=== i2c_scl_gen ===
<file path="config.mk">
export PLATFORM = sky130hd
export DESIGN_NAME = i2c_scl_gen
export DESIGN_NICKNAME = d
export VERILOG_FILES = /design/src/rtl/i2c_scl_gen.sv
export SDC_FILE = /design/constraint.sdc
export NUM_CORES = 1
export LEC_CHECK = 0
export ABC_AREA = 1
export CAP_MARGIN = 20
export CELL_PAD_IN_SITES_DETAIL_PLACEMENT = 0
export CELL_PAD_IN_SITES_GLOBAL_PLACEMENT = 2
export CORE_MARGIN = 5
export CORE_UTILIZATION = 37
export CTS_BUF_LIST = sky130_fd_sc_hd__clkbuf_8
export DETAILED_ROUTE_END_ITERATION = 7
export HOLD_SLACK_MARGIN = 0.02
export PLACE_DENSITY = 0.93
export SYNTH_ARGS = -nofsm -noshare
export SYNTH_HDL_FRONTEND = slang
export SYNTH_SLANG_ARGS = --single-unit
</file>
<file path="constraint.sdc">
create_clock -name clk -period 3.8 [get_ports clk]
set_input_delay 0.76 -clock clk [delete_from_list [all_inputs] [get_ports clk]]
set_output_delay 0.76 -clock clk [all_outputs]
set_load 0.01 [all_outputs]
</file>
<file path="src/rtl/i2c_scl_gen.sv">
// I2C master SCL generator: divides clk into a four-phase bit period, drives
// SCL open-drain, provides data_clk for the SDA shifter and synchronises to
// slaves that stretch SCL, with a sticky timeout for a stuck bus.
module i2c_scl_gen #(
  parameter int DIVIDER         = 250,
  parameter int CBITS           = 12,
  parameter int STRETCH_TIMEOUT = 4096,
  parameter int TBITS           = 13
) (
  input  logic       clk,
  input  logic       rst,
  input  logic       ena,
  input  logic       scl_in,
  output logic       scl_oe,
  output logic       data_clk,
  output logic [1:0] phase,
  output logic       phase_stb,
  output logic       stretching,
  output logic       timeout
);

  localparam logic [CBITS-1:0] CNT_Q1   = CBITS'(DIVIDER);
  localparam logic [CBITS-1:0] CNT_Q2   = CBITS'(2 * DIVIDER);
  localparam logic [CBITS-1:0] CNT_Q3   = CBITS'(3 * DIVIDER);
  localparam logic [CBITS-1:0] CNT_LAST = CBITS'(4 * DIVIDER - 1);
  localparam logic [TBITS-1:0] HELD_MAX = TBITS'(STRETCH_TIMEOUT);

  logic [CBITS-1:0] cnt;
  logic [CBITS-1:0] cnt_nxt;
  logic [TBITS-1:0] held;
  logic [1:0]       phase_nxt;
  logic             at_mid_low;
  logic             hold;
  logic             expire;

  // Next counter value, hold/abort decision and phase decode of the new count.
  // Once a stretch has timed out the bus is treated as dead: no further holds
  // until the generator is disabled or reset.
  always_comb begin
    at_mid_low = (cnt == CNT_Q2) && !scl_in && !timeout;
    hold       = at_mid_low && (held < HELD_MAX);
    expire     = at_mid_low && !hold;
    if (hold)
      cnt_nxt = cnt;
    else if (cnt == CNT_LAST)
      cnt_nxt = '0;
    else
      cnt_nxt = cnt + CBITS'(1);
    if (cnt_nxt >= CNT_Q3)
      phase_nxt = 2'd3;
    else if (cnt_nxt >= CNT_Q2)
      phase_nxt = 2'd2;
    else if (cnt_nxt >= CNT_Q1)
      phase_nxt = 2'd1;
    else
      phase_nxt = 2'd0;
  end

  // Counter, stretch tracking and registered outputs; idle parks the counter
  // one step before zero so the first enabled edge starts a fresh period.
  always_ff @(posedge clk) begin
    if (rst || !ena) begin
      cnt        <= CNT_LAST;
      held       <= '0;
      timeout    <= 1'b0;
      scl_oe     <= 1'b0;
      data_clk   <= 1'b0;
      phase      <= 2'd0;
      phase_stb  <= 1'b0;
      stretching <= 1'b0;
    end else begin
      cnt        <= cnt_nxt;
      held       <= hold ? held + TBITS'(1) : '0;
      if (expire)
        timeout  <= 1'b1;
      scl_oe     <= (phase_nxt == 2'd0) || (phase_nxt == 2'd1);
      data_clk   <= (phase_nxt == 2'd1) || (phase_nxt == 2'd2);
      phase      <= phase_nxt;
      phase_stb  <= !hold && ((cnt_nxt == '0) || (cnt_nxt == CNT_Q1) ||
                              (cnt_nxt == CNT_Q2) || (cnt_nxt == CNT_Q3));
      stretching <= hold;
    end
  end

endmodule

</file>
Fig. 1: i2c_scl_gen, clock wires, drivers and flops
Drawn at 6 px/um.
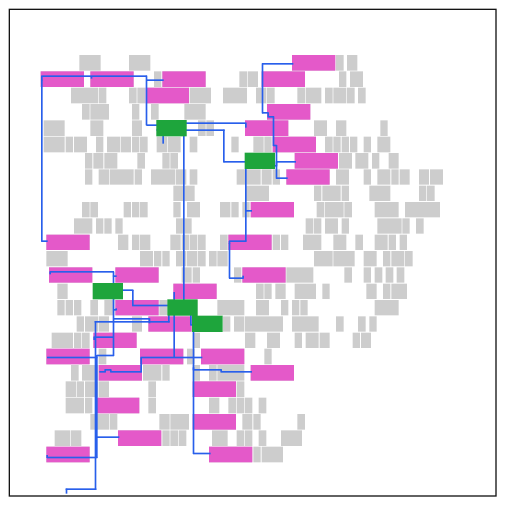
[flip-flops] magenta | count: 32
[clock wires] blue | length: 407 um
[clock-net drivers] green | count: 5
routed clock nets: 6

Fig. 2: i2c_scl_gen, the metal 3 layer
Drawn at 6 px/um.
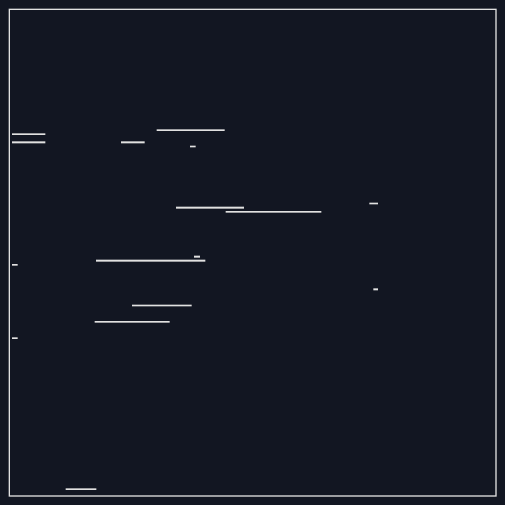
share of all routed wire: 2.7%
longest straight run: 17.9 um
main direction: horizontal
wire length on this layer: 101 um
nets with wire on the layer: 12

==> impl_metrics.xml <==
<?xml version="1.0" encoding="UTF-8"?>
<metrics>
  <group name="outcome">
    <metric name="outcome" unit="">finished clean</metric>
  </group>
  <group name="final_layout">
    <metric name="area.share.sequential" unit="">0.303</metric>
    <metric name="largest_register" unit="">held</metric>
    <metric name="num-multi-input-gates" unit="">190</metric>
    <metric name="number_of_fill_cells" unit="">507</metric>
    <metric name="dominant_logic_cell_type_in_the_layout" unit="">sky130_fd_sc_hd__nand2_1</metric>
    <metric name="layout-drive-gt1-share" unit="">0.177</metric>
  </group>
  <group name="critical_path">
    <metric name="critPathMaxFanout" unit="">10</metric>
    <metric name="critical_path.reg2reg.startpoint" unit="">cnt[0]</metric>
    <metric name="path_common_cell" unit="">sky130_fd_sc_hd__nor2_2</metric>
    <metric name="cpMaxStageDelayCell" unit="">sky130_fd_sc_hd__clkdlybuf4s50_1</metric>
    <metric name="max_stage_delay" unit="ps">450</metric>
  </group>
  <group name="placed_design">
    <metric name="post_placement_worst_setup_slack" unit="ps">1000</metric>
  </group>
  <group name="clock_tree">
    <metric name="postCtsSetupRepairBufs" unit="">0</metric>
    <metric name="clk_root_buffer_cell" unit="">sky130_fd_sc_hd__clkbuf_8</metric>
    <metric name="cts_max_level" unit="">2</metric>
    <metric name="clock_sink_count" unit="">32</metric>
    <metric name="clk-insertion-delay-late" unit="ps">270</metric>
  </group>
  <group name="power_and_ir_drop">
    <metric name="total_leakage_power" unit="nW">0.934</metric>
    <metric name="relative_contribution_of_combinational_cells_to_total_power" unit="">0.320</metric>
    <metric name="powerClk" unit="mW">0.234</metric>
    <metric name="powerComb" unit="mW">0.284</metric>
    <metric name="internal_power" unit="mW">0.572</metric>
    <metric name="peak_supply_drop" unit="mV">0.274</metric>
    <metric name="seq_power" unit="mW">0.370</metric>
    <metric name="largestPowerGroup" unit="">registers</metric>
    <metric name="share_clk_of_total_power" unit="">0.263</metric>
  </group>
  <group name="global_route">
    <metric name="antenna_found_initial" unit="">0</metric>
    <metric name="largest_net_degree_at_the_start_of_global_routing" unit="">11</metric>
  </group>
  <group name="yosys">
    <metric name="synth_stat.cells" unit="">267</metric>
    <metric name="asyncSetResetFlopFracSynth" unit="">0</metric>
    <metric name="synthSimpleGateAreaFrac" unit="">0.460</metric>
    <metric name="synth.most_common_cell" unit="">sky130_fd_sc_hd__nand2_1</metric>
    <metric name="synth_seq_share" unit="">0.345</metric>
    <metric name="post_synth_edffs" unit="">0</metric>
    <metric name="top_area_cell" unit="">sky130_fd_sc_hd__dfxtp_1</metric>
    <metric name="multiplexer_share" unit="">0</metric>
  </group>
  <group name="detailed_routing">
    <metric name="via_count" unit="">1556</metric>
    <metric name="drcViolationCount" unit="">0</metric>
    <metric name="dr.pass1.iters" unit="">4</metric>
    <metric name="drt_via_density" unit="">4.45</metric>
  </group>
  <group name="die">
    <metric name="chip_area" unit="sq mm">0.00654</metric>
  </group>
  <group name="timing">
    <metric name="setup_viol" unit="">0</metric>
    <metric name="fin_worst_skew" unit="ps">2.55</metric>
  </group>
  <group name="job">
    <metric name="warnings" unit="">27</metric>
  </group>
</metrics>
Fig. 3: i2c_scl_gen, routed metal, one color a layer
Drawn at 3 px/um.
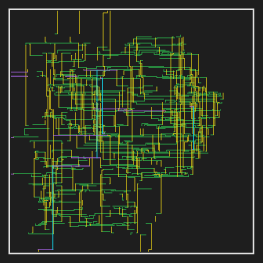
| layer | color | wire length |
|---|---|---|
| M1 | green | 2030 um |
| M4 | cyan | 89.8 um |
| M2 | yellow | 1580 um |
| M3 | purple | 101 um |

-- routing by layer --
metal | share of wire | track usage | vias to the layer above
met5 | 0 | 0 | -
met4 | 0.023 | 0.0541 | 0
met3 | 0.026 | 0.0200 | 8
met2 | 0.42 | 0.188 | 23
met1 | 0.53 | 0.189 | 665
li1 | - | - | 860
-- final timing paths --
kind | end | slack [ps] | cells after the start
worst min-delay path | held[0] | 450 | 1
worst max-delay path | held[8] | 1370 | 8
worst min register to register | held[0] | 450 | 1
worst max register to register | phase_stb | 1860 | 13

=== store_data_queue ===
Fig. 4: store_data_queue, routed metal, one color a layer
Drawn at 1 px/um.
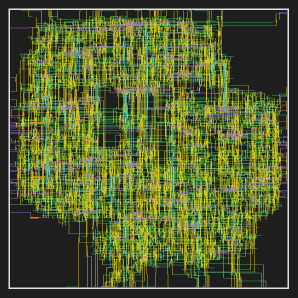
Fig. 5: store_data_queue, the clock network
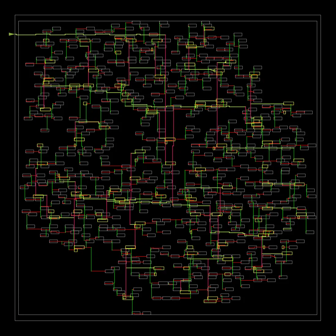
--- config.mk ---
export PLATFORM = sky130hd
export DESIGN_NAME = store_data_queue
export DESIGN_NICKNAME = d
export VERILOG_FILES = /design/src/rtl/store_data_queue.sv
export SDC_FILE = /design/constraint.sdc
export NUM_CORES = 1
export LEC_CHECK = 0
export CORE_MARGIN = 3
export CORE_UTILIZATION = 35
export CTS_CLUSTER_DIAMETER = 200
export DETAILED_ROUTE_END_ITERATION = 16
export DONT_BUFFER_PORTS = 1
export PLACE_DENSITY = 0.53
export SYNTH_ARGS = -nofsm -noshare
export SYNTH_HDL_FRONTEND = slang
export SYNTH_SLANG_ARGS = --single-unit
--- constraint.sdc ---
create_clock -name clk_i -period 2.6 [get_ports clk_i]
set_input_delay 0.26 -clock clk_i [delete_from_list [all_inputs] [get_ports clk_i]]
set_output_delay 0.26 -clock clk_i [all_outputs]
set_load 0.02 [all_outputs]
--- src/rtl/store_data_queue.sv ---
// In-order store data queue: allocates at dispatch, captures AGU results,
// marks stores committed in program order and drains committed stores to the D-cache.
module store_data_queue #(
    parameter  int SDQ_ENTRIES = 8,
    localparam int PW          = $clog2(SDQ_ENTRIES)
) (
    input  logic          clk_i,
    input  logic          rst_i,
    input  logic          disp_vld_i,
    output logic          sdq_full_o,
    output logic [PW-1:0] sdq_disp_idx_o,
    output logic [PW:0]   sdq_tail_o,
    output logic [PW:0]   sdq_head_o,
    output logic          sdq_empty_o,
    input  logic          exec_vld_i,
    input  logic [PW-1:0] exec_sdq_idx_i,
    input  logic [31:0]   exec_addr_i,
    input  logic [31:0]   exec_data_i,
    input  logic [3:0]    exec_be_i,
    input  logic          commit_vld_i,
    output logic          mem_req_vld_o,
    output logic [31:0]   mem_req_addr_o,
    output logic [31:0]   mem_req_data_o,
    output logic [3:0]    mem_req_be_o,
    input  logic          mem_req_rdy_i
);

    localparam logic [PW:0] PTR_ONE = {{PW{1'b0}}, 1'b1};

    logic [SDQ_ENTRIES-1:0]       valid_q, valid_d;
    logic [SDQ_ENTRIES-1:0]       addr_valid_q, addr_valid_d;
    logic [SDQ_ENTRIES-1:0]       committed_q, committed_d;
    logic [SDQ_ENTRIES-1:0][31:0] addr_q, addr_d;
    logic [SDQ_ENTRIES-1:0][31:0] data_q, data_d;
    logic [SDQ_ENTRIES-1:0][3:0]  be_q, be_d;
    logic [PW:0]                  head_q, head_d;
    logic [PW:0]                  cmt_q, cmt_d;
    logic [PW:0]                  tail_q, tail_d;

    logic [PW-1:0] head_idx, cmt_idx, tail_idx;
    logic          full, empty, req_vld;

    assign head_idx = head_q[PW-1:0];
    assign cmt_idx  = cmt_q[PW-1:0];
    assign tail_idx = tail_q[PW-1:0];

    assign full    = (tail_idx == head_idx) && (tail_q[PW] != head_q[PW]);
    assign empty   = (tail_q == head_q);
    assign req_vld = valid_q[head_idx] & addr_valid_q[head_idx] & committed_q[head_idx];

    always_comb begin
        valid_d      = valid_q;
        addr_valid_d = addr_valid_q;
        committed_d  = committed_q;
        addr_d       = addr_q;
        data_d       = data_q;
        be_d         = be_q;
        head_d       = head_q;
        cmt_d        = cmt_q;
        tail_d       = tail_q;

        if (disp_vld_i && !full) begin
            valid_d[tail_idx]      = 1'b1;
            addr_valid_d[tail_idx] = 1'b0;
            committed_d[tail_idx]  = 1'b0;
            addr_d[tail_idx]       = '0;
            data_d[tail_idx]       = '0;
            be_d[tail_idx]         = '0;
            tail_d                 = tail_q + PTR_ONE;
        end

        // Fields are written even for a stale index; keeping that case out is the issuer's job.
        if (exec_vld_i) begin
            addr_d[exec_sdq_idx_i]       = exec_addr_i;
            data_d[exec_sdq_idx_i]       = exec_data_i;
            be_d[exec_sdq_idx_i]         = exec_be_i;
            addr_valid_d[exec_sdq_idx_i] = 1'b1;
        end

        if (commit_vld_i && (cmt_q != tail_q)) begin
            committed_d[cmt_idx] = 1'b1;
            cmt_d                = cmt_q + PTR_ONE;
        end

        if (req_vld && mem_req_rdy_i) begin
            valid_d[head_idx] = 1'b0;
            head_d            = head_q + PTR_ONE;
        end
    end

    always_ff @(posedge clk_i) begin
        if (rst_i) begin
            valid_q      <= '0;
            addr_valid_q <= '0;
            committed_q  <= '0;
            addr_q       <= '0;
            data_q       <= '0;
            be_q         <= '0;
            head_q       <= '0;
            cmt_q        <= '0;
            tail_q       <= '0;
        end else begin
            valid_q      <= valid_d;
            addr_valid_q <= addr_valid_d;
            committed_q  <= committed_d;
            addr_q       <= addr_d;
            data_q       <= data_d;
            be_q         <= be_d;
            head_q       <= head_d;
            cmt_q        <= cmt_d;
            tail_q       <= tail_d;
        end
    end

    assign sdq_full_o     = full;
    assign sdq_empty_o    = empty;
    assign sdq_disp_idx_o = tail_idx;
    assign sdq_tail_o     = tail_q;
    assign sdq_head_o     = head_q;
    assign mem_req_vld_o  = req_vld;
    assign mem_req_addr_o = req_vld ? addr_q[head_idx] : '0;
    assign mem_req_data_o = req_vld ? data_q[head_idx] : '0;
    assign mem_req_be_o   = req_vld ? be_q[head_idx]   : '0;

endmodule
==> impl_metrics.xml <==
<?xml version="1.0" encoding="UTF-8"?>
<metrics>
  <group name="outcome">
    <metric name="outcome" unit="">finished with violations</metric>
    <metric name="violated_checks" unit="">hold timing, slew limit, setup timing</metric>
  </group>
  <group name="die">
    <metric name="num_tap_cells" unit="">950</metric>
    <metric name="dieHeight" unit="um">278</metric>
    <metric name="floorplan.rows" unit="">98</metric>
    <metric name="initial_core_util" unit="">0.357</metric>
  </group>
  <group name="yosys">
    <metric name="synth_chip_area" unit="sq mm">0.0258</metric>
    <metric name="synth-main-ff-cell" unit="">sky130_fd_sc_hd__dfxtp_1</metric>
    <metric name="ys_seq_elements" unit="">580</metric>
  </group>
  <group name="worst_hold_path">
    <metric name="hold_end" unit="">sdq_tail_o[3]</metric>
  </group>
  <group name="timing">
    <metric name="report.final.slew_viol_count" unit="">178</metric>
    <metric name="fmaxAchievable" unit="GHz">0.346</metric>
    <metric name="setup_viol" unit="">69</metric>
    <metric name="worst_hold_slack" unit="ps">-161</metric>
    <metric name="worst_slack" unit="ps">-292</metric>
    <metric name="hold_viol_final" unit="">40</metric>
  </group>
  <group name="critical_path">
    <metric name="timing.critical_path.required" unit="ps">2340</metric>
    <metric name="critical_path.cell_chain" unit="">buf_12 &gt; mux2i_1 &gt; o21bai_1 &gt; nand2_1 &gt; or3_4 &gt; buf_12 &gt; buf_12 &gt; nor2_1 &gt; buf_4</metric>
  </group>
  <group name="clock_tree">
    <metric name="cts_hold_buffers" unit="">124</metric>
  </group>
  <group name="power_and_ir_drop">
    <metric name="overall_power" unit="mW">20.0</metric>
    <metric name="share_clk_of_total_power" unit="">0.476</metric>
    <metric name="relative_contribution_of_combinational_cells_to_total_power" unit="">0.065</metric>
  </group>
  <group name="final_layout">
    <metric name="layout_top_cells_excl_fill_tap" unit="">sky130_fd_sc_hd__dfxtp_1, sky130_fd_sc_hd__nand2_1, sky130_fd_sc_hd__nand3_1, sky130_fd_sc_hd__a21oi_1, sky130_fd_sc_hd__mux4_2</metric>
    <metric name="dominant_logic_cell_type_in_the_layout" unit="">sky130_fd_sc_hd__dfxtp_1</metric>
    <metric name="area.share.sequential" unit="">0.357</metric>
    <metric name="antenna_cells_inserted" unit="">6</metric>
  </group>
  <group name="placed_design">
    <metric name="portBuffers" unit="">0</metric>
  </group>
</metrics>
About Fig. 4:
| layer | color | wire length |
|---|---|---|
| M2 | yellow | 47.6 mm |
| M5 | orange | 32.2 um |
| M3 | purple | 7390 um |
| M1 | green | 40.6 mm |
| M4 | cyan | 2820 um |

About Fig. 5:
Late-Pin Clk Latency: 620 ps
worst clock skew: 20.3 ps
total number of clock tree sinks: 580

==> registers in the layout, summed over array words and instances (netlist names) <==
register,flops
data_q,256
addr_valid_q,8
committed_q,8
sdq_tail_o,4
addr_q,256
sdq_head_o,4
valid_q,8
cmt_q,4
be_q,32
==> layer usage <==
layer  vias up  global-route usage  share of wire
met5         -                   0        0.00033
met4         6              0.0853          0.029
met3       206              0.0428          0.075
met2      1084               0.406           0.48
met1     11812               0.320           0.41
li1      10729                   -              -
==> kinds of logic after synthesis <==
logic type	after synthesis
flops	580
simple gates	1275
compound gates	579
fa+ha+maj	3
buf+inv	370
mux	209
xor+xnor	14

=== scan_mux_reg_flat ===
Fig. 6: scan_mux_reg_flat, the metal 3 layer
Drawn at 8 px/um.
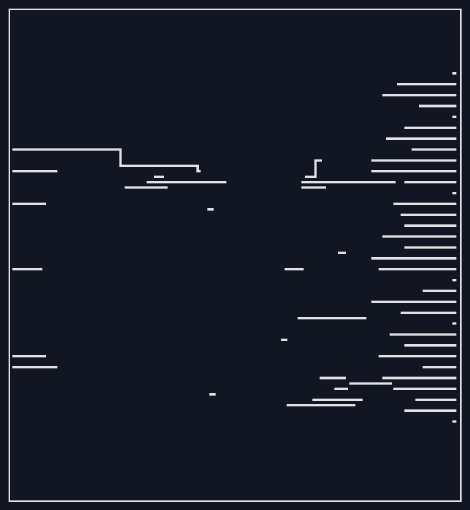
Fig. 7: scan_mux_reg_flat, selected gate families
Drawn at 4 px/um.
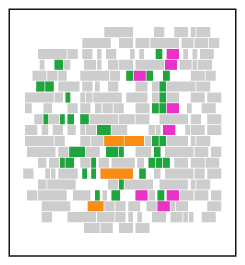
==> src/rtl/scan_mux_reg_pkg.sv <==
// ---------------------------------------------------------------------------
// scan_mux_pkg
// Shared types and constants for the scan_mux_reg block.
//   state_t      : controller state (idle / direct select / auto-scan)
//   MODE_DIRECT  : mode input value selecting direct (external) channel select
//   MODE_SCAN    : mode input value selecting round-robin auto-scan
//   next_state() : state chosen for the coming edge from en/mode
// ---------------------------------------------------------------------------
package scan_mux_pkg;

  typedef enum logic [1:0] {
    ST_IDLE   = 2'd0,
    ST_DIRECT = 2'd1,
    ST_SCAN   = 2'd2
  } state_t;

  localparam logic MODE_DIRECT = 1'b0;
  localparam logic MODE_SCAN   = 1'b1;

  // The state is a pure function of the current en/mode inputs; a mode
  // change made while disabled is therefore picked up when en returns.
  function automatic state_t next_state(input logic en, input logic mode);
    if (!en) begin
      return ST_IDLE;
    end
    return (mode == MODE_SCAN) ? ST_SCAN : ST_DIRECT;
  endfunction

endpackage

==> src/rtl/scan_mux_reg_if.sv <==
// ---------------------------------------------------------------------------
// scan_mux_reg_if
// Groups the data/control bus of scan_mux_reg.
//   en, mode, sel, din           : driven by the source side (master)
//   dout, dout_valid, cur_ch,
//   wrap                         : driven by the multiplexer (slave)
// Parameters W (data width) and N (channel count) must match the
// scan_mux_reg instance the interface is bound to.
// ---------------------------------------------------------------------------
interface scan_mux_reg_if #(
  parameter int W = 8,
  parameter int N = 4
);
  localparam int SELW = $clog2(N);

  logic              en;
  logic              mode;
  logic [SELW-1:0]   sel;
  logic [N*W-1:0]    din;
  logic [W-1:0]      dout;
  logic              dout_valid;
  logic [SELW-1:0]   cur_ch;
  logic              wrap;

  modport master (
    output en, mode, sel, din,
    input  dout, dout_valid, cur_ch, wrap
  );

  modport slave (
    input  en, mode, sel, din,
    output dout, dout_valid, cur_ch, wrap
  );

endinterface

==> src/rtl/scan_mux_reg_dwell_counter.sv <==
// ---------------------------------------------------------------------------
// dwell_counter
// Counts the cycles the current scan channel has been on the output.
//   clk  : clock
//   rst  : synchronous active-high reset (count -> 0)
//   inc  : count this cycle as one dwell cycle
//   clr  : restart the count from 0 (this cycle is cycle 0 if inc is set)
//   last : the cycle being counted now is the final one (count == DWELL-1)
// ---------------------------------------------------------------------------
module dwell_counter #(
  parameter int DWELL = 4
) (
  input  logic clk,
  input  logic rst,
  input  logic inc,
  input  logic clr,
  output logic last
);

  localparam int            CW       = (DWELL > 1) ? $clog2(DWELL) : 1;
  localparam logic [CW-1:0] LAST_VAL = CW'(DWELL - 1);

  logic [CW-1:0] cnt_q;
  logic [CW-1:0] cnt_d;
  logic [CW-1:0] base;

  // 'last' is evaluated against the count this cycle actually uses, so a
  // clear together with inc treats the current cycle as dwell cycle 0.
  always_comb begin
    // NOTE: every variable gets a default first so no path leaves it
    // unassigned, which would otherwise infer a latch.
    base  = clr ? '0 : cnt_q;
    last  = (base == LAST_VAL);
    cnt_d = base;
    if (inc) begin
      cnt_d = last ? '0 : base + 1'b1;
    end
  end

  always_ff @(posedge clk) begin
    // NOTE: state is updated with non-blocking assignments so every flop
    // samples the pre-edge values regardless of block evaluation order.
    if (rst) begin
      cnt_q <= '0;
    end else begin
      cnt_q <= cnt_d;
    end
  end

endmodule

==> src/rtl/scan_mux_reg.sv <==
// ---------------------------------------------------------------------------
// scan_mux_reg
// Clocked N-channel, W-bit multiplexer with registered output. In direct
// mode the channel comes from bus.sel; in scan mode channels are visited
// round-robin, each held for DWELL cycles. Data is resampled every cycle.
//   clk              : clock, all state on rising edge
//   rst              : synchronous active-high reset
//   bus.en           : 0 freezes dout/cur_ch and the scan position
//   bus.mode         : MODE_DIRECT / MODE_SCAN
//   bus.sel          : direct-mode channel; also seeds scan on entry
//   bus.din          : flattened inputs, channel k = din[k*W +: W]
//   bus.dout         : registered selected data
//   bus.dout_valid   : dout carries a valid sample taken on the last edge
//   bus.cur_ch       : channel that produced dout
//   bus.wrap         : one-cycle pulse on the first channel-0 sample after
//                      the scan wrapped from channel N-1
// ---------------------------------------------------------------------------
module scan_mux_reg
  import scan_mux_pkg::*;
#(
  parameter int W     = 8,
  parameter int N     = 4,
  parameter int DWELL = 4,
  parameter int SELW  = $clog2(N)
) (
  input  logic           clk,
  input  logic           rst,
  scan_mux_reg_if.slave  bus
);

  localparam logic [SELW:0]   N_EXT   = (SELW + 1)'(N);
  localparam logic [SELW-1:0] LAST_CH = SELW'(N - 1);

  state_t          state_q, state_d;
  logic [W-1:0]    dout_q, dout_d;
  logic            valid_q, valid_d;
  logic [SELW-1:0] cur_ch_q, cur_ch_d;
  logic [SELW-1:0] scan_ch_q, scan_ch_d;
  logic            wrap_q, wrap_d;
  // Set when the scan steps from N-1 to 0; the pulse is emitted together
  // with the first channel-0 sample that follows.
  logic            wrap_pend_q, wrap_pend_d;

  logic            sel_ok;
  logic            scan_entry;
  logic [SELW-1:0] base_ch;
  logic [SELW-1:0] rd_ch;
  logic [W-1:0]    rd_data;
  logic            cnt_inc;
  logic            cnt_clr;
  logic            dwell_last;

  // -------------------------------------------------------------------------
  // FSM
  // -------------------------------------------------------------------------
  always_comb begin
    state_d = next_state(bus.en, bus.mode);
  end

  always_ff @(posedge clk) begin
    if (rst) begin
      state_q <= ST_IDLE;
    end else begin
      state_q <= state_d;
    end
  end

  // -------------------------------------------------------------------------
  // Channel selection for this edge
  // -------------------------------------------------------------------------
  always_comb begin
    sel_ok     = ({1'b0, bus.sel} < N_EXT);
    // Only a direct->scan transition reseeds the scan; idle->scan resumes.
    scan_entry = (state_q == ST_DIRECT);
    base_ch    = scan_ch_q;
    if (scan_entry) begin
      base_ch = sel_ok ? bus.sel : '0;
    end
    rd_ch = (state_d == ST_SCAN) ? base_ch : bus.sel;
  end

  // N-way select; a channel index >= N matches nothing and reads as 0.
  always_comb begin
    rd_data = '0;
    for (int k = 0; k < N; k++) begin
      if (rd_ch == SELW'(k)) begin
        rd_data = bus.din[k*W +: W];
      end
    end
  end

  dwell_counter #(
    .DWELL (DWELL)
  ) u_dwell (
    .clk  (clk),
    .rst  (rst),
    .inc  (cnt_inc),
    .clr  (cnt_clr),
    .last (dwell_last)
  );

  // -------------------------------------------------------------------------
  // Output / scan-position next state
  // -------------------------------------------------------------------------
  always_comb begin
    dout_d      = dout_q;
    valid_d     = 1'b0;
    cur_ch_d    = cur_ch_q;
    wrap_d      = 1'b0;
    scan_ch_d   = scan_ch_q;
    wrap_pend_d = wrap_pend_q;
    cnt_inc     = 1'b0;
    cnt_clr     = 1'b0;

    case (state_d)
      ST_DIRECT: begin
        dout_d      = rd_data;
        cur_ch_d    = bus.sel;
        valid_d     = sel_ok;
        cnt_clr     = 1'b1;
        wrap_pend_d = 1'b0;
      end

      ST_SCAN: begin
        cnt_clr     = scan_entry;
        cnt_inc     = 1'b1;
        dout_d      = rd_data;
        cur_ch_d    = base_ch;
        valid_d     = 1'b1;
        wrap_d      = wrap_pend_q && !scan_entry;
        wrap_pend_d = 1'b0;
        scan_ch_d   = base_ch;
        if (dwell_last) begin
          scan_ch_d   = (base_ch == LAST_CH) ? '0 : base_ch + 1'b1;
          wrap_pend_d = (base_ch == LAST_CH);
        end
      end

      default: begin
        // Idle: outputs hold, valid/wrap low, scan position frozen.
      end
    endcase
  end

  always_ff @(posedge clk) begin
    if (rst) begin
      dout_q      <= '0;
      valid_q     <= 1'b0;
      cur_ch_q    <= '0;
      scan_ch_q   <= '0;
      wrap_q      <= 1'b0;
      wrap_pend_q <= 1'b0;
    end else begin
      dout_q      <= dout_d;
      valid_q     <= valid_d;
      cur_ch_q    <= cur_ch_d;
      scan_ch_q   <= scan_ch_d;
      wrap_q      <= wrap_d;
      wrap_pend_q <= wrap_pend_d;
    end
  end

  assign bus.dout       = dout_q;
  assign bus.dout_valid = valid_q;
  assign bus.cur_ch     = cur_ch_q;
  assign bus.wrap       = wrap_q;

endmodule

==> src/flat_wrapper.sv <==
// flat-port wrapper written by rule: the top's interface ports become plain ports
module scan_mux_reg_flat import scan_mux_pkg::*;
#(
  parameter int W     = 8,
  parameter int N     = 4,
  parameter int DWELL = 4,
  parameter int SELW  = $clog2(N)
)
  (clk, rst, bus_en, bus_mode, bus_sel, bus_din, bus_dout, bus_dout_valid, bus_cur_ch, bus_wrap);
  scan_mux_reg_if #(.W(W), .N(N)) bus_i ();
  input  logic clk;
  input  logic rst;
  input wire logic [$bits(bus_i.en)-1:0] bus_en;
  input wire logic [$bits(bus_i.mode)-1:0] bus_mode;
  input wire logic [$bits(bus_i.sel)-1:0] bus_sel;
  input wire logic [$bits(bus_i.din)-1:0] bus_din;
  output wire logic [$bits(bus_i.dout)-1:0] bus_dout;
  output wire logic [$bits(bus_i.dout_valid)-1:0] bus_dout_valid;
  output wire logic [$bits(bus_i.cur_ch)-1:0] bus_cur_ch;
  output wire logic [$bits(bus_i.wrap)-1:0] bus_wrap;
  assign bus_i.en = bus_en;
  assign bus_i.mode = bus_mode;
  assign bus_i.sel = bus_sel;
  assign bus_i.din = bus_din;
  assign bus_dout = bus_i.dout;
  assign bus_dout_valid = bus_i.dout_valid;
  assign bus_cur_ch = bus_i.cur_ch;
  assign bus_wrap = bus_i.wrap;
  scan_mux_reg #(.W(W), .N(N), .DWELL(DWELL), .SELW(SELW)) u_core (.clk(clk), .rst(rst), .bus(bus_i));
endmodule
==> config.mk <==
export PLATFORM = sky130hd
export DESIGN_NAME = scan_mux_reg_flat
export DESIGN_NICKNAME = d
export VERILOG_FILES = /design/src/rtl/scan_mux_reg_pkg.sv /design/src/rtl/scan_mux_reg_if.sv /design/src/rtl/scan_mux_reg_dwell_counter.sv /design/src/rtl/scan_mux_reg.sv /design/src/flat_wrapper.sv
export SDC_FILE = /design/constraint.sdc
export NUM_CORES = 1
export LEC_CHECK = 0
export CORE_ASPECT_RATIO = 1.1
export CORE_MARGIN = 3
export CORE_UTILIZATION = 41
export DETAILED_ROUTE_END_ITERATION = 12
export PLACE_DENSITY = 0.78
export SETUP_SLACK_MARGIN = 0.1
export SLEW_MARGIN = 20
export SYNTH_ARGS = -nofsm -noshare
export SYNTH_HDL_FRONTEND = slang
export SYNTH_SLANG_ARGS = --single-unit
export TNS_END_PERCENT = 100
==> constraint.sdc <==
create_clock -name clk -period 1.8 [get_ports clk]
set_input_delay 0.54 -clock clk [delete_from_list [all_inputs] [get_ports clk]]
set_output_delay 0.54 -clock clk [all_outputs]
set_load 0.05 [all_outputs]
==> impl_metrics.xml <==
<?xml version="1.0" encoding="UTF-8"?>
<metrics>
  <group name="die">
    <metric name="num_tap_cells" unit="">31</metric>
  </group>
  <group name="power_and_ir_drop">
    <metric name="powerClk" unit="mW">0.220</metric>
    <metric name="peak_supply_drop" unit="mV">0.514</metric>
    <metric name="pwr_density_cell" unit="mW/mm^2">576</metric>
    <metric name="switching_power" unit="mW">0.337</metric>
    <metric name="relative_contribution_of_combinational_cells_to_total_power" unit="">0.353</metric>
  </group>
  <group name="final_layout">
    <metric name="final-seq-area" unit="sq um">380</metric>
    <metric name="dominant_logic_cell_type_in_the_layout" unit="">sky130_fd_sc_hd__clkdlybuf4s50_1</metric>
  </group>
  <group name="outcome">
    <metric name="outcome" unit="">finished clean</metric>
  </group>
  <group name="global_route">
    <metric name="grt_overflow" unit="">0</metric>
  </group>
  <group name="critical_path">
    <metric name="reg2reg_depth" unit="">6</metric>
    <metric name="crit_path_end_kind" unit="">flip-flop</metric>
    <metric name="critical_path.cell_chain" unit="">dlygate4sd2_1 &gt; nand2_4 &gt; nor2_8 &gt; mux2i_2 &gt; buf_6 &gt; a221oi_1 &gt; a22o_1</metric>
    <metric name="cpMaxStageDelayCell" unit="">sky130_fd_sc_hd__dlygate4sd2_1</metric>
    <metric name="critPathMaxFanout" unit="">8</metric>
    <metric name="critical_path.reg2reg.startpoint" unit="">u_core.state_q[0]</metric>
  </group>
  <group name="yosys">
    <metric name="synth_stat.cells" unit="">136</metric>
    <metric name="synth-main-ff-cell" unit="">sky130_fd_sc_hd__dfxtp_1</metric>
    <metric name="synth.top_cells.by_area" unit="">sky130_fd_sc_hd__dfxtp_1, sky130_fd_sc_hd__nand3_1, sky130_fd_sc_hd__a22o_1</metric>
    <metric name="syn-cell-area" unit="sq mm">0.00114</metric>
  </group>
  <group name="placed_design">
    <metric name="post_placement_worst_setup_slack" unit="ps">-447</metric>
  </group>
  <group name="detailed_routing">
    <metric name="drcViolationCount" unit="">0</metric>
    <metric name="dr.pass1.iters" unit="">4</metric>
    <metric name="maxUsedRoutingLayer" unit="">met4</metric>
    <metric name="dr_wl_met2" unit="mm">1.62</metric>
  </group>
  <group name="worst_hold_path">
    <metric name="timing.hold.worst_path_depth" unit="">2</metric>
  </group>
  <group name="clock_tree">
    <metric name="clk_root_buffer_cell" unit="">sky130_fd_sc_hd__clkbuf_4</metric>
    <metric name="tritoncts" unit="">done</metric>
    <metric name="post_cts_resized" unit="">6</metric>
  </group>
  <group name="timing">
    <metric name="hold_viol_final" unit="">0</metric>
  </group>
</metrics>
## Picture notes: Fig. 6
nets with wire on the layer: 53
main direction: horizontal
longest straight run: 13.3 um

## Picture notes: Fig. 7
| family | color | cells |
|---|---|---|
| nand cells | green | 36 |
| mux cells | orange | 4 |
| non-inverting ao/oa cells | magenta | 8 |

==> cells by family (layout without fill, tap and decap cells) <==
| group | after synthesis | count (layout) | share of synthesized area |
|---|---|---|---|
| buffers and inverters | 24 | 92 | 0.0955 |
| multiplexers | 3 | 4 | 0.0417 |
| AND/OR/NAND/NOR | 53 | 53 | 0.263 |
| AND-OR/OR-AND | 35 | 35 | 0.244 |
| flip-flops | 19 | 19 | 0.334 |
| adder cells (fa/ha/maj) | 2 | 2 | 0.0220 |
==> metrics by stage <==
stage,hold WS (ps),instances
final,474,236
after CTS,473,234
after detailed placement,455,228
after global routing,519,236
after floorplan,441,136
after global placement,449,228

=== mem_access_unit ===
Fig. 8: mem_access_unit, clock wires, drivers and flops
Drawn at 4 px/um.
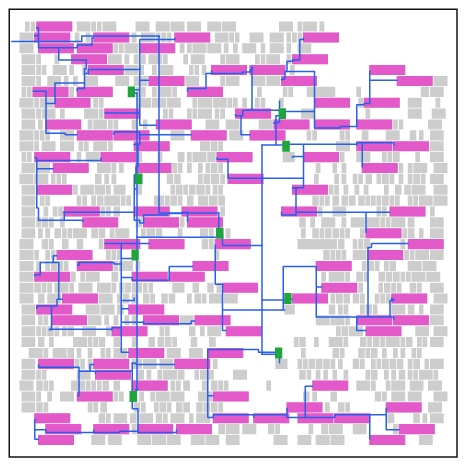
Fig. 9: mem_access_unit, the clock network
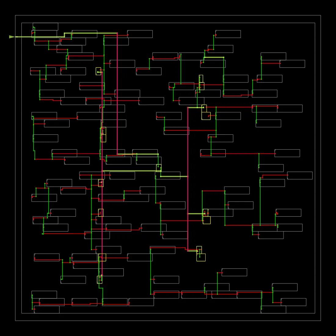
[src/rtl/mem_access_unit.sv]
// MEM-stage load/store engine: one data-memory transaction per MEM instruction, stalling until the response.
// Optional bus-wait timeout is built when LSU_TIMEOUT_EN is defined.
module mem_access_unit #(
  parameter int TIMEOUT_CYCLES = 256
) (
  input  logic        clk,
  input  logic        rst,
  input  logic        req_ren,
  input  logic        req_wen,
  input  logic [31:0] req_addr,
  input  logic [31:0] req_wdata,
  input  logic [1:0]  req_size,
  input  logic        req_flush,
  output logic        lsu_stall,
  output logic [31:0] lsu_rdata,
  output logic        lsu_fault,
  output logic [1:0]  lsu_fault_cause,
  output logic        dmem_valid,
  input  logic        dmem_ready,
  output logic [31:0] dmem_addr,
  output logic        dmem_wen,
  output logic [31:0] dmem_wdata,
  output logic [3:0]  dmem_wstrb,
  input  logic        dmem_rvalid,
  input  logic [31:0] dmem_rdata
);

  localparam logic [2:0] IDLE  = 3'd0;
  localparam logic [2:0] REQ   = 3'd1;
  localparam logic [2:0] WAIT  = 3'd2;
  localparam logic [2:0] DONE  = 3'd3;
  localparam logic [2:0] DRAIN = 3'd4;

  logic [2:0]  state_q, state_d;
  logic        kill_q, kill_d;
  logic [1:0]  off_q, off_d;
  logic [1:0]  size_q, size_d;
  logic        wen_q, wen_d;
  logic [31:0] addr_q, addr_d;
  logic [31:0] wdata_q, wdata_d;
  logic [3:0]  strb_q, strb_d;
  logic [31:0] rdata_q, rdata_d;
  logic        fault_q, fault_d;
  logic [1:0]  cause_q, cause_d;

  logic        access, misaligned, accept, mis_fault, kill_now, timeout;
  logic        done_resp, done_timeout;
  logic [3:0]  new_strb;
  logic [31:0] new_wdata, shifted, load_data;

  assign access     = req_ren | req_wen;
  assign misaligned = ((req_size == 2'b01) && req_addr[0]) ||
                      (req_size[1] && (req_addr[1:0] != 2'b00));
  assign accept     = access && !req_flush && !misaligned;
  assign mis_fault  = (state_q == IDLE) && access && !req_flush && misaligned;
  assign kill_now   = kill_q | req_flush;

`ifdef LSU_TIMEOUT_EN
  localparam int CW = $clog2(TIMEOUT_CYCLES + 1);
  logic [CW-1:0] cnt_q, cnt_d;

  // Counter runs only while the bus is outstanding, so it is zero on every entry to REQ.
  always_comb begin
    cnt_d = '0;
    if ((state_q == REQ) || (state_q == WAIT)) cnt_d = cnt_q + 1'b1;
  end

  always_ff @(posedge clk or posedge rst) begin
    if (rst) cnt_q <= '0;
    else     cnt_q <= cnt_d;
  end

  assign timeout = (cnt_q == CW'(TIMEOUT_CYCLES - 1));
`else
  logic [31:0] timeout_limit_unused;
  assign timeout_limit_unused = 32'(TIMEOUT_CYCLES);
  assign timeout = 1'b0;
`endif

  always_comb begin
    new_strb  = 4'b1111;
    new_wdata = req_wdata;
    case (req_size)
      2'b00: begin
        new_strb  = 4'b0001 << req_addr[1:0];
        new_wdata = {4{req_wdata[7:0]}};
      end
      2'b01: begin
        new_strb  = 4'b0011 << req_addr[1:0];
        new_wdata = {2{req_wdata[15:0]}};
      end
      default: ;
    endcase
  end

  assign shifted = dmem_rdata >> {off_q, 3'b000};

  always_comb begin
    case (size_q)
      2'b00:   load_data = {24'd0, shifted[7:0]};
      2'b01:   load_data = {16'd0, shifted[15:0]};
      default: load_data = shifted;
    endcase
  end

  always_comb begin
    state_d      = state_q;
    kill_d       = kill_q;
    off_d        = off_q;
    size_d       = size_q;
    wen_d        = wen_q;
    addr_d       = addr_q;
    wdata_d      = wdata_q;
    strb_d       = strb_q;
    rdata_d      = rdata_q;
    fault_d      = fault_q;
    cause_d      = cause_q;
    done_resp    = 1'b0;
    done_timeout = 1'b0;
    case (state_q)
      IDLE: begin
        if (accept) begin
          state_d = REQ;
          kill_d  = 1'b0;
          off_d   = req_addr[1:0];
          size_d  = req_size;
          wen_d   = req_wen;
          addr_d  = {req_addr[31:2], 2'b00};
          wdata_d = new_wdata;
          strb_d  = new_strb;
        end
      end
      REQ: begin
        kill_d = kill_now;
        if (dmem_ready && dmem_rvalid) done_resp = 1'b1;
        else if (dmem_ready)           state_d = WAIT;
        else if (timeout)              done_timeout = 1'b1;
      end
      WAIT: begin
        kill_d = kill_now;
        if (dmem_rvalid)  done_resp = 1'b1;
        else if (timeout) done_timeout = 1'b1;
      end
      DONE:    state_d = IDLE;
      DRAIN:   state_d = IDLE;
      default: state_d = IDLE;
    endcase
    // A killed instruction drains silently: no data or fault update reaches WB.
    if (done_resp || done_timeout) begin
      if (kill_now) begin
        state_d = DRAIN;
      end else begin
        state_d = DONE;
        fault_d = done_timeout;
        cause_d = done_timeout ? 2'b10 : 2'b00;
        if (done_timeout) rdata_d = 32'd0;
        else if (!wen_q)  rdata_d = load_data;
      end
    end
  end

  always_ff @(posedge clk or posedge rst) begin
    if (rst) begin
      state_q <= IDLE;
      kill_q  <= 1'b0;
      off_q   <= 2'b00;
      size_q  <= 2'b00;
      wen_q   <= 1'b0;
      addr_q  <= 32'd0;
      wdata_q <= 32'd0;
      strb_q  <= 4'd0;
      rdata_q <= 32'd0;
      fault_q <= 1'b0;
      cause_q <= 2'b00;
    end else begin
      state_q <= state_d;
      kill_q  <= kill_d;
      off_q   <= off_d;
      size_q  <= size_d;
      wen_q   <= wen_d;
      addr_q  <= addr_d;
      wdata_q <= wdata_d;
      strb_q  <= strb_d;
      rdata_q <= rdata_d;
      fault_q <= fault_d;
      cause_q <= cause_d;
    end
  end

  assign lsu_stall       = ((state_q == IDLE) && accept) || (state_q == REQ) ||
                           (state_q == WAIT) || (state_q == DRAIN);
  assign lsu_rdata       = rdata_q;
  assign lsu_fault       = mis_fault | fault_q;
  assign lsu_fault_cause = mis_fault ? 2'b01 : cause_q;
  assign dmem_valid      = (state_q == REQ);
  assign dmem_addr       = addr_q;
  assign dmem_wen        = wen_q;
  assign dmem_wdata      = wdata_q;
  assign dmem_wstrb      = strb_q;

endmodule

[config.mk]
export PLATFORM = sky130hd
export DESIGN_NAME = mem_access_unit
export DESIGN_NICKNAME = d
export VERILOG_FILES = /design/src/rtl/mem_access_unit.sv
export SDC_FILE = /design/constraint.sdc
export NUM_CORES = 1
export LEC_CHECK = 0
export ABC_AREA = 1
export CAP_MARGIN = 20
export CORE_MARGIN = 2
export CORE_UTILIZATION = 44
export CTS_BUF_LIST = sky130_fd_sc_hd__clkbuf_2
export DETAILED_ROUTE_END_ITERATION = 16
export GPL_ROUTABILITY_DRIVEN = 0
export PLACE_DENSITY = 0.87
export SYNTH_ARGS = -nofsm -noshare
export SYNTH_HDL_FRONTEND = slang
export SYNTH_SLANG_ARGS = --single-unit
[constraint.sdc]
create_clock -name clk -period 4.4 [get_ports clk]
set_input_delay 0.66 -clock clk [delete_from_list [all_inputs] [get_ports clk]]
set_output_delay 0.66 -clock clk [all_outputs]
set_load 0.01 [all_outputs]
==> impl_metrics.xml <==
<?xml version="1.0" encoding="UTF-8"?>
<metrics>
  <group name="outcome">
    <metric name="outcome" unit="">finished clean</metric>
  </group>
  <group name="detailed_routing">
    <metric name="drcViolationCount" unit="">0</metric>
  </group>
  <group name="final_layout">
    <metric name="clock_tree_area_fraction" unit="">0.0126</metric>
    <metric name="area.share.sequential" unit="">0.368</metric>
  </group>
  <group name="yosys">
    <metric name="synth.lib_cells_used.distinct" unit="">23</metric>
    <metric name="syn-cell-area" unit="sq mm">0.00509</metric>
    <metric name="adder_share" unit="">0</metric>
  </group>
  <group name="timing">
    <metric name="fmaxAchievable" unit="GHz">0.301</metric>
  </group>
  <group name="power_and_ir_drop">
    <metric name="share_clk_of_total_power" unit="">0.094</metric>
    <metric name="internal_power" unit="mW">2.70</metric>
    <metric name="switching_power" unit="mW">1.75</metric>
  </group>
  <group name="die">
    <metric name="chip_area" unit="sq mm">0.0125</metric>
  </group>
  <group name="clock_tree">
    <metric name="clk_root_buffer_cell" unit="">sky130_fd_sc_hd__clkbuf_2</metric>
  </group>
  <group name="critical_path">
    <metric name="endpoint" unit="">lsu_stall</metric>
    <metric name="r2r_end" unit="">kill_q</metric>
  </group>
</metrics>
Notes on Fig. 8 above:
[flip-flops] magenta | count: 107
[clock-net drivers] green | count: 9
[clock wires] blue | length: 1350 um
flops lie: spread over the die
routed clock nets: 10

Notes on Fig. 9 above:
Late-Pin Clk Latency: 600 ps
clock buffer count in the final layout: 10
Num CTS Buffers: 9

## per-layer routing
layer / vias up / track usage
met4: 0 / 0.0872
met1: 2267 / 0.314
li1: 2456 / -
met5: - / 0
met2: 240 / 0.373
met3: 19 / 0.0550
## stage by stage
step	hold WS, ps	util
2_1_floorplan	451	-
3_3_place_gp	460	0.628
3_5_place_dp	465	0.628
4_1_cts	467	0.636
5_1_grt	477	0.640
6_report	467	0.640
## sequential cells by signal (all words and copies together), names as in the netlist
name	flops
dmem_wdata	32
lsu_rdata	32
dmem_addr	30
dmem_wstrb	4
state_q	3
off_q	2
size_q	2
dmem_wen	1
kill_q	1

=== pipeline_hazard_ctrl_flat ===
File: src/rtl/pipeline_hazard_ctrl_if.sv
`timescale 1ns/1ps
`default_nettype none
// +--------------------------------------------------------------------+
// | pipeline_hazard_ctrl_if: pipeline-to-hazard-controller bundle       |
// | Rev 1.0                                                            |
// +--------------------------------------------------------------------+
interface pipeline_hazard_ctrl_if #(
  parameter int CNT_W = 16
);
  logic [4:0]       Rs1D, Rs2D, Rs1E, Rs2E, RdE, RdM, RdW;
  logic             ResultSrcE, RegWriteM, RegWriteW, PCSrcE, MemReqM, MemReadyM;
  logic [1:0]       ForwardAE, ForwardBE;
  logic             StallF, StallD, StallE, StallM;
  logic             FlushD, FlushE, FlushW;
  logic [CNT_W-1:0] StallCnt, FlushCnt;
  logic             MemErr;

  modport master (
    output Rs1D, Rs2D, Rs1E, Rs2E, RdE, RdM, RdW,
    output ResultSrcE, RegWriteM, RegWriteW, PCSrcE, MemReqM, MemReadyM,
    input  ForwardAE, ForwardBE, StallF, StallD, StallE, StallM,
    input  FlushD, FlushE, FlushW, StallCnt, FlushCnt, MemErr
  );

  modport slave (
    input  Rs1D, Rs2D, Rs1E, Rs2E, RdE, RdM, RdW,
    input  ResultSrcE, RegWriteM, RegWriteW, PCSrcE, MemReqM, MemReadyM,
    output ForwardAE, ForwardBE, StallF, StallD, StallE, StallM,
    output FlushD, FlushE, FlushW, StallCnt, FlushCnt, MemErr
  );
endinterface
`default_nettype wire

File: src/rtl/pipeline_hazard_ctrl.sv
`timescale 1ns/1ps
`default_nettype none
// +--------------------------------------------------------------------+
// | pipeline_hazard_ctrl: RV32I forwarding, stall/flush sequencing     |
// | Rev 1.0                                                            |
// +--------------------------------------------------------------------+
module pipeline_hazard_ctrl #(
  parameter int BR_PENALTY  = 0,
  parameter int MEM_TIMEOUT = 64,
  parameter int CNT_W       = 16
) (
  input  logic                  clk,
  input  logic                  rst,
  pipeline_hazard_ctrl_if.slave hz
);
  localparam logic [1:0] ST_RUN      = 2'd0;
  localparam logic [1:0] ST_BR_FLUSH = 2'd1;
  localparam logic [1:0] ST_MEM_WAIT = 2'd2;

  localparam int               TO_W     = $clog2(MEM_TIMEOUT + 1);
  localparam logic [TO_W-1:0]  TO_LIMIT = TO_W'(MEM_TIMEOUT);
  localparam logic [3:0]       BR_LOAD  = 4'(BR_PENALTY);
  localparam logic [CNT_W-1:0] CNT_MAX  = '1;

  logic [1:0]       state_q, state_d;
  logic [3:0]       br_cnt_q, br_cnt_d;
  logic [TO_W-1:0]  to_cnt_q, to_cnt_d;
  logic [CNT_W-1:0] stall_cnt_q, stall_cnt_d;
  logic [CNT_W-1:0] flush_cnt_q, flush_cnt_d;
  logic             mem_err_q, mem_err_d;

  logic       mem_wait, in_br, load_use;
  logic       stall_f, stall_d, stall_e, stall_m;
  logic       flush_d, flush_e, flush_w;
  logic [1:0] fwd_a, fwd_b;

  function automatic logic [1:0] fwd_sel(
    input logic [4:0] rs, input logic [4:0] rd_m, input logic wr_m,
    input logic [4:0] rd_w, input logic wr_w
  );
    if (wr_m && rd_m != 5'd0 && rd_m == rs)
      return 2'b10;
    else if (wr_w && rd_w != 5'd0 && rd_w == rs)
      return 2'b01;
    else
      return 2'b00;
  endfunction

  assign fwd_a = fwd_sel(hz.Rs1E, hz.RdM, hz.RegWriteM, hz.RdW, hz.RegWriteW);
  assign fwd_b = fwd_sel(hz.Rs2E, hz.RdM, hz.RegWriteM, hz.RdW, hz.RegWriteW);

  assign mem_wait = hz.MemReqM && !hz.MemReadyM;
  assign load_use = hz.ResultSrcE && (hz.RdE != 5'd0) &&
                    ((hz.RdE == hz.Rs1D) || (hz.RdE == hz.Rs2D));
  // A paused branch penalty survives a memory wait in br_cnt_q.
  assign in_br = (state_q == ST_BR_FLUSH) ||
                 ((state_q == ST_MEM_WAIT) && (br_cnt_q != 4'd0));

  always_comb begin
    stall_f   = 1'b0;
    stall_d   = 1'b0;
    stall_e   = 1'b0;
    stall_m   = 1'b0;
    flush_d   = 1'b0;
    flush_e   = 1'b0;
    flush_w   = 1'b0;
    state_d   = ST_RUN;
    br_cnt_d  = br_cnt_q;
    to_cnt_d  = '0;
    mem_err_d = mem_err_q;
    if (mem_wait) begin
      stall_f  = 1'b1;
      stall_d  = 1'b1;
      stall_e  = 1'b1;
      stall_m  = 1'b1;
      flush_w  = 1'b1;
      state_d  = ST_MEM_WAIT;
      to_cnt_d = (to_cnt_q == TO_LIMIT) ? to_cnt_q : to_cnt_q + 1'b1;
      if (to_cnt_d == TO_LIMIT)
        mem_err_d = 1'b1;
    end else if (hz.PCSrcE) begin
      flush_d = 1'b1;
      flush_e = 1'b1;
      if (BR_PENALTY > 0) begin
        br_cnt_d = BR_LOAD;
        state_d  = ST_BR_FLUSH;
      end else begin
        br_cnt_d = 4'd0;
      end
    end else begin
      if (in_br) begin
        flush_d  = 1'b1;
        br_cnt_d = br_cnt_q - 4'd1;
        state_d  = (br_cnt_q == 4'd1) ? ST_RUN : ST_BR_FLUSH;
      end
      if (load_use) begin
        stall_f = 1'b1;
        stall_d = 1'b1;
        flush_e = 1'b1;
      end
    end
  end

  always_comb begin
    stall_cnt_d = (stall_f && stall_cnt_q != CNT_MAX) ? stall_cnt_q + 1'b1 : stall_cnt_q;
    flush_cnt_d = (flush_d && flush_cnt_q != CNT_MAX) ? flush_cnt_q + 1'b1 : flush_cnt_q;
  end

  always_ff @(posedge clk or posedge rst) begin
    if (rst) begin
      state_q     <= ST_RUN;
      br_cnt_q    <= 4'd0;
      to_cnt_q    <= '0;
      stall_cnt_q <= '0;
      flush_cnt_q <= '0;
      mem_err_q   <= 1'b0;
    end else begin
      state_q     <= state_d;
      br_cnt_q    <= br_cnt_d;
      to_cnt_q    <= to_cnt_d;
      stall_cnt_q <= stall_cnt_d;
      flush_cnt_q <= flush_cnt_d;
      mem_err_q   <= mem_err_d;
    end
  end

  // Reset gates the combinational outputs so they drop the instant rst rises.
  assign hz.ForwardAE = rst ? 2'b00 : fwd_a;
  assign hz.ForwardBE = rst ? 2'b00 : fwd_b;
  assign hz.StallF    = stall_f & ~rst;
  assign hz.StallD    = stall_d & ~rst;
  assign hz.StallE    = stall_e & ~rst;
  assign hz.StallM    = stall_m & ~rst;
  assign hz.FlushD    = flush_d & ~rst;
  assign hz.FlushE    = flush_e & ~rst;
  assign hz.FlushW    = flush_w & ~rst;
  assign hz.StallCnt  = stall_cnt_q;
  assign hz.FlushCnt  = flush_cnt_q;
  assign hz.MemErr    = mem_err_q;
endmodule
`default_nettype wire

File: src/flat_wrapper.sv
// flat-port wrapper written by rule: the top's interface ports become plain ports
module pipeline_hazard_ctrl_flat 
#(
  parameter int BR_PENALTY  = 0,
  parameter int MEM_TIMEOUT = 64,
  parameter int CNT_W       = 16
)
  (clk, rst, hz_Rs1D, hz_Rs2D, hz_Rs1E, hz_Rs2E, hz_RdE, hz_RdM, hz_RdW, hz_ResultSrcE, hz_RegWriteM, hz_RegWriteW, hz_PCSrcE, hz_MemReqM, hz_MemReadyM, hz_ForwardAE, hz_ForwardBE, hz_StallF, hz_StallD, hz_StallE, hz_StallM, hz_FlushD, hz_FlushE, hz_FlushW, hz_StallCnt, hz_FlushCnt, hz_MemErr);
  pipeline_hazard_ctrl_if #(.CNT_W(CNT_W)) hz_i ();
  input  logic clk;
  input  logic rst;
  input wire logic [$bits(hz_i.Rs1D)-1:0] hz_Rs1D;
  input wire logic [$bits(hz_i.Rs2D)-1:0] hz_Rs2D;
  input wire logic [$bits(hz_i.Rs1E)-1:0] hz_Rs1E;
  input wire logic [$bits(hz_i.Rs2E)-1:0] hz_Rs2E;
  input wire logic [$bits(hz_i.RdE)-1:0] hz_RdE;
  input wire logic [$bits(hz_i.RdM)-1:0] hz_RdM;
  input wire logic [$bits(hz_i.RdW)-1:0] hz_RdW;
  input wire logic [$bits(hz_i.ResultSrcE)-1:0] hz_ResultSrcE;
  input wire logic [$bits(hz_i.RegWriteM)-1:0] hz_RegWriteM;
  input wire logic [$bits(hz_i.RegWriteW)-1:0] hz_RegWriteW;
  input wire logic [$bits(hz_i.PCSrcE)-1:0] hz_PCSrcE;
  input wire logic [$bits(hz_i.MemReqM)-1:0] hz_MemReqM;
  input wire logic [$bits(hz_i.MemReadyM)-1:0] hz_MemReadyM;
  output wire logic [$bits(hz_i.ForwardAE)-1:0] hz_ForwardAE;
  output wire logic [$bits(hz_i.ForwardBE)-1:0] hz_ForwardBE;
  output wire logic [$bits(hz_i.StallF)-1:0] hz_StallF;
  output wire logic [$bits(hz_i.StallD)-1:0] hz_StallD;
  output wire logic [$bits(hz_i.StallE)-1:0] hz_StallE;
  output wire logic [$bits(hz_i.StallM)-1:0] hz_StallM;
  output wire logic [$bits(hz_i.FlushD)-1:0] hz_FlushD;
  output wire logic [$bits(hz_i.FlushE)-1:0] hz_FlushE;
  output wire logic [$bits(hz_i.FlushW)-1:0] hz_FlushW;
  output wire logic [$bits(hz_i.StallCnt)-1:0] hz_StallCnt;
  output wire logic [$bits(hz_i.FlushCnt)-1:0] hz_FlushCnt;
  output wire logic [$bits(hz_i.MemErr)-1:0] hz_MemErr;
  assign hz_i.Rs1D = hz_Rs1D;
  assign hz_i.Rs2D = hz_Rs2D;
  assign hz_i.Rs1E = hz_Rs1E;
  assign hz_i.Rs2E = hz_Rs2E;
  assign hz_i.RdE = hz_RdE;
  assign hz_i.RdM = hz_RdM;
  assign hz_i.RdW = hz_RdW;
  assign hz_i.ResultSrcE = hz_ResultSrcE;
  assign hz_i.RegWriteM = hz_RegWriteM;
  assign hz_i.RegWriteW = hz_RegWriteW;
  assign hz_i.PCSrcE = hz_PCSrcE;
  assign hz_i.MemReqM = hz_MemReqM;
  assign hz_i.MemReadyM = hz_MemReadyM;
  assign hz_ForwardAE = hz_i.ForwardAE;
  assign hz_ForwardBE = hz_i.ForwardBE;
  assign hz_StallF = hz_i.StallF;
  assign hz_StallD = hz_i.StallD;
  assign hz_StallE = hz_i.StallE;
  assign hz_StallM = hz_i.StallM;
  assign hz_FlushD = hz_i.FlushD;
  assign hz_FlushE = hz_i.FlushE;
  assign hz_FlushW = hz_i.FlushW;
  assign hz_StallCnt = hz_i.StallCnt;
  assign hz_FlushCnt = hz_i.FlushCnt;
  assign hz_MemErr = hz_i.MemErr;
  pipeline_hazard_ctrl #(.BR_PENALTY(BR_PENALTY), .MEM_TIMEOUT(MEM_TIMEOUT), .CNT_W(CNT_W)) u_core (.clk(clk), .rst(rst), .hz(hz_i));
endmodule
File: config.mk
export PLATFORM = sky130hd
export DESIGN_NAME = pipeline_hazard_ctrl_flat
export DESIGN_NICKNAME = d
export VERILOG_FILES = /design/src/rtl/pipeline_hazard_ctrl_if.sv /design/src/rtl/pipeline_hazard_ctrl.sv /design/src/flat_wrapper.sv
export SDC_FILE = /design/constraint.sdc
export NUM_CORES = 1
export LEC_CHECK = 0
export CAP_MARGIN = 20
export CORE_MARGIN = 4
export CORE_UTILIZATION = 40
export CTS_BUF_LIST = sky130_fd_sc_hd__clkbuf_16
export DETAILED_ROUTE_END_ITERATION = 10
export GPL_ROUTABILITY_DRIVEN = 0
export GPL_TIMING_DRIVEN = 0
export MAX_ROUTING_LAYER = met4
export PLACE_DENSITY = 0.78
export RECOVER_POWER = 25
export SLEW_MARGIN = 15
export SYNTH_ARGS = -nofsm -noshare
export SYNTH_HDL_FRONTEND = slang
export SYNTH_SLANG_ARGS = --single-unit
File: constraint.sdc
create_clock -name clk -period 7.23 [get_ports clk]
set_input_delay 0.723 -clock clk [delete_from_list [all_inputs] [get_ports clk]]
set_output_delay 0.723 -clock clk [all_outputs]
set_load 0.02 [all_outputs]
Fig. 10: pipeline_hazard_ctrl_flat, clock wires, drivers and flops
Drawn at 4 px/um.
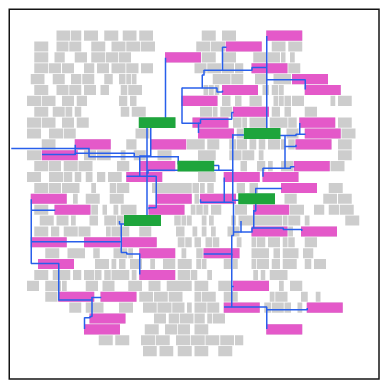
[flip-flops] magenta | count: 46
[clock-net drivers] green | count: 5
[clock wires] blue | length: 561 um
routed clock nets: 6

Fig. 11: pipeline_hazard_ctrl_flat, selected gate families
Drawn at 3 px/um.
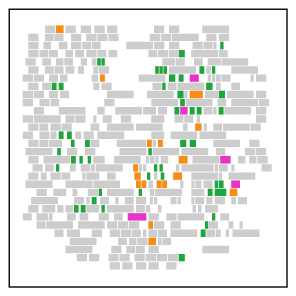
| family | color | cells |
|---|---|---|
| non-inverting ao/oa cells | magenta | 5 |
| nand cells | green | 52 |
| aoi and oai cells | orange | 17 |

==> impl_metrics.xml <==
<?xml version="1.0" encoding="UTF-8"?>
<metrics>
  <group name="yosys">
    <metric name="synth_stat.cells" unit="">288</metric>
    <metric name="post_synth_main_logic_family" unit="">simple AND/OR/NAND/NOR gates</metric>
    <metric name="synthSimpleGateAreaFrac" unit="">0.260</metric>
    <metric name="asyncSetResetFlopFracSynth" unit="">1.00</metric>
    <metric name="synthDominantCellAreaShare" unit="">0.407</metric>
    <metric name="synth.cells.most_frequent" unit="">sky130_fd_sc_hd__dfrtp_1, sky130_fd_sc_hd__xor2_1, sky130_fd_sc_hd__nand2_1, sky130_fd_sc_hd__xnor2_1, sky130_fd_sc_hd__nor2_1</metric>
  </group>
  <group name="final_layout">
    <metric name="layout.area.top_class" unit="">combinational gates</metric>
    <metric name="combAreaFraction" unit="">0.396</metric>
    <metric name="dominant_logic_cell_type_in_the_layout" unit="">sky130_fd_sc_hd__clkdlybuf4s50_1</metric>
  </group>
  <group name="power_and_ir_drop">
    <metric name="fraction_of_power_consumed_by_sequential_logic" unit="">0.389</metric>
    <metric name="peak_supply_drop" unit="mV">0.111</metric>
    <metric name="internal_power" unit="mW">0.631</metric>
  </group>
  <group name="worst_hold_path">
    <metric name="holdCritPathClass" unit="">flip-flop to flip-flop</metric>
    <metric name="hold_end" unit="">u_core.hz.MemErr</metric>
  </group>
  <group name="timing">
    <metric name="fin_worst_skew" unit="ps">8.08</metric>
    <metric name="worst-slew-pin-transition" unit="ps">1050</metric>
  </group>
  <group name="die">
    <metric name="initial_core_util" unit="">0.414</metric>
  </group>
  <group name="critical_path">
    <metric name="endpoint" unit="">hz_ForwardAE[0]</metric>
    <metric name="critical_path.cell_chain" unit="">dlygate4sd3_1 &gt; inv_1 &gt; buf_16 &gt; o211ai_1 &gt; or4_1 &gt; nor4_1 &gt; clkdlybuf4s50_1</metric>
  </group>
  <group name="placed_design">
    <metric name="portBuffers" unit="">86</metric>
    <metric name="post-place-cells" unit="">471</metric>
  </group>
  <group name="outcome">
    <metric name="outcome" unit="">finished clean</metric>
  </group>
</metrics>
-- stage by stage --
step / util / hold WS [ps] / cell area (sq um)
2_1_floorplan: - / 473 / 2830
3_3_place_gp: 0.558 / 469 / 3810
3_5_place_dp: 0.562 / 465 / 3840
4_1_cts: 0.586 / 481 / 4010
5_1_grt: 0.586 / 505 / 4010
6_report: 0.586 / 473 / 4010
-- metal layers --
metal,GRT usage,routed length (um)
met1,0.204,2900
met2,0.288,3400
met3,0.0312,223
met4,0.0396,33
met5,-,0

=== cpu_sequencer_flat ===
Fig. 12: cpu_sequencer_flat, the clock network
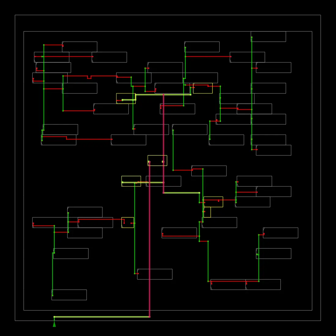
Fig. 13: cpu_sequencer_flat, the metal 3 layer
Drawn at 6 px/um.
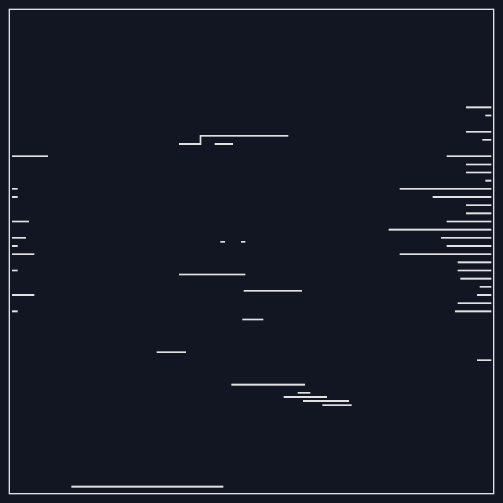
## src/rtl/cpu_sequencer_if.sv

```systemverilog
// Sequencer <-> instruction RAM / decoder bundle: master is the sequencer, slave is the RAM/decoder side.
// Plain level signals, no handshake; all timing is owned by the sequencer's clock.
interface cpu_sequencer_if #(
  parameter int PC_WIDTH = 12
);
  logic [15:0]         instr_data;
  logic                sm_extra;
  logic                stop;
  logic                pc_sload;
  logic                pc_cnt_en;
  logic [PC_WIDTH-1:0] pc_load_value;
  logic                resume;
  logic [1:0]          state;
  logic [15:0]         instruction;
  logic [PC_WIDTH-1:0] instr_addr;
  logic                halted;
  logic [15:0]         retired;

  modport master (
    input  instr_data, sm_extra, stop, pc_sload, pc_cnt_en, pc_load_value, resume,
    output state, instruction, instr_addr, halted, retired
  );

  modport slave (
    output instr_data, sm_extra, stop, pc_sload, pc_cnt_en, pc_load_value, resume,
    input  state, instruction, instr_addr, halted, retired
  );
endinterface

```

## src/rtl/cpu_sequencer.sv

```systemverilog
// Fetch/execute sequencer owning state, IR and PC; 2 cycles per instruction (3 with EXEC2).
// No backpressure: stop parks the machine in HALT until resume with stop low.
module cpu_sequencer #(
  parameter int                  PC_WIDTH = 12,
  parameter logic [PC_WIDTH-1:0] RESET_PC = '0
) (
  input  logic             clock,
  input  logic             reset,
  cpu_sequencer_if.master  bus
);

  typedef enum logic [1:0] {
    FETCH = 2'b00,
    EXEC1 = 2'b10,
    EXEC2 = 2'b01,
    HALT  = 2'b11
  } state_t;

  state_t              state_q;
  logic [15:0]         ir_q;
  logic [PC_WIDTH-1:0] pc_q;
  logic                halted_q;
  logic [15:0]         retired_q;
  logic [PC_WIDTH-1:0] pc_exec_next;

  // Shared by EXEC1 and EXEC2: a load beats an extra increment.
  always_comb begin
    pc_exec_next = pc_q;
    if (bus.pc_sload)
      pc_exec_next = bus.pc_load_value;
    else if (bus.pc_cnt_en)
      pc_exec_next = pc_q + 1'b1;
  end

  always_ff @(posedge clock or posedge reset) begin
    if (reset) begin
      state_q   <= FETCH;
      ir_q      <= 16'h0000;
      pc_q      <= RESET_PC;
      halted_q  <= 1'b0;
      retired_q <= 16'h0000;
    end else if (bus.stop) begin
      // Halt edge discards any concurrent PC, IR or retire activity.
      state_q  <= HALT;
      halted_q <= 1'b1;
    end else begin
      unique case (state_q)
        FETCH: begin
          ir_q    <= bus.instr_data;
          pc_q    <= pc_q + 1'b1;
          state_q <= EXEC1;
        end
        EXEC1: begin
          pc_q <= pc_exec_next;
          if (bus.sm_extra) begin
            state_q <= EXEC2;
          end else begin
            state_q   <= FETCH;
            retired_q <= retired_q + 16'd1;
          end
        end
        EXEC2: begin
          pc_q      <= pc_exec_next;
          state_q   <= FETCH;
          retired_q <= retired_q + 16'd1;
        end
        HALT: begin
          if (bus.resume) begin
            state_q  <= FETCH;
            halted_q <= 1'b0;
          end
        end
        default: state_q <= FETCH;
      endcase
    end
  end

  assign bus.state       = state_q;
  assign bus.instruction = ir_q;
  assign bus.instr_addr  = pc_q;
  assign bus.halted      = halted_q;
  assign bus.retired     = retired_q;

endmodule

```

## src/flat_wrapper.sv

```systemverilog
// flat-port wrapper written by rule: the top's interface ports become plain ports
module cpu_sequencer_flat 
#(
  parameter int                  PC_WIDTH = 12,
  parameter logic [PC_WIDTH-1:0] RESET_PC = '0
)
  (clock, reset, bus_instr_data, bus_sm_extra, bus_stop, bus_pc_sload, bus_pc_cnt_en, bus_pc_load_value, bus_resume, bus_state, bus_instruction, bus_instr_addr, bus_halted, bus_retired);
  cpu_sequencer_if #(.PC_WIDTH(PC_WIDTH)) bus_i ();
  input  logic clock;
  input  logic reset;
  input wire logic [$bits(bus_i.instr_data)-1:0] bus_instr_data;
  input wire logic [$bits(bus_i.sm_extra)-1:0] bus_sm_extra;
  input wire logic [$bits(bus_i.stop)-1:0] bus_stop;
  input wire logic [$bits(bus_i.pc_sload)-1:0] bus_pc_sload;
  input wire logic [$bits(bus_i.pc_cnt_en)-1:0] bus_pc_cnt_en;
  input wire logic [$bits(bus_i.pc_load_value)-1:0] bus_pc_load_value;
  input wire logic [$bits(bus_i.resume)-1:0] bus_resume;
  output wire logic [$bits(bus_i.state)-1:0] bus_state;
  output wire logic [$bits(bus_i.instruction)-1:0] bus_instruction;
  output wire logic [$bits(bus_i.instr_addr)-1:0] bus_instr_addr;
  output wire logic [$bits(bus_i.halted)-1:0] bus_halted;
  output wire logic [$bits(bus_i.retired)-1:0] bus_retired;
  assign bus_i.instr_data = bus_instr_data;
  assign bus_i.sm_extra = bus_sm_extra;
  assign bus_i.stop = bus_stop;
  assign bus_i.pc_sload = bus_pc_sload;
  assign bus_i.pc_cnt_en = bus_pc_cnt_en;
  assign bus_i.pc_load_value = bus_pc_load_value;
  assign bus_i.resume = bus_resume;
  assign bus_state = bus_i.state;
  assign bus_instruction = bus_i.instruction;
  assign bus_instr_addr = bus_i.instr_addr;
  assign bus_halted = bus_i.halted;
  assign bus_retired = bus_i.retired;
  cpu_sequencer #(.PC_WIDTH(PC_WIDTH), .RESET_PC(RESET_PC)) u_core (.clock(clock), .reset(reset), .bus(bus_i));
endmodule
```

## config.mk

```make
export PLATFORM = sky130hd
export DESIGN_NAME = cpu_sequencer_flat
export DESIGN_NICKNAME = d
export VERILOG_FILES = /design/src/rtl/cpu_sequencer_if.sv /design/src/rtl/cpu_sequencer.sv /design/src/flat_wrapper.sv
export SDC_FILE = /design/constraint.sdc
export NUM_CORES = 1
export LEC_CHECK = 0
export CAP_MARGIN = 10
export CORE_MARGIN = 2
export CORE_UTILIZATION = 39
export CTS_CLUSTER_DIAMETER = 60
export DETAILED_ROUTE_END_ITERATION = 7
export GPL_TIMING_DRIVEN = 0
export HOLD_SLACK_MARGIN = 0.03
export PLACE_DENSITY = 0.71
export SLEW_MARGIN = 20
export SYNTH_ARGS = -nofsm -noshare
export SYNTH_HDL_FRONTEND = slang
export SYNTH_SLANG_ARGS = --single-unit
```

## constraint.sdc

```tcl
create_clock -name clock -period 3.5 [get_ports clock]
set_input_delay 0.35 -clock clock [delete_from_list [all_inputs] [get_ports clock]]
set_output_delay 0.35 -clock clock [all_outputs]
set_load 0.05 [all_outputs]
```

==> impl_metrics.xml <==
<?xml version="1.0" encoding="UTF-8"?>
<metrics>
  <group name="outcome">
    <metric name="outcome" unit="">finished clean</metric>
  </group>
  <group name="power_and_ir_drop">
    <metric name="sw_frac" unit="">0.467</metric>
    <metric name="pwr_density_cell" unit="mW/mm^2">735</metric>
    <metric name="switching_power" unit="mW">1.13</metric>
    <metric name="overall_power" unit="mW">2.41</metric>
  </group>
  <group name="yosys">
    <metric name="syn-mean-instance-area" unit="sq um">11.2</metric>
    <metric name="multiplexer_share" unit="">0.0883</metric>
    <metric name="synth_stat.cells" unit="">204</metric>
    <metric name="asyncSetResetFlopFracSynth" unit="">1.00</metric>
    <metric name="synth.most_common_cell" unit="">sky130_fd_sc_hd__dfrtp_1</metric>
    <metric name="synth_seq_share" unit="">0.516</metric>
  </group>
  <group name="timing">
    <metric name="worst_slack" unit="ps">1410</metric>
    <metric name="hold_viol_final" unit="">0</metric>
  </group>
  <group name="placed_design">
    <metric name="portBuffers" unit="">81</metric>
  </group>
  <group name="critical_path">
    <metric name="path_common_cell" unit="">sky130_fd_sc_hd__a21oi_1</metric>
    <metric name="path_delay_family" unit="">buffers and inverters</metric>
    <metric name="critical_path_cell_count" unit="">8</metric>
    <metric name="critical_path.cell_chain" unit="">inv_1 &gt; ha_1 &gt; nand2_1 &gt; buf_2 &gt; clkbuf_1 &gt; o31ai_1 &gt; a21oi_1 &gt; a21oi_1</metric>
  </group>
  <group name="clock_tree">
    <metric name="clock_sink_count" unit="">47</metric>
    <metric name="cts_hold_buffers" unit="">0</metric>
  </group>
  <group name="final_layout">
    <metric name="antenna_cells_inserted" unit="">0</metric>
    <metric name="number_of_fill_cells" unit="">489</metric>
    <metric name="layout.cells.non_filler" unit="">365</metric>
  </group>
  <group name="detailed_routing">
    <metric name="dr.pass1.iters" unit="">4</metric>
  </group>
  <group name="die">
    <metric name="chipWidth" unit="um">80.5</metric>
  </group>
</metrics>
## Picture notes: Fig. 12
number of sequential cells: 47
clock buffer count in the final layout: 5
clock network power consumption: 0.315 mW

## Picture notes: Fig. 13
main direction: horizontal
longest straight run: 25.1 um
wire length on this layer: 274 um
share of all routed wire: 5.2%

[metal layers]
layer	wire [um]	vias up	global-route usage
li1	-	913	-
met5	0	-	0
met4	66	0	0.0508
met3	273	6	0.0371
met1	2370	908	0.227
met2	2510	58	0.278
[flip-flops by register name, indices dropped and copies added, names as in the netlist]
| signal | flops |
|---|---|
| u_core.bus.state | 2 |
| u_core.bus.instruction | 16 |
| u_core.bus.retired | 16 |
| u_core.bus.instr_addr | 12 |
| u_core.bus.halted | 1 |

=== snax_cgra_cfg_loader ===
<file path="src/rtl/snax_cgra_cfg_loader.sv">
// Streams a CGRA configuration image out of TCDM into the tile config slots,
// one word per read, ordered by ascending tile then ascending slot.
//
//   state | meaning
//   IDLE  | waiting for start_i
//   REQ   | read request for (tile, slot) on the TCDM port
//   WAIT  | read accepted, waiting for the response word
//   PUSH  | config word offered to the target tile
//   DONE  | one-cycle completion / abort pulse
module snax_cgra_cfg_loader #(
  parameter int TCDMAddrWidth = 48,
  parameter int DataWidth     = 64,
  parameter int NumTiles      = 16,
  parameter int KernelSize    = 4,
  parameter int CfgWidth      = 49,
  localparam int TileW = (NumTiles > 1) ? $clog2(NumTiles) : 1,
  localparam int SlotW = (KernelSize > 1) ? $clog2(KernelSize) : 1
) (
  input  logic                     clk_i,
  input  logic                     rst_i,
  input  logic                     start_i,
  input  logic [TCDMAddrWidth-1:0] base_addr_i,
  input  logic [NumTiles-1:0]      tile_mask_i,
  input  logic                     abort_i,
  output logic                     busy_o,
  output logic                     done_o,
  output logic                     tcdm_q_valid_o,
  output logic [TCDMAddrWidth-1:0] tcdm_q_addr_o,
  output logic                     tcdm_q_write_o,
  input  logic                     tcdm_q_ready_i,
  input  logic                     tcdm_p_valid_i,
  input  logic [DataWidth-1:0]     tcdm_p_data_i,
  output logic                     cfg_valid_o,
  output logic [TileW-1:0]         cfg_tile_o,
  output logic [SlotW-1:0]         cfg_slot_o,
  output logic [CfgWidth-1:0]      cfg_data_o,
  input  logic [NumTiles-1:0]      cfg_ready_i
);

  localparam int WordBytes = DataWidth / 8;

  typedef enum logic [2:0] {IDLE, REQ, WAIT, PUSH, DONE} state_e;

  state_e                   state_q, state_d;
  logic [TCDMAddrWidth-1:0] base_q, base_d;
  logic [NumTiles-1:0]      mask_q, mask_d;
  logic [TileW-1:0]         tile_q, tile_d;
  logic [SlotW-1:0]         slot_q, slot_d;
  logic [CfgWidth-1:0]      data_q, data_d;
  logic                     abort_pend_q, abort_pend_d;

  logic [TileW-1:0]         first_tile, nxt_tile;
  logic                     first_found, nxt_found;
  logic [TCDMAddrWidth-1:0] word_idx, addr_off;

  // Lowest enabled tile of the incoming mask, and the next enabled tile above
  // the current one in the latched mask.
  always_comb begin
    first_tile  = '0;
    first_found = 1'b0;
    nxt_tile    = '0;
    nxt_found   = 1'b0;
    for (int t = NumTiles - 1; t >= 0; t--) begin
      if (tile_mask_i[t]) begin
        first_tile  = TileW'(t);
        first_found = 1'b1;
      end
      if (mask_q[t] && (t > int'(tile_q))) begin
        nxt_tile  = TileW'(t);
        nxt_found = 1'b1;
      end
    end
  end

  // Addresses use the absolute tile number, so skipped tiles leave holes.
  assign word_idx = TCDMAddrWidth'(tile_q) * TCDMAddrWidth'(KernelSize)
                  + TCDMAddrWidth'(slot_q);
  assign addr_off = word_idx * TCDMAddrWidth'(WordBytes);

  always_ff @(posedge clk_i or posedge rst_i) begin
    if (rst_i) begin
      state_q      <= IDLE;
      base_q       <= '0;
      mask_q       <= '0;
      tile_q       <= '0;
      slot_q       <= '0;
      data_q       <= '0;
      abort_pend_q <= 1'b0;
    end else begin
      state_q      <= state_d;
      base_q       <= base_d;
      mask_q       <= mask_d;
      tile_q       <= tile_d;
      slot_q       <= slot_d;
      data_q       <= data_d;
      abort_pend_q <= abort_pend_d;
    end
  end

  always_comb begin
    state_d      = state_q;
    base_d       = base_q;
    mask_d       = mask_q;
    tile_d       = tile_q;
    slot_d       = slot_q;
    data_d       = data_q;
    abort_pend_d = abort_pend_q;

    unique case (state_q)
      IDLE: begin
        if (start_i) begin
          base_d       = base_addr_i;
          mask_d       = tile_mask_i;
          tile_d       = first_tile;
          slot_d       = '0;
          abort_pend_d = 1'b0;
          state_d      = first_found ? REQ : DONE;
        end
      end
      REQ: begin
        if (tcdm_q_ready_i) begin
          // An accepted read must still be drained before finishing.
          abort_pend_d = abort_i;
          state_d      = WAIT;
        end else if (abort_i) begin
          state_d = DONE;
        end
      end
      WAIT: begin
        if (tcdm_p_valid_i) begin
          if (abort_pend_q || abort_i) begin
            state_d = DONE;
          end else begin
            data_d  = tcdm_p_data_i[CfgWidth-1:0];
            state_d = PUSH;
          end
        end else if (abort_i) begin
          abort_pend_d = 1'b1;
        end
      end
      PUSH: begin
        if (abort_i) begin
          state_d = DONE;
        end else if (cfg_ready_i[tile_q]) begin
          if (slot_q != SlotW'(KernelSize - 1)) begin
            slot_d  = slot_q + SlotW'(1);
            state_d = REQ;
          end else if (nxt_found) begin
            tile_d  = nxt_tile;
            slot_d  = '0;
            state_d = REQ;
          end else begin
            state_d = DONE;
          end
        end
      end
      DONE: begin
        abort_pend_d = 1'b0;
        state_d      = IDLE;
      end
      default: state_d = IDLE;
    endcase
  end

  assign busy_o         = (state_q == REQ) || (state_q == WAIT) || (state_q == PUSH);
  assign done_o         = (state_q == DONE);
  assign tcdm_q_valid_o = (state_q == REQ);
  assign tcdm_q_addr_o  = base_q + addr_off;
  assign tcdm_q_write_o = 1'b0;
  assign cfg_valid_o    = (state_q == PUSH);
  assign cfg_tile_o     = tile_q;
  assign cfg_slot_o     = slot_q;
  assign cfg_data_o     = data_q;

  if (DataWidth > CfgWidth) begin : g_unused_hi
    logic unused_data_hi;
    assign unused_data_hi = ^tcdm_p_data_i[DataWidth-1:CfgWidth];
  end

endmodule

</file>
<file path="config.mk">
export PLATFORM = sky130hd
export DESIGN_NAME = snax_cgra_cfg_loader
export DESIGN_NICKNAME = d
export VERILOG_FILES = /design/src/rtl/snax_cgra_cfg_loader.sv
export SDC_FILE = /design/constraint.sdc
export NUM_CORES = 1
export LEC_CHECK = 0
export CAP_MARGIN = 5
export CORE_AREA = 3 3 126 128
export CTS_BUF_LIST = sky130_fd_sc_hd__clkbuf_4
export DETAILED_ROUTE_END_ITERATION = 10
export DIE_AREA = 0 0 129 131
export GPL_TIMING_DRIVEN = 0
export PLACE_DENSITY_LB_ADDON = 0.08
export SYNTH_ARGS = -nofsm -noshare
export SYNTH_HDL_FRONTEND = slang
export SYNTH_SLANG_ARGS = --single-unit
export TNS_END_PERCENT = 100
</file>
<file path="constraint.sdc">
create_clock -name clk_i -period 6.1 [get_ports clk_i]
set_clock_uncertainty 0.05 [all_clocks]
set_input_delay 1.83 -clock clk_i [delete_from_list [all_inputs] [get_ports clk_i]]
set_output_delay 1.83 -clock clk_i [all_outputs]
set_load 0.05 [all_outputs]
</file>
Fig. 14: snax_cgra_cfg_loader, clock wires, drivers and flops
Drawn at 4 px/um.
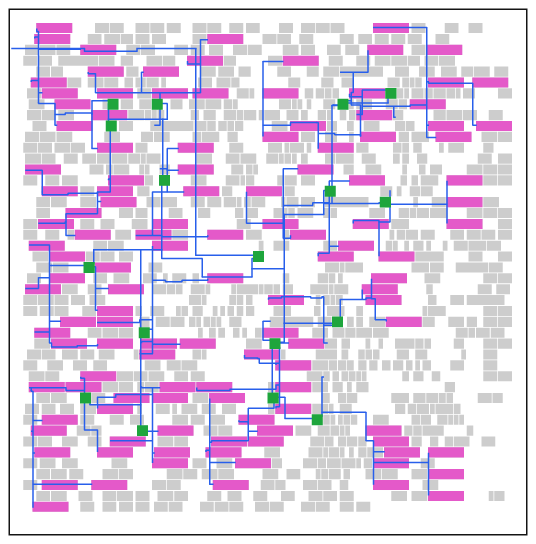
[flip-flops] magenta | count: 122
[clock-net drivers] green | count: 17
[clock wires] blue | length: 1610 um
routed clock nets: 18
flops lie: spread over the die

==> impl_metrics.xml <==
<?xml version="1.0" encoding="UTF-8"?>
<metrics>
  <group name="power_and_ir_drop">
    <metric name="overall_power" unit="mW">5.96</metric>
    <metric name="largestPowerGroup" unit="">combinational logic</metric>
    <metric name="peak_supply_drop" unit="mV">0.388</metric>
    <metric name="share_clk_of_total_power" unit="">0.107</metric>
    <metric name="total_leakage_power" unit="nW">3.92</metric>
  </group>
  <group name="critical_path">
    <metric name="reg2reg_depth" unit="">8</metric>
    <metric name="worst-r2r-setup-slack" unit="ps">3650</metric>
    <metric name="cpMaxStageDelayCell" unit="">sky130_fd_sc_hd__clkdlybuf4s50_1</metric>
    <metric name="critical_path.cell_chain" unit="">ha_1 &gt; inv_1 &gt; fa_1 &gt; nor2b_1 &gt; o21a_1 &gt; o21ai_0 &gt; a21oi_2 &gt; and3_1 &gt; xor2_1 &gt; clkdlybuf4s50_1</metric>
  </group>
  <group name="clock_tree">
    <metric name="cts_buffers" unit="">17</metric>
    <metric name="worst_setup_hold_path_clk_slew" unit="ps">110</metric>
    <metric name="cts_buffer_depth" unit="">2</metric>
  </group>
  <group name="global_route">
    <metric name="busiest_layer" unit="">met2</metric>
    <metric name="largest_net_degree_at_the_start_of_global_routing" unit="">86</metric>
    <metric name="grt.met1_usage" unit="">0.259</metric>
    <metric name="grtUsageMet2" unit="">0.365</metric>
  </group>
  <group name="timing">
    <metric name="fmaxAchievable" unit="GHz">0.175</metric>
    <metric name="unrepaired_setup_endpoints_after_global_routing" unit="">false</metric>
    <metric name="worst_slack" unit="ps">385</metric>
    <metric name="finalWorstPathRequiredPeriod" unit="ps">5720</metric>
    <metric name="max-slew-margin-rel" unit="">0.503</metric>
  </group>
  <group name="worst_hold_path">
    <metric name="hold_end" unit="">mask_q[2]</metric>
    <metric name="holdCritPathClass" unit="">flip-flop to flip-flop</metric>
  </group>
  <group name="yosys">
    <metric name="syn-instance-count" unit="">580</metric>
  </group>
  <group name="job">
    <metric name="warnings" unit="">41</metric>
  </group>
  <group name="die">
    <metric name="top_level_ports" unit="">258</metric>
    <metric name="chip_area" unit="sq mm">0.0169</metric>
  </group>
  <group name="detailed_routing">
    <metric name="dr_wl_met3" unit="mm">2.02</metric>
    <metric name="drt_via_density" unit="">5.35</metric>
  </group>
  <group name="final_layout">
    <metric name="final_core_utilization" unit="">0.640</metric>
    <metric name="largest_register_ffs" unit="">49</metric>
  </group>
  <group name="outcome">
    <metric name="outcome" unit="">finished clean</metric>
  </group>
</metrics>
Fig. 15: snax_cgra_cfg_loader, routed metal, one color a layer
Drawn at 2 px/um.
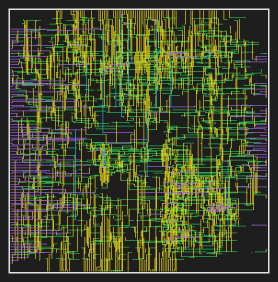
| layer | color | wire length |
|---|---|---|
| M2 | yellow | 9190 um |
| M3 | purple | 2020 um |
| M4 | cyan | 391 um |
| M1 | green | 7180 um |

-- final cells by class --
cell class	instances	area [sq um]
Clock buffer	19	143
Multi-Input combinational cell	413	3310
Inverter	17	68.8
Clock inverter	13	176
Tap cell	188	235
Buffer	28	161
Timing Repair Buffer	242	2440
Sequential cell	122	3050
Fill cell	1193	5390
-- critical path, delay by kind of cell (launching register included) --
kind	cells	cell delay (ps)
adders and majority gates	2	610
AOI/OAI and AO/OA	3	810
xor gates and xnor gates	1	180
DFF	1	460
and+or+nand+nor	2	370
buffers and inverters	2	880

=== chunk_transfer_ctrl ===
Fig. 16: chunk_transfer_ctrl, clock wires, drivers and flops
Drawn at 4 px/um.
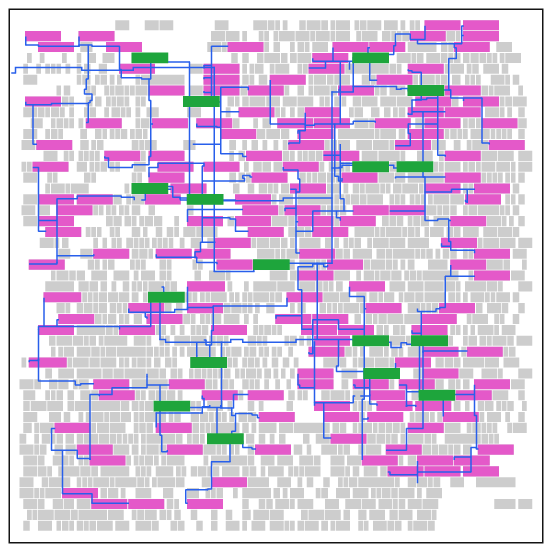
Fig. 17: chunk_transfer_ctrl, the clock network
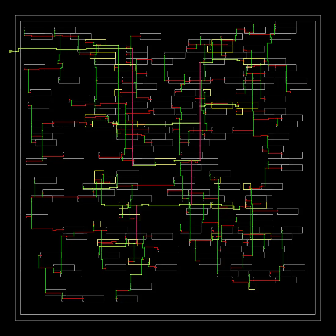
### config.mk
export PLATFORM = sky130hd
export DESIGN_NAME = chunk_transfer_ctrl
export DESIGN_NICKNAME = d
export VERILOG_FILES = /design/src/rtl/chunk_transfer_ctrl.sv
export SDC_FILE = /design/constraint.sdc
export NUM_CORES = 1
export LEC_CHECK = 0
export ABC_AREA = 1
export CAP_MARGIN = 30
export CORE_MARGIN = 2
export CORE_UTILIZATION = 52
export DETAILED_ROUTE_END_ITERATION = 12
export GPL_TIMING_DRIVEN = 0
export PLACE_DENSITY = 0.79
export SYNTH_ARGS = -nofsm -noshare
export SYNTH_HDL_FRONTEND = slang
export SYNTH_SLANG_ARGS = --single-unit
### constraint.sdc
create_clock -name clk -period 1.9 [get_ports clk]
set_input_delay 0.38 -clock clk [delete_from_list [all_inputs] [get_ports clk]]
set_output_delay 0.38 -clock clk [all_outputs]
set_load 0.005 [all_outputs]
### src/rtl/chunk_transfer_ctrl.sv
// Chunk sequencer: DDR load stream -> BRAM, compute handoff, BRAM -> DDR store stream.
// Optional macro CHUNK_LOAD_CHECKSUM_EN adds a 32-bit sum of all words accepted in LOAD.
module chunk_transfer_ctrl #(
  parameter int DATA_W      = 32,
  parameter int ADDR_W      = 12,
  parameter int CHUNK_WORDS = 4096
) (
  input  logic              clk,
  input  logic              rst_n,
  input  logic              start,
  input  logic [DATA_W-1:0] ddr_rd_data,
  input  logic              ddr_rd_valid,
  output logic              ddr_rd_ready,
  output logic [DATA_W-1:0] ddr_wr_data,
  output logic              ddr_wr_valid,
  input  logic              ddr_wr_ready,
  input  logic [DATA_W-1:0] bram_dout,
  output logic [DATA_W-1:0] bram_din,
  output logic [ADDR_W-1:0] DDR_addr,
  output logic              wen,
  output logic              chunk_transfer_ready,
  output logic              chunk_compute_ready,
  output logic              compute_start,
  input  logic              compute_done,
  output logic              busy,
  output logic              chunk_done,
  output logic [15:0]       chunk_count
`ifdef CHUNK_LOAD_CHECKSUM_EN
  ,output logic [31:0]      load_checksum
`endif
);

  typedef enum logic [2:0] {
    IDLE    = 3'd0,
    LOAD    = 3'd1,
    COMPUTE = 3'd2,
    STORE   = 3'd3,
    DONE    = 3'd4
  } state_t;

  // One extra bit so a chunk of exactly 2^ADDR_W words still terminates.
  localparam logic [ADDR_W:0] LAST_IDX = (ADDR_W+1)'(CHUNK_WORDS - 1);

  state_t            state;
  logic [ADDR_W:0]   ld_cnt;
  logic [ADDR_W:0]   rd_cnt;
  logic [ADDR_W:0]   wr_cnt;
  logic              p1;
  logic [DATA_W-1:0] fifo_mem [0:2];
  logic [1:0]        fifo_wp;
  logic [1:0]        fifo_rp;
  logic [1:0]        fifo_count;
  logic              ld_acc;
  logic              issue;
  logic              pop;

  function automatic logic [1:0] ptr_next(input logic [1:0] p);
    return (p == 2'd2) ? 2'd0 : p + 2'd1;
  endfunction

  always_comb begin
    ld_acc = (state == LOAD) && ddr_rd_valid;
    // Reads in flight (p1) count against FIFO space so a push never overflows.
    issue  = (state == STORE) && (rd_cnt <= LAST_IDX) &&
             (({1'b0, fifo_count} + {2'b00, p1}) < 3'd3);
    pop    = ddr_wr_valid && ddr_wr_ready;
  end

  always_comb begin
    ddr_rd_ready = 1'b0;
    wen          = 1'b0;
    bram_din     = '0;
    DDR_addr     = '0;
    case (state)
      LOAD: begin
        ddr_rd_ready = 1'b1;
        wen          = ddr_rd_valid;
        bram_din     = ddr_rd_data;
        DDR_addr     = ld_cnt[ADDR_W-1:0];
      end
      STORE: begin
        DDR_addr = rd_cnt[ADDR_W-1:0];
      end
      default: begin
        DDR_addr = '0;
      end
    endcase
  end

  assign ddr_wr_valid         = (fifo_count != 2'd0);
  assign ddr_wr_data          = ddr_wr_valid ? fifo_mem[fifo_rp] : '0;
  assign chunk_transfer_ready = (state == LOAD) || (state == STORE);
  assign chunk_compute_ready  = (state == COMPUTE);
  assign busy                 = (state != IDLE);
  assign chunk_done           = (state == DONE);

  always_ff @(posedge clk or negedge rst_n) begin
    if (!rst_n) begin
      state         <= IDLE;
      ld_cnt        <= '0;
      rd_cnt        <= '0;
      wr_cnt        <= '0;
      compute_start <= 1'b0;
      chunk_count   <= 16'd0;
`ifdef CHUNK_LOAD_CHECKSUM_EN
      load_checksum <= 32'd0;
`endif
    end else begin
      compute_start <= 1'b0;
      case (state)
        IDLE: begin
          if (start) begin
            state  <= LOAD;
            ld_cnt <= '0;
`ifdef CHUNK_LOAD_CHECKSUM_EN
            load_checksum <= 32'd0;
`endif
          end
        end
        LOAD: begin
          if (ld_acc) begin
            ld_cnt <= ld_cnt + 1'b1;
`ifdef CHUNK_LOAD_CHECKSUM_EN
            load_checksum <= load_checksum + 32'(ddr_rd_data);
`endif
            if (ld_cnt == LAST_IDX) begin
              state         <= COMPUTE;
              compute_start <= 1'b1;
            end
          end
        end
        COMPUTE: begin
          if (compute_done) begin
            state  <= STORE;
            rd_cnt <= '0;
            wr_cnt <= '0;
          end
        end
        STORE: begin
          if (issue) rd_cnt <= rd_cnt + 1'b1;
          if (pop) begin
            wr_cnt <= wr_cnt + 1'b1;
            if (wr_cnt == LAST_IDX) begin
              state       <= DONE;
              chunk_count <= chunk_count + 16'd1;
            end
          end
        end
        DONE: begin
          state <= IDLE;
        end
        default: begin
          state <= IDLE;
        end
      endcase
    end
  end

  // Three-entry skid FIFO absorbing the one-cycle BRAM read latency.
  always_ff @(posedge clk or negedge rst_n) begin
    if (!rst_n) begin
      p1         <= 1'b0;
      fifo_wp    <= 2'd0;
      fifo_rp    <= 2'd0;
      fifo_count <= 2'd0;
      for (int i = 0; i < 3; i++) fifo_mem[i] <= '0;
    end else begin
      p1 <= issue;
      if (p1) begin
        fifo_mem[fifo_wp] <= bram_dout;
        fifo_wp           <= ptr_next(fifo_wp);
      end
      if (pop) fifo_rp <= ptr_next(fifo_rp);
      case ({p1, pop})
        2'b10:   fifo_count <= fifo_count + 2'd1;
        2'b01:   fifo_count <= fifo_count - 2'd1;
        default: fifo_count <= fifo_count;
      endcase
    end
  end

endmodule

==> impl_metrics.xml <==
<?xml version="1.0" encoding="UTF-8"?>
<metrics>
  <group name="outcome">
    <metric name="outcome" unit="">finished with violations</metric>
    <metric name="violated_checks" unit="">setup timing</metric>
  </group>
  <group name="worst_hold_path">
    <metric name="hold_end" unit="">fifo_mem[4]</metric>
    <metric name="holdCritPathClass" unit="">flip-flop to flip-flop</metric>
  </group>
  <group name="global_route">
    <metric name="grtUsageMet2" unit="">0.543</metric>
    <metric name="grt_pass1_vias" unit="">9333</metric>
    <metric name="grt_first_pass_wirelength" unit="mm">46.2</metric>
    <metric name="grt_overflow" unit="">0</metric>
  </group>
  <group name="detailed_routing">
    <metric name="drt_first_iter_violations" unit="">1037</metric>
    <metric name="drcViolationCount" unit="">0</metric>
    <metric name="drt_via_density" unit="">5.64</metric>
  </group>
  <group name="yosys">
    <metric name="syn-instance-count" unit="">1202</metric>
    <metric name="post_synth_edffs" unit="">0</metric>
    <metric name="synthXorXnorAreaFrac" unit="">0.0132</metric>
    <metric name="asyncSetResetFlopFracSynth" unit="">1.00</metric>
    <metric name="synth-main-ff-cell" unit="">sky130_fd_sc_hd__dfrtp_1</metric>
  </group>
  <group name="critical_path">
    <metric name="r2r_end" unit="">fifo_mem[3]</metric>
    <metric name="worst-setup-path-type" unit="">flip-flop to output port</metric>
    <metric name="critPathMaxFanout" unit="">8</metric>
    <metric name="timing.critical_path.arrival" unit="ps">1830</metric>
    <metric name="reg2reg_depth" unit="">4</metric>
    <metric name="critical_path.reg2reg.startpoint" unit="">p1</metric>
  </group>
  <group name="timing">
    <metric name="worst_slack" unit="ps">-308</metric>
    <metric name="fin_tns_setup" unit="ps">-18150</metric>
    <metric name="setup_viol" unit="">79</metric>
    <metric name="fin_crit_sh" unit="">1.16</metric>
    <metric name="fmaxAchievable" unit="GHz">0.453</metric>
    <metric name="max-slew-margin-rel" unit="">0.612</metric>
  </group>
  <group name="final_layout">
    <metric name="layout.area.top_class" unit="">combinational gates</metric>
    <metric name="final_core_utilization" unit="">0.786</metric>
    <metric name="layout.cells.non_filler" unit="">1704</metric>
    <metric name="clock_tree_area_fraction" unit="">0.0465</metric>
    <metric name="combGateArea" unit="sq mm">0.00455</metric>
  </group>
  <group name="die">
    <metric name="dieHeight" unit="um">133</metric>
    <metric name="floorplan.rows" unit="">47</metric>
    <metric name="top_level_ports" unit="">170</metric>
  </group>
  <group name="placed_design">
    <metric name="post_placement_worst_setup_slack" unit="ps">-633</metric>
    <metric name="place_area" unit="sq mm">0.0107</metric>
  </group>
  <group name="clock_tree">
    <metric name="clock_sink_count" unit="">162</metric>
    <metric name="worst_setup_hold_path_clk_slew" unit="ps">70</metric>
  </group>
  <group name="power_and_ir_drop">
    <metric name="total_leakage_power" unit="nW">6.49</metric>
    <metric name="relative_contribution_of_combinational_cells_to_total_power" unit="">0.454</metric>
    <metric name="sw_frac" unit="">0.364</metric>
    <metric name="share_clk_of_total_power" unit="">0.269</metric>
  </group>
</metrics>
About Fig. 16:
[clock wires] blue | length: 2100 um
[clock-net drivers] green | count: 17
[flip-flops] magenta | count: 162
flops lie: spread over the die
routed clock nets: 18

About Fig. 17:
clock network power consumption: 3.55 mW
Late-Pin Clk Latency: 440 ps
clock buffer count in the final layout: 17
number of sequential cells: 162

[critical path, cell delays in order, from the launching register on]
cell and delay (ps):
sky130_fd_sc_hd__dfrtp_1 410, sky130_fd_sc_hd__nor2_4 140, sky130_fd_sc_hd__inv_2 60, sky130_fd_sc_hd__nor2_4 120, sky130_fd_sc_hd__clkinv_4 100, sky130_fd_sc_hd__buf_12 160, sky130_fd_sc_hd__clkbuf_16 170, sky130_fd_sc_hd__nor2_4 110
sky130_fd_sc_hd__buf_2 120
[layer usage]
layer  up-vias  part of all wire
met3       160             0.078
met5         -                 0
li1       4324                 -
met2       610              0.49
met1      4524              0.38
met4         0             0.055

=== decoder_nto2n_seq ===
Fig. 18: decoder_nto2n_seq, the metal 3 layer
Drawn at 12 px/um.
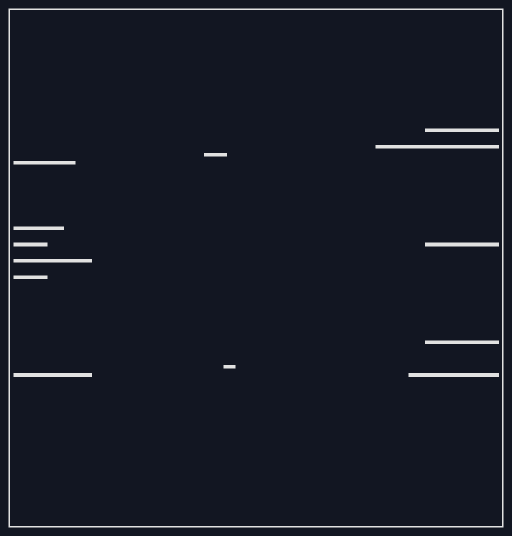
Fig. 19: decoder_nto2n_seq, clock wires, drivers and flops
Drawn at 12 px/um.
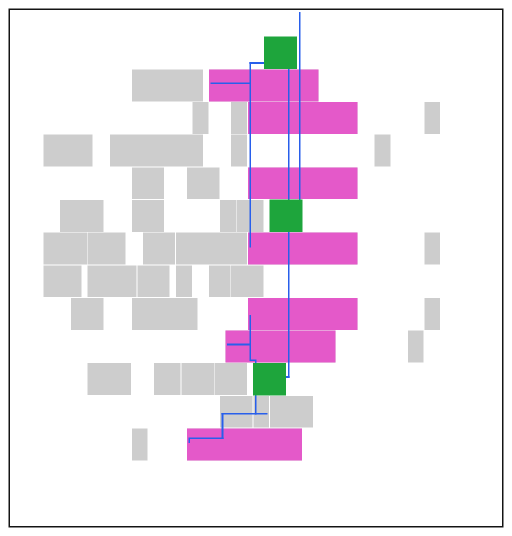
Fig. 20: decoder_nto2n_seq, selected gate families
Drawn at 6 px/um.
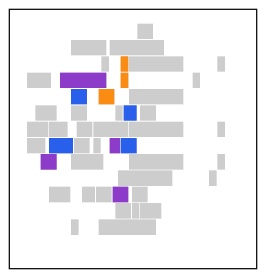
## config.mk

```make
export PLATFORM = sky130hd
export DESIGN_NAME = decoder_nto2n_seq
export DESIGN_NICKNAME = d
export VERILOG_FILES = /design/src/rtl/decoder_nto2n_seq.sv
export SDC_FILE = /design/constraint.sdc
export NUM_CORES = 1
export LEC_CHECK = 0
export CORE_AREA = 2 2 39 41
export CTS_CLUSTER_DIAMETER = 60
export CTS_CLUSTER_SIZE = 16
export DETAILED_ROUTE_END_ITERATION = 6
export DIE_AREA = 0 0 41 43
export MAX_ROUTING_LAYER = met4
export PLACE_DENSITY_LB_ADDON = 0.2
export RECOVER_POWER = 100
export SETUP_SLACK_MARGIN = 0.5
export SLEW_MARGIN = 20
export SYNTH_ARGS = -nofsm -noshare
export SYNTH_HDL_FRONTEND = slang
export SYNTH_SLANG_ARGS = --single-unit
```

## constraint.sdc

```tcl
create_clock -name clk -period 1.5 [get_ports clk]
set_input_delay 0.45 -clock clk [delete_from_list [all_inputs] [get_ports clk]]
set_output_delay 0.45 -clock clk [all_outputs]
set_load 0.02 [all_outputs]
```

## src/rtl/decoder_nto2n_seq.sv

```systemverilog
// Registered N-to-2^N one-hot/one-cold decoder with a prescaled auto-scan
// mode and an end-of-scan wrap strobe. Each output bit is its own lane register.

module decoder_nto2n_lane #(
  parameter int N          = 2,
  parameter int K          = 0,
  parameter int ACTIVE_LOW = 0
) (
  input  logic         clk,
  input  logic         rst_n,
  input  logic         en,
  input  logic [N-1:0] idx_next,
  output logic         y
);
  localparam logic [N-1:0] SEL   = N'(K);
  localparam logic         INACT = 1'(ACTIVE_LOW);

  always_ff @(posedge clk or negedge rst_n) begin
    if (!rst_n) y <= INACT;
    else        y <= (en && idx_next == SEL) ? ~INACT : INACT;
  end
endmodule

module decoder_nto2n_seq #(
  parameter int N          = 2,
  parameter int DIV        = 1,
  parameter int ACTIVE_LOW = 0
) (
  input  logic               clk,
  input  logic               rst_n,
  input  logic               en,
  input  logic               mode,
  input  logic               load,
  input  logic [N-1:0]       sel,
  output logic [(1<<N)-1:0]  y,
  output logic [N-1:0]       idx,
  output logic               wrap
);
  localparam int NO = 1 << N;
  localparam int PW = (DIV > 1) ? $clog2(DIV) : 1;

  localparam logic [PW-1:0] PC_TC  = PW'(DIV - 1);
  localparam logic [PW-1:0] PC_ONE = PW'(1);
  localparam logic [N-1:0]  IX_ONE = N'(1);

  if (N < 1 || N > 6) begin : g_bad_n
    $error("decoder_nto2n_seq: N must be in 1..6");
  end
  if (DIV < 1) begin : g_bad_div
    $error("decoder_nto2n_seq: DIV must be >= 1");
  end

  typedef struct packed {
    logic [N-1:0]  idx;
    logic [PW-1:0] pc;
    logic          wrap;
  } seq_st_t;

  seq_st_t st_q, st_d;

  always_comb begin
    st_d      = st_q;
    st_d.wrap = 1'b0;
    if (load) begin
      st_d.idx = sel;
      st_d.pc  = '0;
    end else if (mode && en) begin
      if (st_q.pc == PC_TC) begin
        st_d.pc   = '0;
        st_d.idx  = st_q.idx + IX_ONE;
        st_d.wrap = &st_q.idx;
      end else begin
        st_d.pc   = st_q.pc + PC_ONE;
      end
    end else if (!mode) begin
      st_d.pc = '0;
    end
    // mode=1, en=0: prescaler and index hold so the scan resumes mid-period
  end

  always_ff @(posedge clk or negedge rst_n) begin
    if (!rst_n) st_q <= '0;
    else        st_q <= st_d;
  end

  assign idx  = st_q.idx;
  assign wrap = st_q.wrap;

  // Lanes decode the next index so y and idx change on the same edge
  for (genvar k = 0; k < NO; k++) begin : g_lane
    decoder_nto2n_lane #(
      .N          (N),
      .K          (k),
      .ACTIVE_LOW (ACTIVE_LOW)
    ) u_lane (
      .clk      (clk),
      .rst_n    (rst_n),
      .en       (en),
      .idx_next (st_d.idx),
      .y        (y[k])
    );
  end
endmodule

```

==> impl_metrics.xml <==
<?xml version="1.0" encoding="UTF-8"?>
<metrics>
  <group name="job">
    <metric name="maxCapViolCount" unit="">0</metric>
  </group>
  <group name="yosys">
    <metric name="synth_seq_share" unit="">0.528</metric>
    <metric name="top_area_cell" unit="">sky130_fd_sc_hd__dfrtp_1</metric>
    <metric name="post_synth_main_logic_family" unit="">simple AND/OR/NAND/NOR gates</metric>
    <metric name="yosysWarnings" unit="">0</metric>
    <metric name="synth.top_cells.by_area" unit="">sky130_fd_sc_hd__dfrtp_1, sky130_fd_sc_hd__buf_4, sky130_fd_sc_hd__and3_1</metric>
    <metric name="synthXorXnorAreaFrac" unit="">0.0528</metric>
  </group>
  <group name="power_and_ir_drop">
    <metric name="total_leakage_power" unit="nW">0.228</metric>
    <metric name="internal_power" unit="mW">0.368</metric>
    <metric name="powerComb" unit="mW">0.132</metric>
    <metric name="sw_frac" unit="">0.278</metric>
    <metric name="share_clk_of_total_power" unit="">0.322</metric>
  </group>
  <group name="final_layout">
    <metric name="largest_register" unit="">g_lane.u_lane.y</metric>
    <metric name="post_route_design_area" unit="sq um">505</metric>
  </group>
  <group name="clock_tree">
    <metric name="clk_root_buffer_cell" unit="">sky130_fd_sc_hd__clkbuf_4</metric>
    <metric name="postCtsSetupRepairBufs" unit="">1</metric>
    <metric name="worst_setup_hold_path_clk_slew" unit="ps">50</metric>
    <metric name="clock_sink_count" unit="">7</metric>
  </group>
  <group name="placed_design">
    <metric name="portBuffers" unit="">13</metric>
  </group>
  <group name="outcome">
    <metric name="outcome" unit="">finished clean</metric>
  </group>
  <group name="timing">
    <metric name="max-slew-margin-rel" unit="">0.805</metric>
    <metric name="finalWorstPathRequiredPeriod" unit="ps">1390</metric>
  </group>
  <group name="detailed_routing">
    <metric name="routed_length_per_placed_instance" unit="um">11.5</metric>
    <metric name="drt_via_density" unit="">4.21</metric>
  </group>
  <group name="critical_path">
    <metric name="critical_path.cell_chain" unit="">clkbuf_4 &gt; clkbuf_1 &gt; xor2_2 &gt; o211ai_1 &gt; nor2_1</metric>
    <metric name="worst-r2r-setup-slack" unit="ps">110</metric>
    <metric name="worst-setup-path-type" unit="">flip-flop to flip-flop</metric>
    <metric name="setup.worst_path.start_class" unit="">flip-flop</metric>
  </group>
  <group name="die">
    <metric name="chipWidth" unit="um">41</metric>
  </group>
</metrics>
Notes on Fig. 18 above:
main direction: horizontal
wire length on this layer: 63.4 um
share of all routed wire: 8.8%
nets with wire on the layer: 12
longest straight run: 10.0 um

Notes on Fig. 19 above:
[clock-net drivers] green | count: 3
[clock wires] blue | length: 90.8 um
[flip-flops] magenta | count: 7
routed clock nets: 4

Notes on Fig. 20 above:
| family | color | cells |
|---|---|---|
| aoi and oai cells | purple | 4 |
| and/or cells | blue | 4 |
| nor cells | orange | 3 |

cell type report:
type                            count  area (sq um)
Inverter                            1          3.75
Multi-Input combinational cell     17           154
Timing Repair Buffer               18           125
Fill cell                         154           878
Sequential cell                     7           176
Clock buffer                        4          26.3
Tap cell                           16          20.0
path summary, 6_finish.rpt:
check                       start                 end  cells past startpoint
max                        idx[0]  g_lane[3].u_lane.y                      5
min                         rst_n                wrap                      1
max reg2reg                idx[0]  g_lane[3].u_lane.y                      5
min reg2reg                idx[1]                wrap                      2
max in group asynchronous   rst_n              idx[0]                      1
min in group clk             load              idx[1]                      3

=== mips_cpu_bus_master ===
Fig. 21: mips_cpu_bus_master, selected gate families
Drawn at 2 px/um.
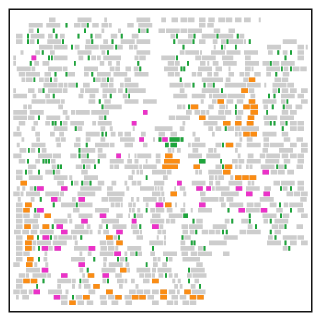
Fig. 22: mips_cpu_bus_master, clock wires, drivers and flops
Drawn at 3 px/um.
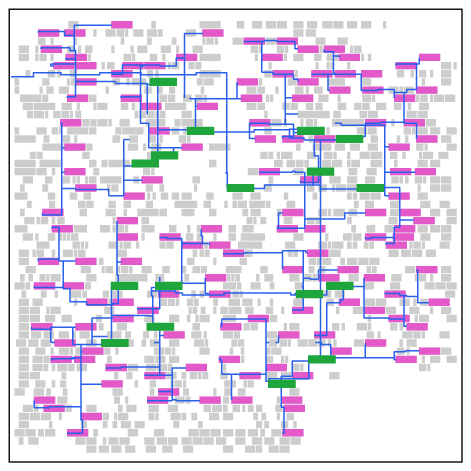
## src/rtl/mips_cpu_bus_pkg.sv

```systemverilog
// Shared definitions for the MIPS Avalon bus master: access-size encoding,
// FSM state type, reset vector and the alignment rule.
package mips_cpu_bus_pkg;

  localparam logic [1:0] SIZE_BYTE = 2'b00;
  localparam logic [1:0] SIZE_HALF = 2'b01;
  localparam logic [1:0] SIZE_WORD = 2'b10;

  localparam logic [31:0] RESET_VECTOR = 32'hBFC0_0000;

  typedef enum logic [1:0] {
    ST_IDLE  = 2'd0,
    ST_ISSUE = 2'd1,
    ST_WAIT  = 2'd2,
    ST_DONE  = 2'd3
  } bus_state_t;

  // Half-words need an even address, words a multiple of four.
  function automatic logic is_misaligned(input logic [1:0] size, input logic [1:0] addr_lo);
    case (size)
      SIZE_BYTE: return 1'b0;
      SIZE_HALF: return addr_lo[0];
      default:   return addr_lo != 2'b00;
    endcase
  endfunction

endpackage

```

## src/rtl/mips_cpu_bus_lane.sv

```systemverilog
// Combinational byte-lane steering: byteenable/writedata for stores and
// extraction plus sign/zero extension for loads. Lane k = addr[1:0].
module mips_cpu_bus_lane
  import mips_cpu_bus_pkg::*;
(
  input  logic [1:0]  i_addr_lo,
  input  logic [1:0]  i_size,
  input  logic        i_signed,
  input  logic [31:0] i_wdata,
  input  logic [31:0] i_readdata,
  output logic [3:0]  o_byteenable,
  output logic [31:0] o_writedata,
  output logic [31:0] o_load_data
);

  logic [31:0] w_shifted;

  // Steer store data onto its lanes and pull load data down from them
  always_comb begin
    // NOTE: every output gets a default first, so no path through the case leaves a latch behind.
    w_shifted    = i_readdata >> {i_addr_lo, 3'b000};
    o_byteenable = 4'b1111;
    o_writedata  = i_wdata;
    o_load_data  = w_shifted;
    case (i_size)
      SIZE_BYTE: begin
        o_byteenable = 4'b0001 << i_addr_lo;
        o_writedata  = {24'h0, i_wdata[7:0]} << {i_addr_lo, 3'b000};
        o_load_data  = {{24{i_signed & w_shifted[7]}}, w_shifted[7:0]};
      end
      SIZE_HALF: begin
        o_byteenable = i_addr_lo[1] ? 4'b1100 : 4'b0011;
        o_writedata  = i_addr_lo[1] ? {i_wdata[15:0], 16'h0} : {16'h0, i_wdata[15:0]};
        o_load_data  = {{16{i_signed & w_shifted[15]}}, w_shifted[15:0]};
      end
      default: ;
    endcase
  end

endmodule

```

## src/rtl/mips_cpu_bus_master.sv

```systemverilog
// Avalon-MM bus master for the MIPS core. Arbitrates instruction fetch and
// data load/store onto one Avalon port (data wins ties), honours waitrequest
// and rejects misaligned data accesses without a bus cycle.
// Optional: define MIPS_BUS_MASTER_TIMEOUT_EN to abort a transfer after
// TIMEOUT_CYCLES WAIT cycles and report it through mem_err.
module mips_cpu_bus_master
  import mips_cpu_bus_pkg::*;
#(
  parameter int TIMEOUT_CYCLES = 255
) (
  input  logic        clk,
  input  logic        reset_n,
  input  logic        fetch_req,
  input  logic [31:0] fetch_addr,
  output logic        fetch_valid,
  output logic [31:0] fetch_instr,
  input  logic        mem_req,
  input  logic        mem_we,
  input  logic [1:0]  mem_size,
  input  logic        mem_signed,
  input  logic [31:0] mem_addr,
  input  logic [31:0] mem_wdata,
  output logic        mem_done,
  output logic [31:0] mem_rdata,
  output logic        mem_err,
  output logic [31:0] address,
  output logic        read,
  output logic        write,
  input  logic        waitrequest,
  output logic [31:0] writedata,
  output logic [3:0]  byteenable,
  input  logic [31:0] readdata
);

  bus_state_t  r_state, w_next_state;
  logic        r_is_fetch, r_we, r_signed, r_err;
  logic [1:0]  r_size;
  logic [31:0] r_addr, r_wdata, r_fetch_instr, r_mem_rdata;

  logic        w_mem_misaligned;
  logic        w_timeout;
  logic [3:0]  w_lane_be;
  logic [31:0] w_lane_wdata, w_load_data;

  assign w_mem_misaligned = is_misaligned(mem_size, mem_addr[1:0]);

`ifdef MIPS_BUS_MASTER_TIMEOUT_EN
  localparam int CNT_W = ($clog2(TIMEOUT_CYCLES + 1) > 8) ? $clog2(TIMEOUT_CYCLES + 1) : 8;
  logic [CNT_W-1:0] r_wait_cnt;

  assign w_timeout = (r_state == ST_WAIT) && waitrequest &&
                     (r_wait_cnt == CNT_W'(TIMEOUT_CYCLES - 1));

  // Count stalled WAIT cycles; restarts with every new bus cycle
  always_ff @(posedge clk) begin
    if (!reset_n)                          r_wait_cnt <= '0;
    else if (r_state == ST_ISSUE)          r_wait_cnt <= '0;
    else if (r_state == ST_WAIT && waitrequest) r_wait_cnt <= r_wait_cnt + CNT_W'(1);
  end
`else
  logic w_unused_timeout;
  assign w_timeout        = 1'b0;
  assign w_unused_timeout = (TIMEOUT_CYCLES != 0);
`endif

  mips_cpu_bus_lane u_lane (
    .i_addr_lo    (r_addr[1:0]),
    .i_size       (r_size),
    .i_signed     (r_signed),
    .i_wdata      (r_wdata),
    .i_readdata   (readdata),
    .o_byteenable (w_lane_be),
    .o_writedata  (w_lane_wdata),
    .o_load_data  (w_load_data)
  );

  // State register; reset abandons any transfer in flight
  always_ff @(posedge clk) begin
    // NOTE: sequential state uses non-blocking assignments so every register samples pre-edge values.
    if (!reset_n) r_state <= ST_IDLE;
    else          r_state <= w_next_state;
  end

  // Next-state decode and bus/handshake outputs, all derived from the state
  always_comb begin
    w_next_state = r_state;
    read         = 1'b0;
    write        = 1'b0;
    address      = '0;
    writedata    = '0;
    byteenable   = '0;
    fetch_valid  = 1'b0;
    mem_done     = 1'b0;
    mem_err      = 1'b0;
    case (r_state)
      ST_IDLE: begin
        if (mem_req)        w_next_state = w_mem_misaligned ? ST_DONE : ST_ISSUE;
        else if (fetch_req) w_next_state = ST_ISSUE;
      end
      ST_ISSUE, ST_WAIT: begin
        read       = !r_we;
        write      = r_we;
        address    = {r_addr[31:2], 2'b00};
        writedata  = w_lane_wdata;
        byteenable = w_lane_be;
        if (r_state == ST_ISSUE)              w_next_state = ST_WAIT;
        else if (!waitrequest || w_timeout)   w_next_state = ST_DONE;
      end
      ST_DONE: begin
        fetch_valid  = r_is_fetch;
        mem_done     = !r_is_fetch;
        mem_err      = r_err;
        w_next_state = ST_IDLE;
      end
      default: w_next_state = ST_IDLE;
    endcase
  end

  // Capture the accepted request in IDLE and the returned data at completion
  always_ff @(posedge clk) begin
    // NOTE: the request and result registers are reset too, since fetch_instr/mem_rdata must read 0 out of reset.
    if (!reset_n) begin
      r_is_fetch    <= 1'b0;
      r_we          <= 1'b0;
      r_size        <= SIZE_WORD;
      r_signed      <= 1'b0;
      r_addr        <= RESET_VECTOR;
      r_wdata       <= '0;
      r_err         <= 1'b0;
      r_fetch_instr <= '0;
      r_mem_rdata   <= '0;
    end else begin
      case (r_state)
        ST_IDLE: begin
          if (mem_req) begin
            r_is_fetch <= 1'b0;
            r_we       <= mem_we;
            r_size     <= mem_size;
            r_signed   <= mem_signed;
            r_addr     <= mem_addr;
            r_wdata    <= mem_wdata;
            r_err      <= w_mem_misaligned;
            if (w_mem_misaligned) r_mem_rdata <= '0;
          end else if (fetch_req) begin
            r_is_fetch <= 1'b1;
            r_we       <= 1'b0;
            r_size     <= SIZE_WORD;
            r_signed   <= 1'b0;
            r_addr     <= fetch_addr;
            r_err      <= 1'b0;
          end
        end
        ST_WAIT: begin
          if (!waitrequest) begin
            if (r_is_fetch) r_fetch_instr <= readdata;
            else if (!r_we) r_mem_rdata   <= w_load_data;
          end else if (w_timeout) begin
            r_err <= 1'b1;
            if (r_is_fetch) r_fetch_instr <= '0;
          end
        end
        default: ;
      endcase
    end
  end

  assign fetch_instr = r_fetch_instr;
  assign mem_rdata   = r_mem_rdata;

endmodule

```

## config.mk

```make
export PLATFORM = sky130hd
export DESIGN_NAME = mips_cpu_bus_master
export DESIGN_NICKNAME = d
export VERILOG_FILES = /design/src/rtl/mips_cpu_bus_pkg.sv /design/src/rtl/mips_cpu_bus_lane.sv /design/src/rtl/mips_cpu_bus_master.sv
export SDC_FILE = /design/constraint.sdc
export NUM_CORES = 1
export LEC_CHECK = 0
export ABC_CLOCK_PERIOD_IN_PS = 3600
export CORE_UTILIZATION = 31
export DETAILED_ROUTE_END_ITERATION = 6
export PLACE_DENSITY = 0.58
export RECOVER_POWER = 100
export SYNTH_ARGS = -nofsm -noshare
export SYNTH_HDL_FRONTEND = slang
export SYNTH_SLANG_ARGS = --single-unit
```

## constraint.sdc

```tcl
create_clock -name clk -period 3.6 [get_ports clk]
set_clock_uncertainty 0.1 [all_clocks]
set_input_delay 0.54 -clock clk [delete_from_list [all_inputs] [get_ports clk]]
set_output_delay 0.54 -clock clk [all_outputs]
set_load 0.1 [all_outputs]
```

==> impl_metrics.xml <==
<?xml version="1.0" encoding="UTF-8"?>
<metrics>
  <group name="outcome">
    <metric name="outcome" unit="">finished clean</metric>
  </group>
  <group name="placed_design">
    <metric name="post_placement_worst_setup_slack" unit="ps">844</metric>
    <metric name="hpwl" unit="mm">17.1</metric>
  </group>
  <group name="global_route">
    <metric name="grtUsageMet2" unit="">0.339</metric>
    <metric name="busiest_layer" unit="">met2</metric>
    <metric name="grt_pass1_vias" unit="">6292</metric>
  </group>
  <group name="critical_path">
    <metric name="timing.critical_path.arrival" unit="ps">2670</metric>
    <metric name="setup.worst_path.start_class" unit="">flip-flop</metric>
    <metric name="max_stage_delay" unit="ps">770</metric>
  </group>
  <group name="final_layout">
    <metric name="clock_tree_area_fraction" unit="">0.0611</metric>
    <metric name="inv_count" unit="">15</metric>
    <metric name="area.growth.synth_to_final" unit="%">49.8</metric>
    <metric name="num-multi-input-gates" unit="">567</metric>
    <metric name="layout-drive-gt1-share" unit="">0.126</metric>
    <metric name="non_clock_buffer_area_share" unit="">0.269</metric>
    <metric name="n_all_buffers" unit="">286</metric>
  </group>
  <group name="detailed_routing">
    <metric name="drt_first_iter_violations" unit="">265</metric>
  </group>
  <group name="power_and_ir_drop">
    <metric name="pwr_density_cell" unit="mW/mm^2">828</metric>
    <metric name="peak_supply_drop" unit="mV">0.581</metric>
  </group>
  <group name="job">
    <metric name="warnings" unit="">30</metric>
  </group>
  <group name="clock_tree">
    <metric name="cts_buffer_depth" unit="">2</metric>
    <metric name="worst_setup_hold_path_clk_slew" unit="ps">70</metric>
    <metric name="cts_hold_buffers" unit="">0</metric>
  </group>
  <group name="timing">
    <metric name="report.final.slew_viol_count" unit="">0</metric>
  </group>
  <group name="die">
    <metric name="floorplan.rows" unit="">53</metric>
    <metric name="top_level_ports" unit="">274</metric>
    <metric name="num_tap_cells" unit="">275</metric>
  </group>
  <group name="yosys">
    <metric name="syn-instance-count" unit="">785</metric>
    <metric name="synth_chip_area" unit="sq mm">0.00683</metric>
    <metric name="synth.top_cells.by_area" unit="">sky130_fd_sc_hd__dfxtp_1, sky130_fd_sc_hd__nand2_1, sky130_fd_sc_hd__a21boi_0</metric>
  </group>
</metrics>
About Fig. 21:
| family | color | cells |
|---|---|---|
| mux cells | orange | 57 |
| non-inverting ao/oa cells | magenta | 40 |
| nand cells | green | 184 |

About Fig. 22:
[flip-flops] magenta | count: 136
[clock wires] blue | length: 2020 um
[clock-net drivers] green | count: 17
flops lie: spread over the die
routed clock nets: 18

==> path summary, 6_finish.rpt <==
check / end / from / slack [ps] / depth (start not counted)
max: writedata[28] / r_addr[0] / 290 / 5
min reg2reg: fetch_instr[13] / fetch_instr[13] / 360 / 2
min: fetch_instr[13] / fetch_instr[13] / 360 / 2
max reg2reg: mem_rdata[31] / r_state[0] / 590 / 7
==> power by group <==
group / switching [mW] / internal [mW]
clock: 0.750 / 1.13
sequential: 0.150 / 1.74
combinational: 3.58 / 1.13
total: 4.48 / 4.00

=== mult_div_unit ===
Fig. 23: mult_div_unit, the metal 3 layer
Drawn at 3 px/um.
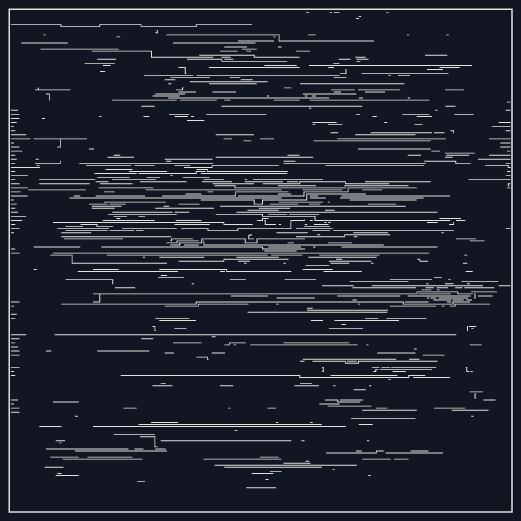
Fig. 24: mult_div_unit, clock wires, drivers and flops
Drawn at 3 px/um.
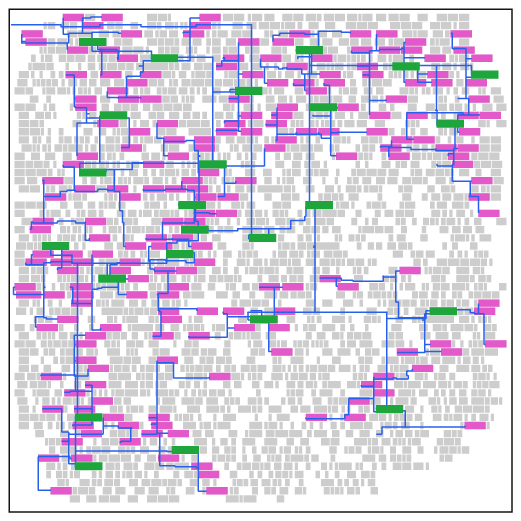
File: config.mk
export PLATFORM = sky130hd
export DESIGN_NAME = mult_div_unit
export DESIGN_NICKNAME = d
export VERILOG_FILES = /design/src/rtl/mult_div_unit.sv
export SDC_FILE = /design/constraint.sdc
export NUM_CORES = 1
export LEC_CHECK = 0
export ABC_AREA = 0
export CORE_UTILIZATION = 60
export DETAILED_ROUTE_END_ITERATION = 8
export PLACE_DENSITY = 0.84
export SLEW_MARGIN = 0
export SYNTH_ARGS = -nofsm -noshare
export SYNTH_HDL_FRONTEND = slang
export SYNTH_SLANG_ARGS = --single-unit
File: constraint.sdc
create_clock -name clk -period 10.34 [get_ports clk]
set_input_delay 2.068 -clock clk [delete_from_list [all_inputs] [get_ports clk]]
set_output_delay 2.068 -clock clk [all_outputs]
set_load 0.01 [all_outputs]
File: src/rtl/mult_div_unit.sv
// mult_div_unit: multi-cycle MIPS MULT/MULTU/DIV/DIVU unit with HI/LO registers and MTHI/MTLO path
module mult_div_unit #(
  parameter int WIDTH = 32,
  parameter int CNT_W = 5
) (
  input  logic             clk,
  input  logic             reset,
  input  logic             start,
  input  logic [1:0]       op,
  input  logic [WIDTH-1:0] rsData,
  input  logic [WIDTH-1:0] rtData,
  input  logic             hiWriteEn,
  input  logic             loWriteEn,
  input  logic [WIDTH-1:0] writeData,
  output logic             busy,
  output logic             done,
  output logic [WIDTH-1:0] hi,
  output logic [WIDTH-1:0] lo
);
  localparam logic [1:0] IDLE = 2'd0, CALC = 2'd1, FINISH = 2'd2;
  logic [1:0] state;
  logic [CNT_W-1:0] counter;
  logic isDiv, divZero, negQ, negR;
  logic [WIDTH-1:0] operandB, rsRaw;
  logic [2*WIDTH-1:0] work;
  logic aNeg, bNeg;
  logic [WIDTH-1:0] aMag, bMag;
  logic [WIDTH:0] addSum, remShift, diff;
  logic [2*WIDTH-1:0] mulNext, divNext, prodFix;
  logic [WIDTH-1:0] quot, rem;
  assign busy = state != IDLE;
  always_comb begin
    aNeg = op[0] & rsData[WIDTH-1];
    bNeg = op[0] & rtData[WIDTH-1];
    aMag = aNeg ? -rsData : rsData;
    bMag = bNeg ? -rtData : rtData;
    // work holds {acc, multiplier} for multiply and {remainder, dividend/quotient} for divide
    addSum = work[0] ? {1'b0, work[2*WIDTH-1:WIDTH]} + {1'b0, operandB} : {1'b0, work[2*WIDTH-1:WIDTH]};
    mulNext = {addSum, work[WIDTH-1:1]};
    remShift = work[2*WIDTH-1:WIDTH-1];
    diff = remShift - {1'b0, operandB};
    divNext = diff[WIDTH] ? {remShift[WIDTH-1:0], work[WIDTH-2:0], 1'b0} : {diff[WIDTH-1:0], work[WIDTH-2:0], 1'b1};
    prodFix = negQ ? -work : work;
    quot = negQ ? -work[WIDTH-1:0] : work[WIDTH-1:0];
    rem = negR ? -work[2*WIDTH-1:WIDTH] : work[2*WIDTH-1:WIDTH];
  end
  always_ff @(posedge clk) begin
    if (reset) begin
      state <= IDLE;
      counter <= '0;
      hi <= '0;
      lo <= '0;
      done <= 1'b0;
      isDiv <= 1'b0;
      divZero <= 1'b0;
      negQ <= 1'b0;
      negR <= 1'b0;
      operandB <= '0;
      rsRaw <= '0;
      work <= '0;
    end else begin
      done <= 1'b0;
      case (state)
        IDLE: begin
          if (hiWriteEn) hi <= writeData;
          if (loWriteEn) lo <= writeData;
          if (start) begin
            state <= CALC;
            counter <= '0;
            isDiv <= op[1];
            divZero <= op[1] & (rtData == '0);
            negQ <= aNeg ^ bNeg;
            negR <= aNeg;
            operandB <= bMag;
            rsRaw <= rsData;
            work <= {{WIDTH{1'b0}}, aMag};
          end
        end
        CALC: begin
          work <= isDiv ? divNext : mulNext;
          counter <= counter + 1'b1;
          if (counter == CNT_W'(WIDTH - 1)) state <= FINISH;
        end
        FINISH: begin
          hi <= !isDiv ? prodFix[2*WIDTH-1:WIDTH] : divZero ? rsRaw : rem;
          lo <= !isDiv ? prodFix[WIDTH-1:0] : divZero ? {WIDTH{1'b1}} : quot;
          done <= 1'b1;
          state <= IDLE;
        end
        default: state <= IDLE;
      endcase
    end
  end
endmodule

==> impl_metrics.xml <==
<?xml version="1.0" encoding="UTF-8"?>
<metrics>
  <group name="power_and_ir_drop">
    <metric name="share_clk_of_total_power" unit="">0.339</metric>
    <metric name="internal_power" unit="mW">1.66</metric>
    <metric name="pwr_density_cell" unit="mW/mm^2">137</metric>
    <metric name="relative_contribution_of_combinational_cells_to_total_power" unit="">0.296</metric>
    <metric name="seq_power" unit="mW">0.938</metric>
    <metric name="largestPowerGroup" unit="">registers</metric>
    <metric name="sw_frac" unit="">0.355</metric>
    <metric name="powerComb" unit="mW">0.760</metric>
    <metric name="overall_power" unit="mW">2.57</metric>
  </group>
  <group name="yosys">
    <metric name="ys_seq_elements" unit="">204</metric>
    <metric name="synth_stat.cells" unit="">2223</metric>
    <metric name="asyncSetResetFlopFracSynth" unit="">0</metric>
    <metric name="syn-instance-count" unit="">2223</metric>
  </group>
  <group name="detailed_routing">
    <metric name="drt_first_iter_violations" unit="">2228</metric>
    <metric name="wire_length_reported_by_the_detailed_router" unit="mm">56.3</metric>
    <metric name="via_count" unit="">17580</metric>
    <metric name="drt_via_density" unit="">6.73</metric>
  </group>
  <group name="clock_tree">
    <metric name="clk-insertion-delay-late" unit="ps">550</metric>
    <metric name="post_cts_resized" unit="">0</metric>
    <metric name="cts_buffers" unit="">24</metric>
  </group>
  <group name="global_route">
    <metric name="grt.met1_usage" unit="">0.536</metric>
    <metric name="largest_net_degree_at_the_start_of_global_routing" unit="">98</metric>
  </group>
  <group name="final_layout">
    <metric name="num-multi-input-gates" unit="">1768</metric>
    <metric name="combAreaFraction" unit="">0.604</metric>
    <metric name="largest_register" unit="">work</metric>
    <metric name="layout.area.top_class" unit="">combinational gates</metric>
    <metric name="non_clock_buffer_area_share" unit="">0.0980</metric>
    <metric name="area.growth.synth_to_final" unit="%">14.7</metric>
  </group>
  <group name="timing">
    <metric name="fin_worst_skew" unit="ps">23.1</metric>
    <metric name="worst-slew-pin-transition" unit="ps">1130</metric>
  </group>
  <group name="die">
    <metric name="chipWidth" unit="um">167</metric>
    <metric name="chip_area" unit="sq mm">0.0279</metric>
  </group>
  <group name="critical_path">
    <metric name="cp.buffers_inverters" unit="">1</metric>
    <metric name="path_common_cell" unit="">sky130_fd_sc_hd__or4_1</metric>
  </group>
  <group name="outcome">
    <metric name="outcome" unit="">finished clean</metric>
  </group>
  <group name="placed_design">
    <metric name="hpwl" unit="mm">41.3</metric>
  </group>
</metrics>
Notes on Fig. 23 above:
wire length on this layer: 6390 um
nets with wire on the layer: 342
longest straight run: 134 um
share of all routed wire: 11%
main direction: horizontal

Notes on Fig. 24 above:
[clock wires] blue | length: 2710 um
[clock-net drivers] green | count: 24
[flip-flops] magenta | count: 204
routed clock nets: 25
flops lie: spread over the die

logic make-up (layout without fill, tap and decap cells):
group / Yosys count / in the layout / share of synthesized area
mux: 70 / 70 / 0.0432
compound gates: 728 / 728 / 0.293
xor+xnor: 175 / 175 / 0.0938
buf+inv: 251 / 300 / 0.0584
flops: 204 / 204 / 0.250
simple gates: 723 / 723 / 0.206
fa+ha+maj: 72 / 72 / 0.0560
final timing paths:
path,startpoint,to,slack (ps),depth (start not counted)
max,rsData[6],work[30],5440,10
min,rsRaw[0],rsRaw[0],450,2
max reg2reg,work[31],work[61],6250,13
min reg2reg,rsRaw[0],rsRaw[0],450,2


==> notes/layouts.md <==
Pictures saved along the way, in no particular order.

Selected gate families.
Plate I
Drawn at 3 px/um.
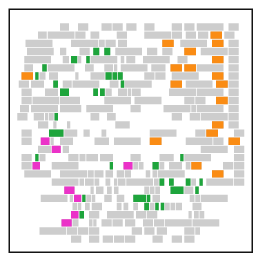
Plate II
Drawn at 2 px/um.
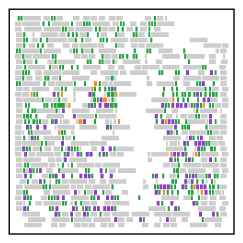
Plate III
Drawn at 2 px/um.
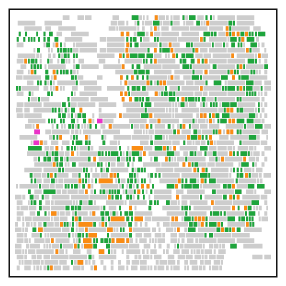
Plate IV
Drawn at 1.5 px/um.
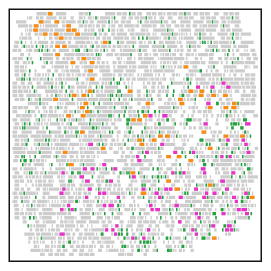
Plate V
Drawn at 2 px/um.
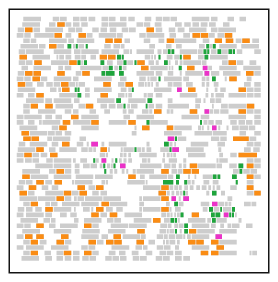
Plate VI
Drawn at 3 px/um.
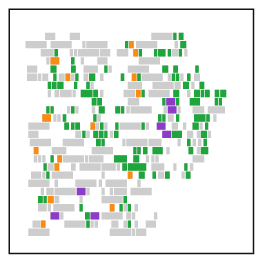
The one with the most cells is Plate IV.
cpu_sequencer_flat is Plate I.
i2c_scl_gen is Plate VI.
chunk_transfer_ctrl is Plate III.
mult_div_unit is Plate IV.
mem_access_unit is Plate II.
snax_cgra_cfg_loader is Plate V.


==> screenshots <==
The clock network.
(a)
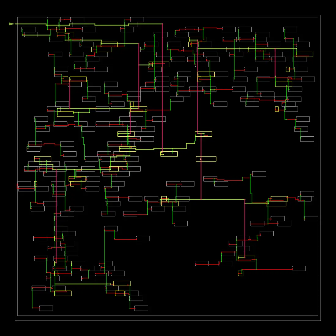
(b)
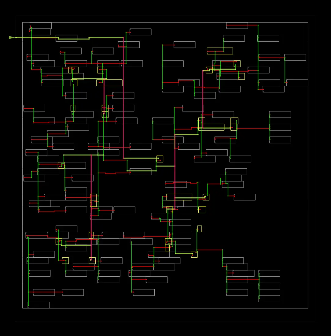
(c)
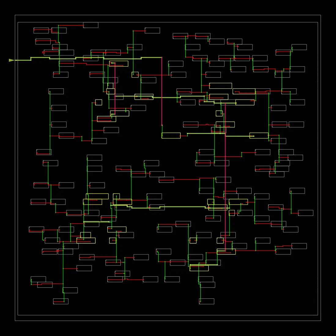
(d)
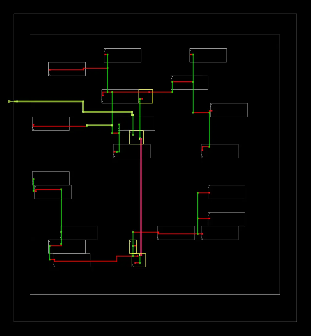
(e)
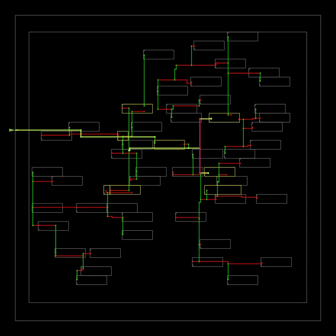
(f)
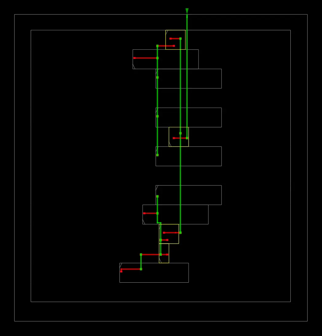
mips_cpu_bus_master: (c)
mult_div_unit: (a)
decoder_nto2n_seq: (f)
pipeline_hazard_ctrl_flat: (e)
snax_cgra_cfg_loader: (b)
scan_mux_reg_flat: (d)

No activity file was given, so power comes from the tool's default toggle rates.
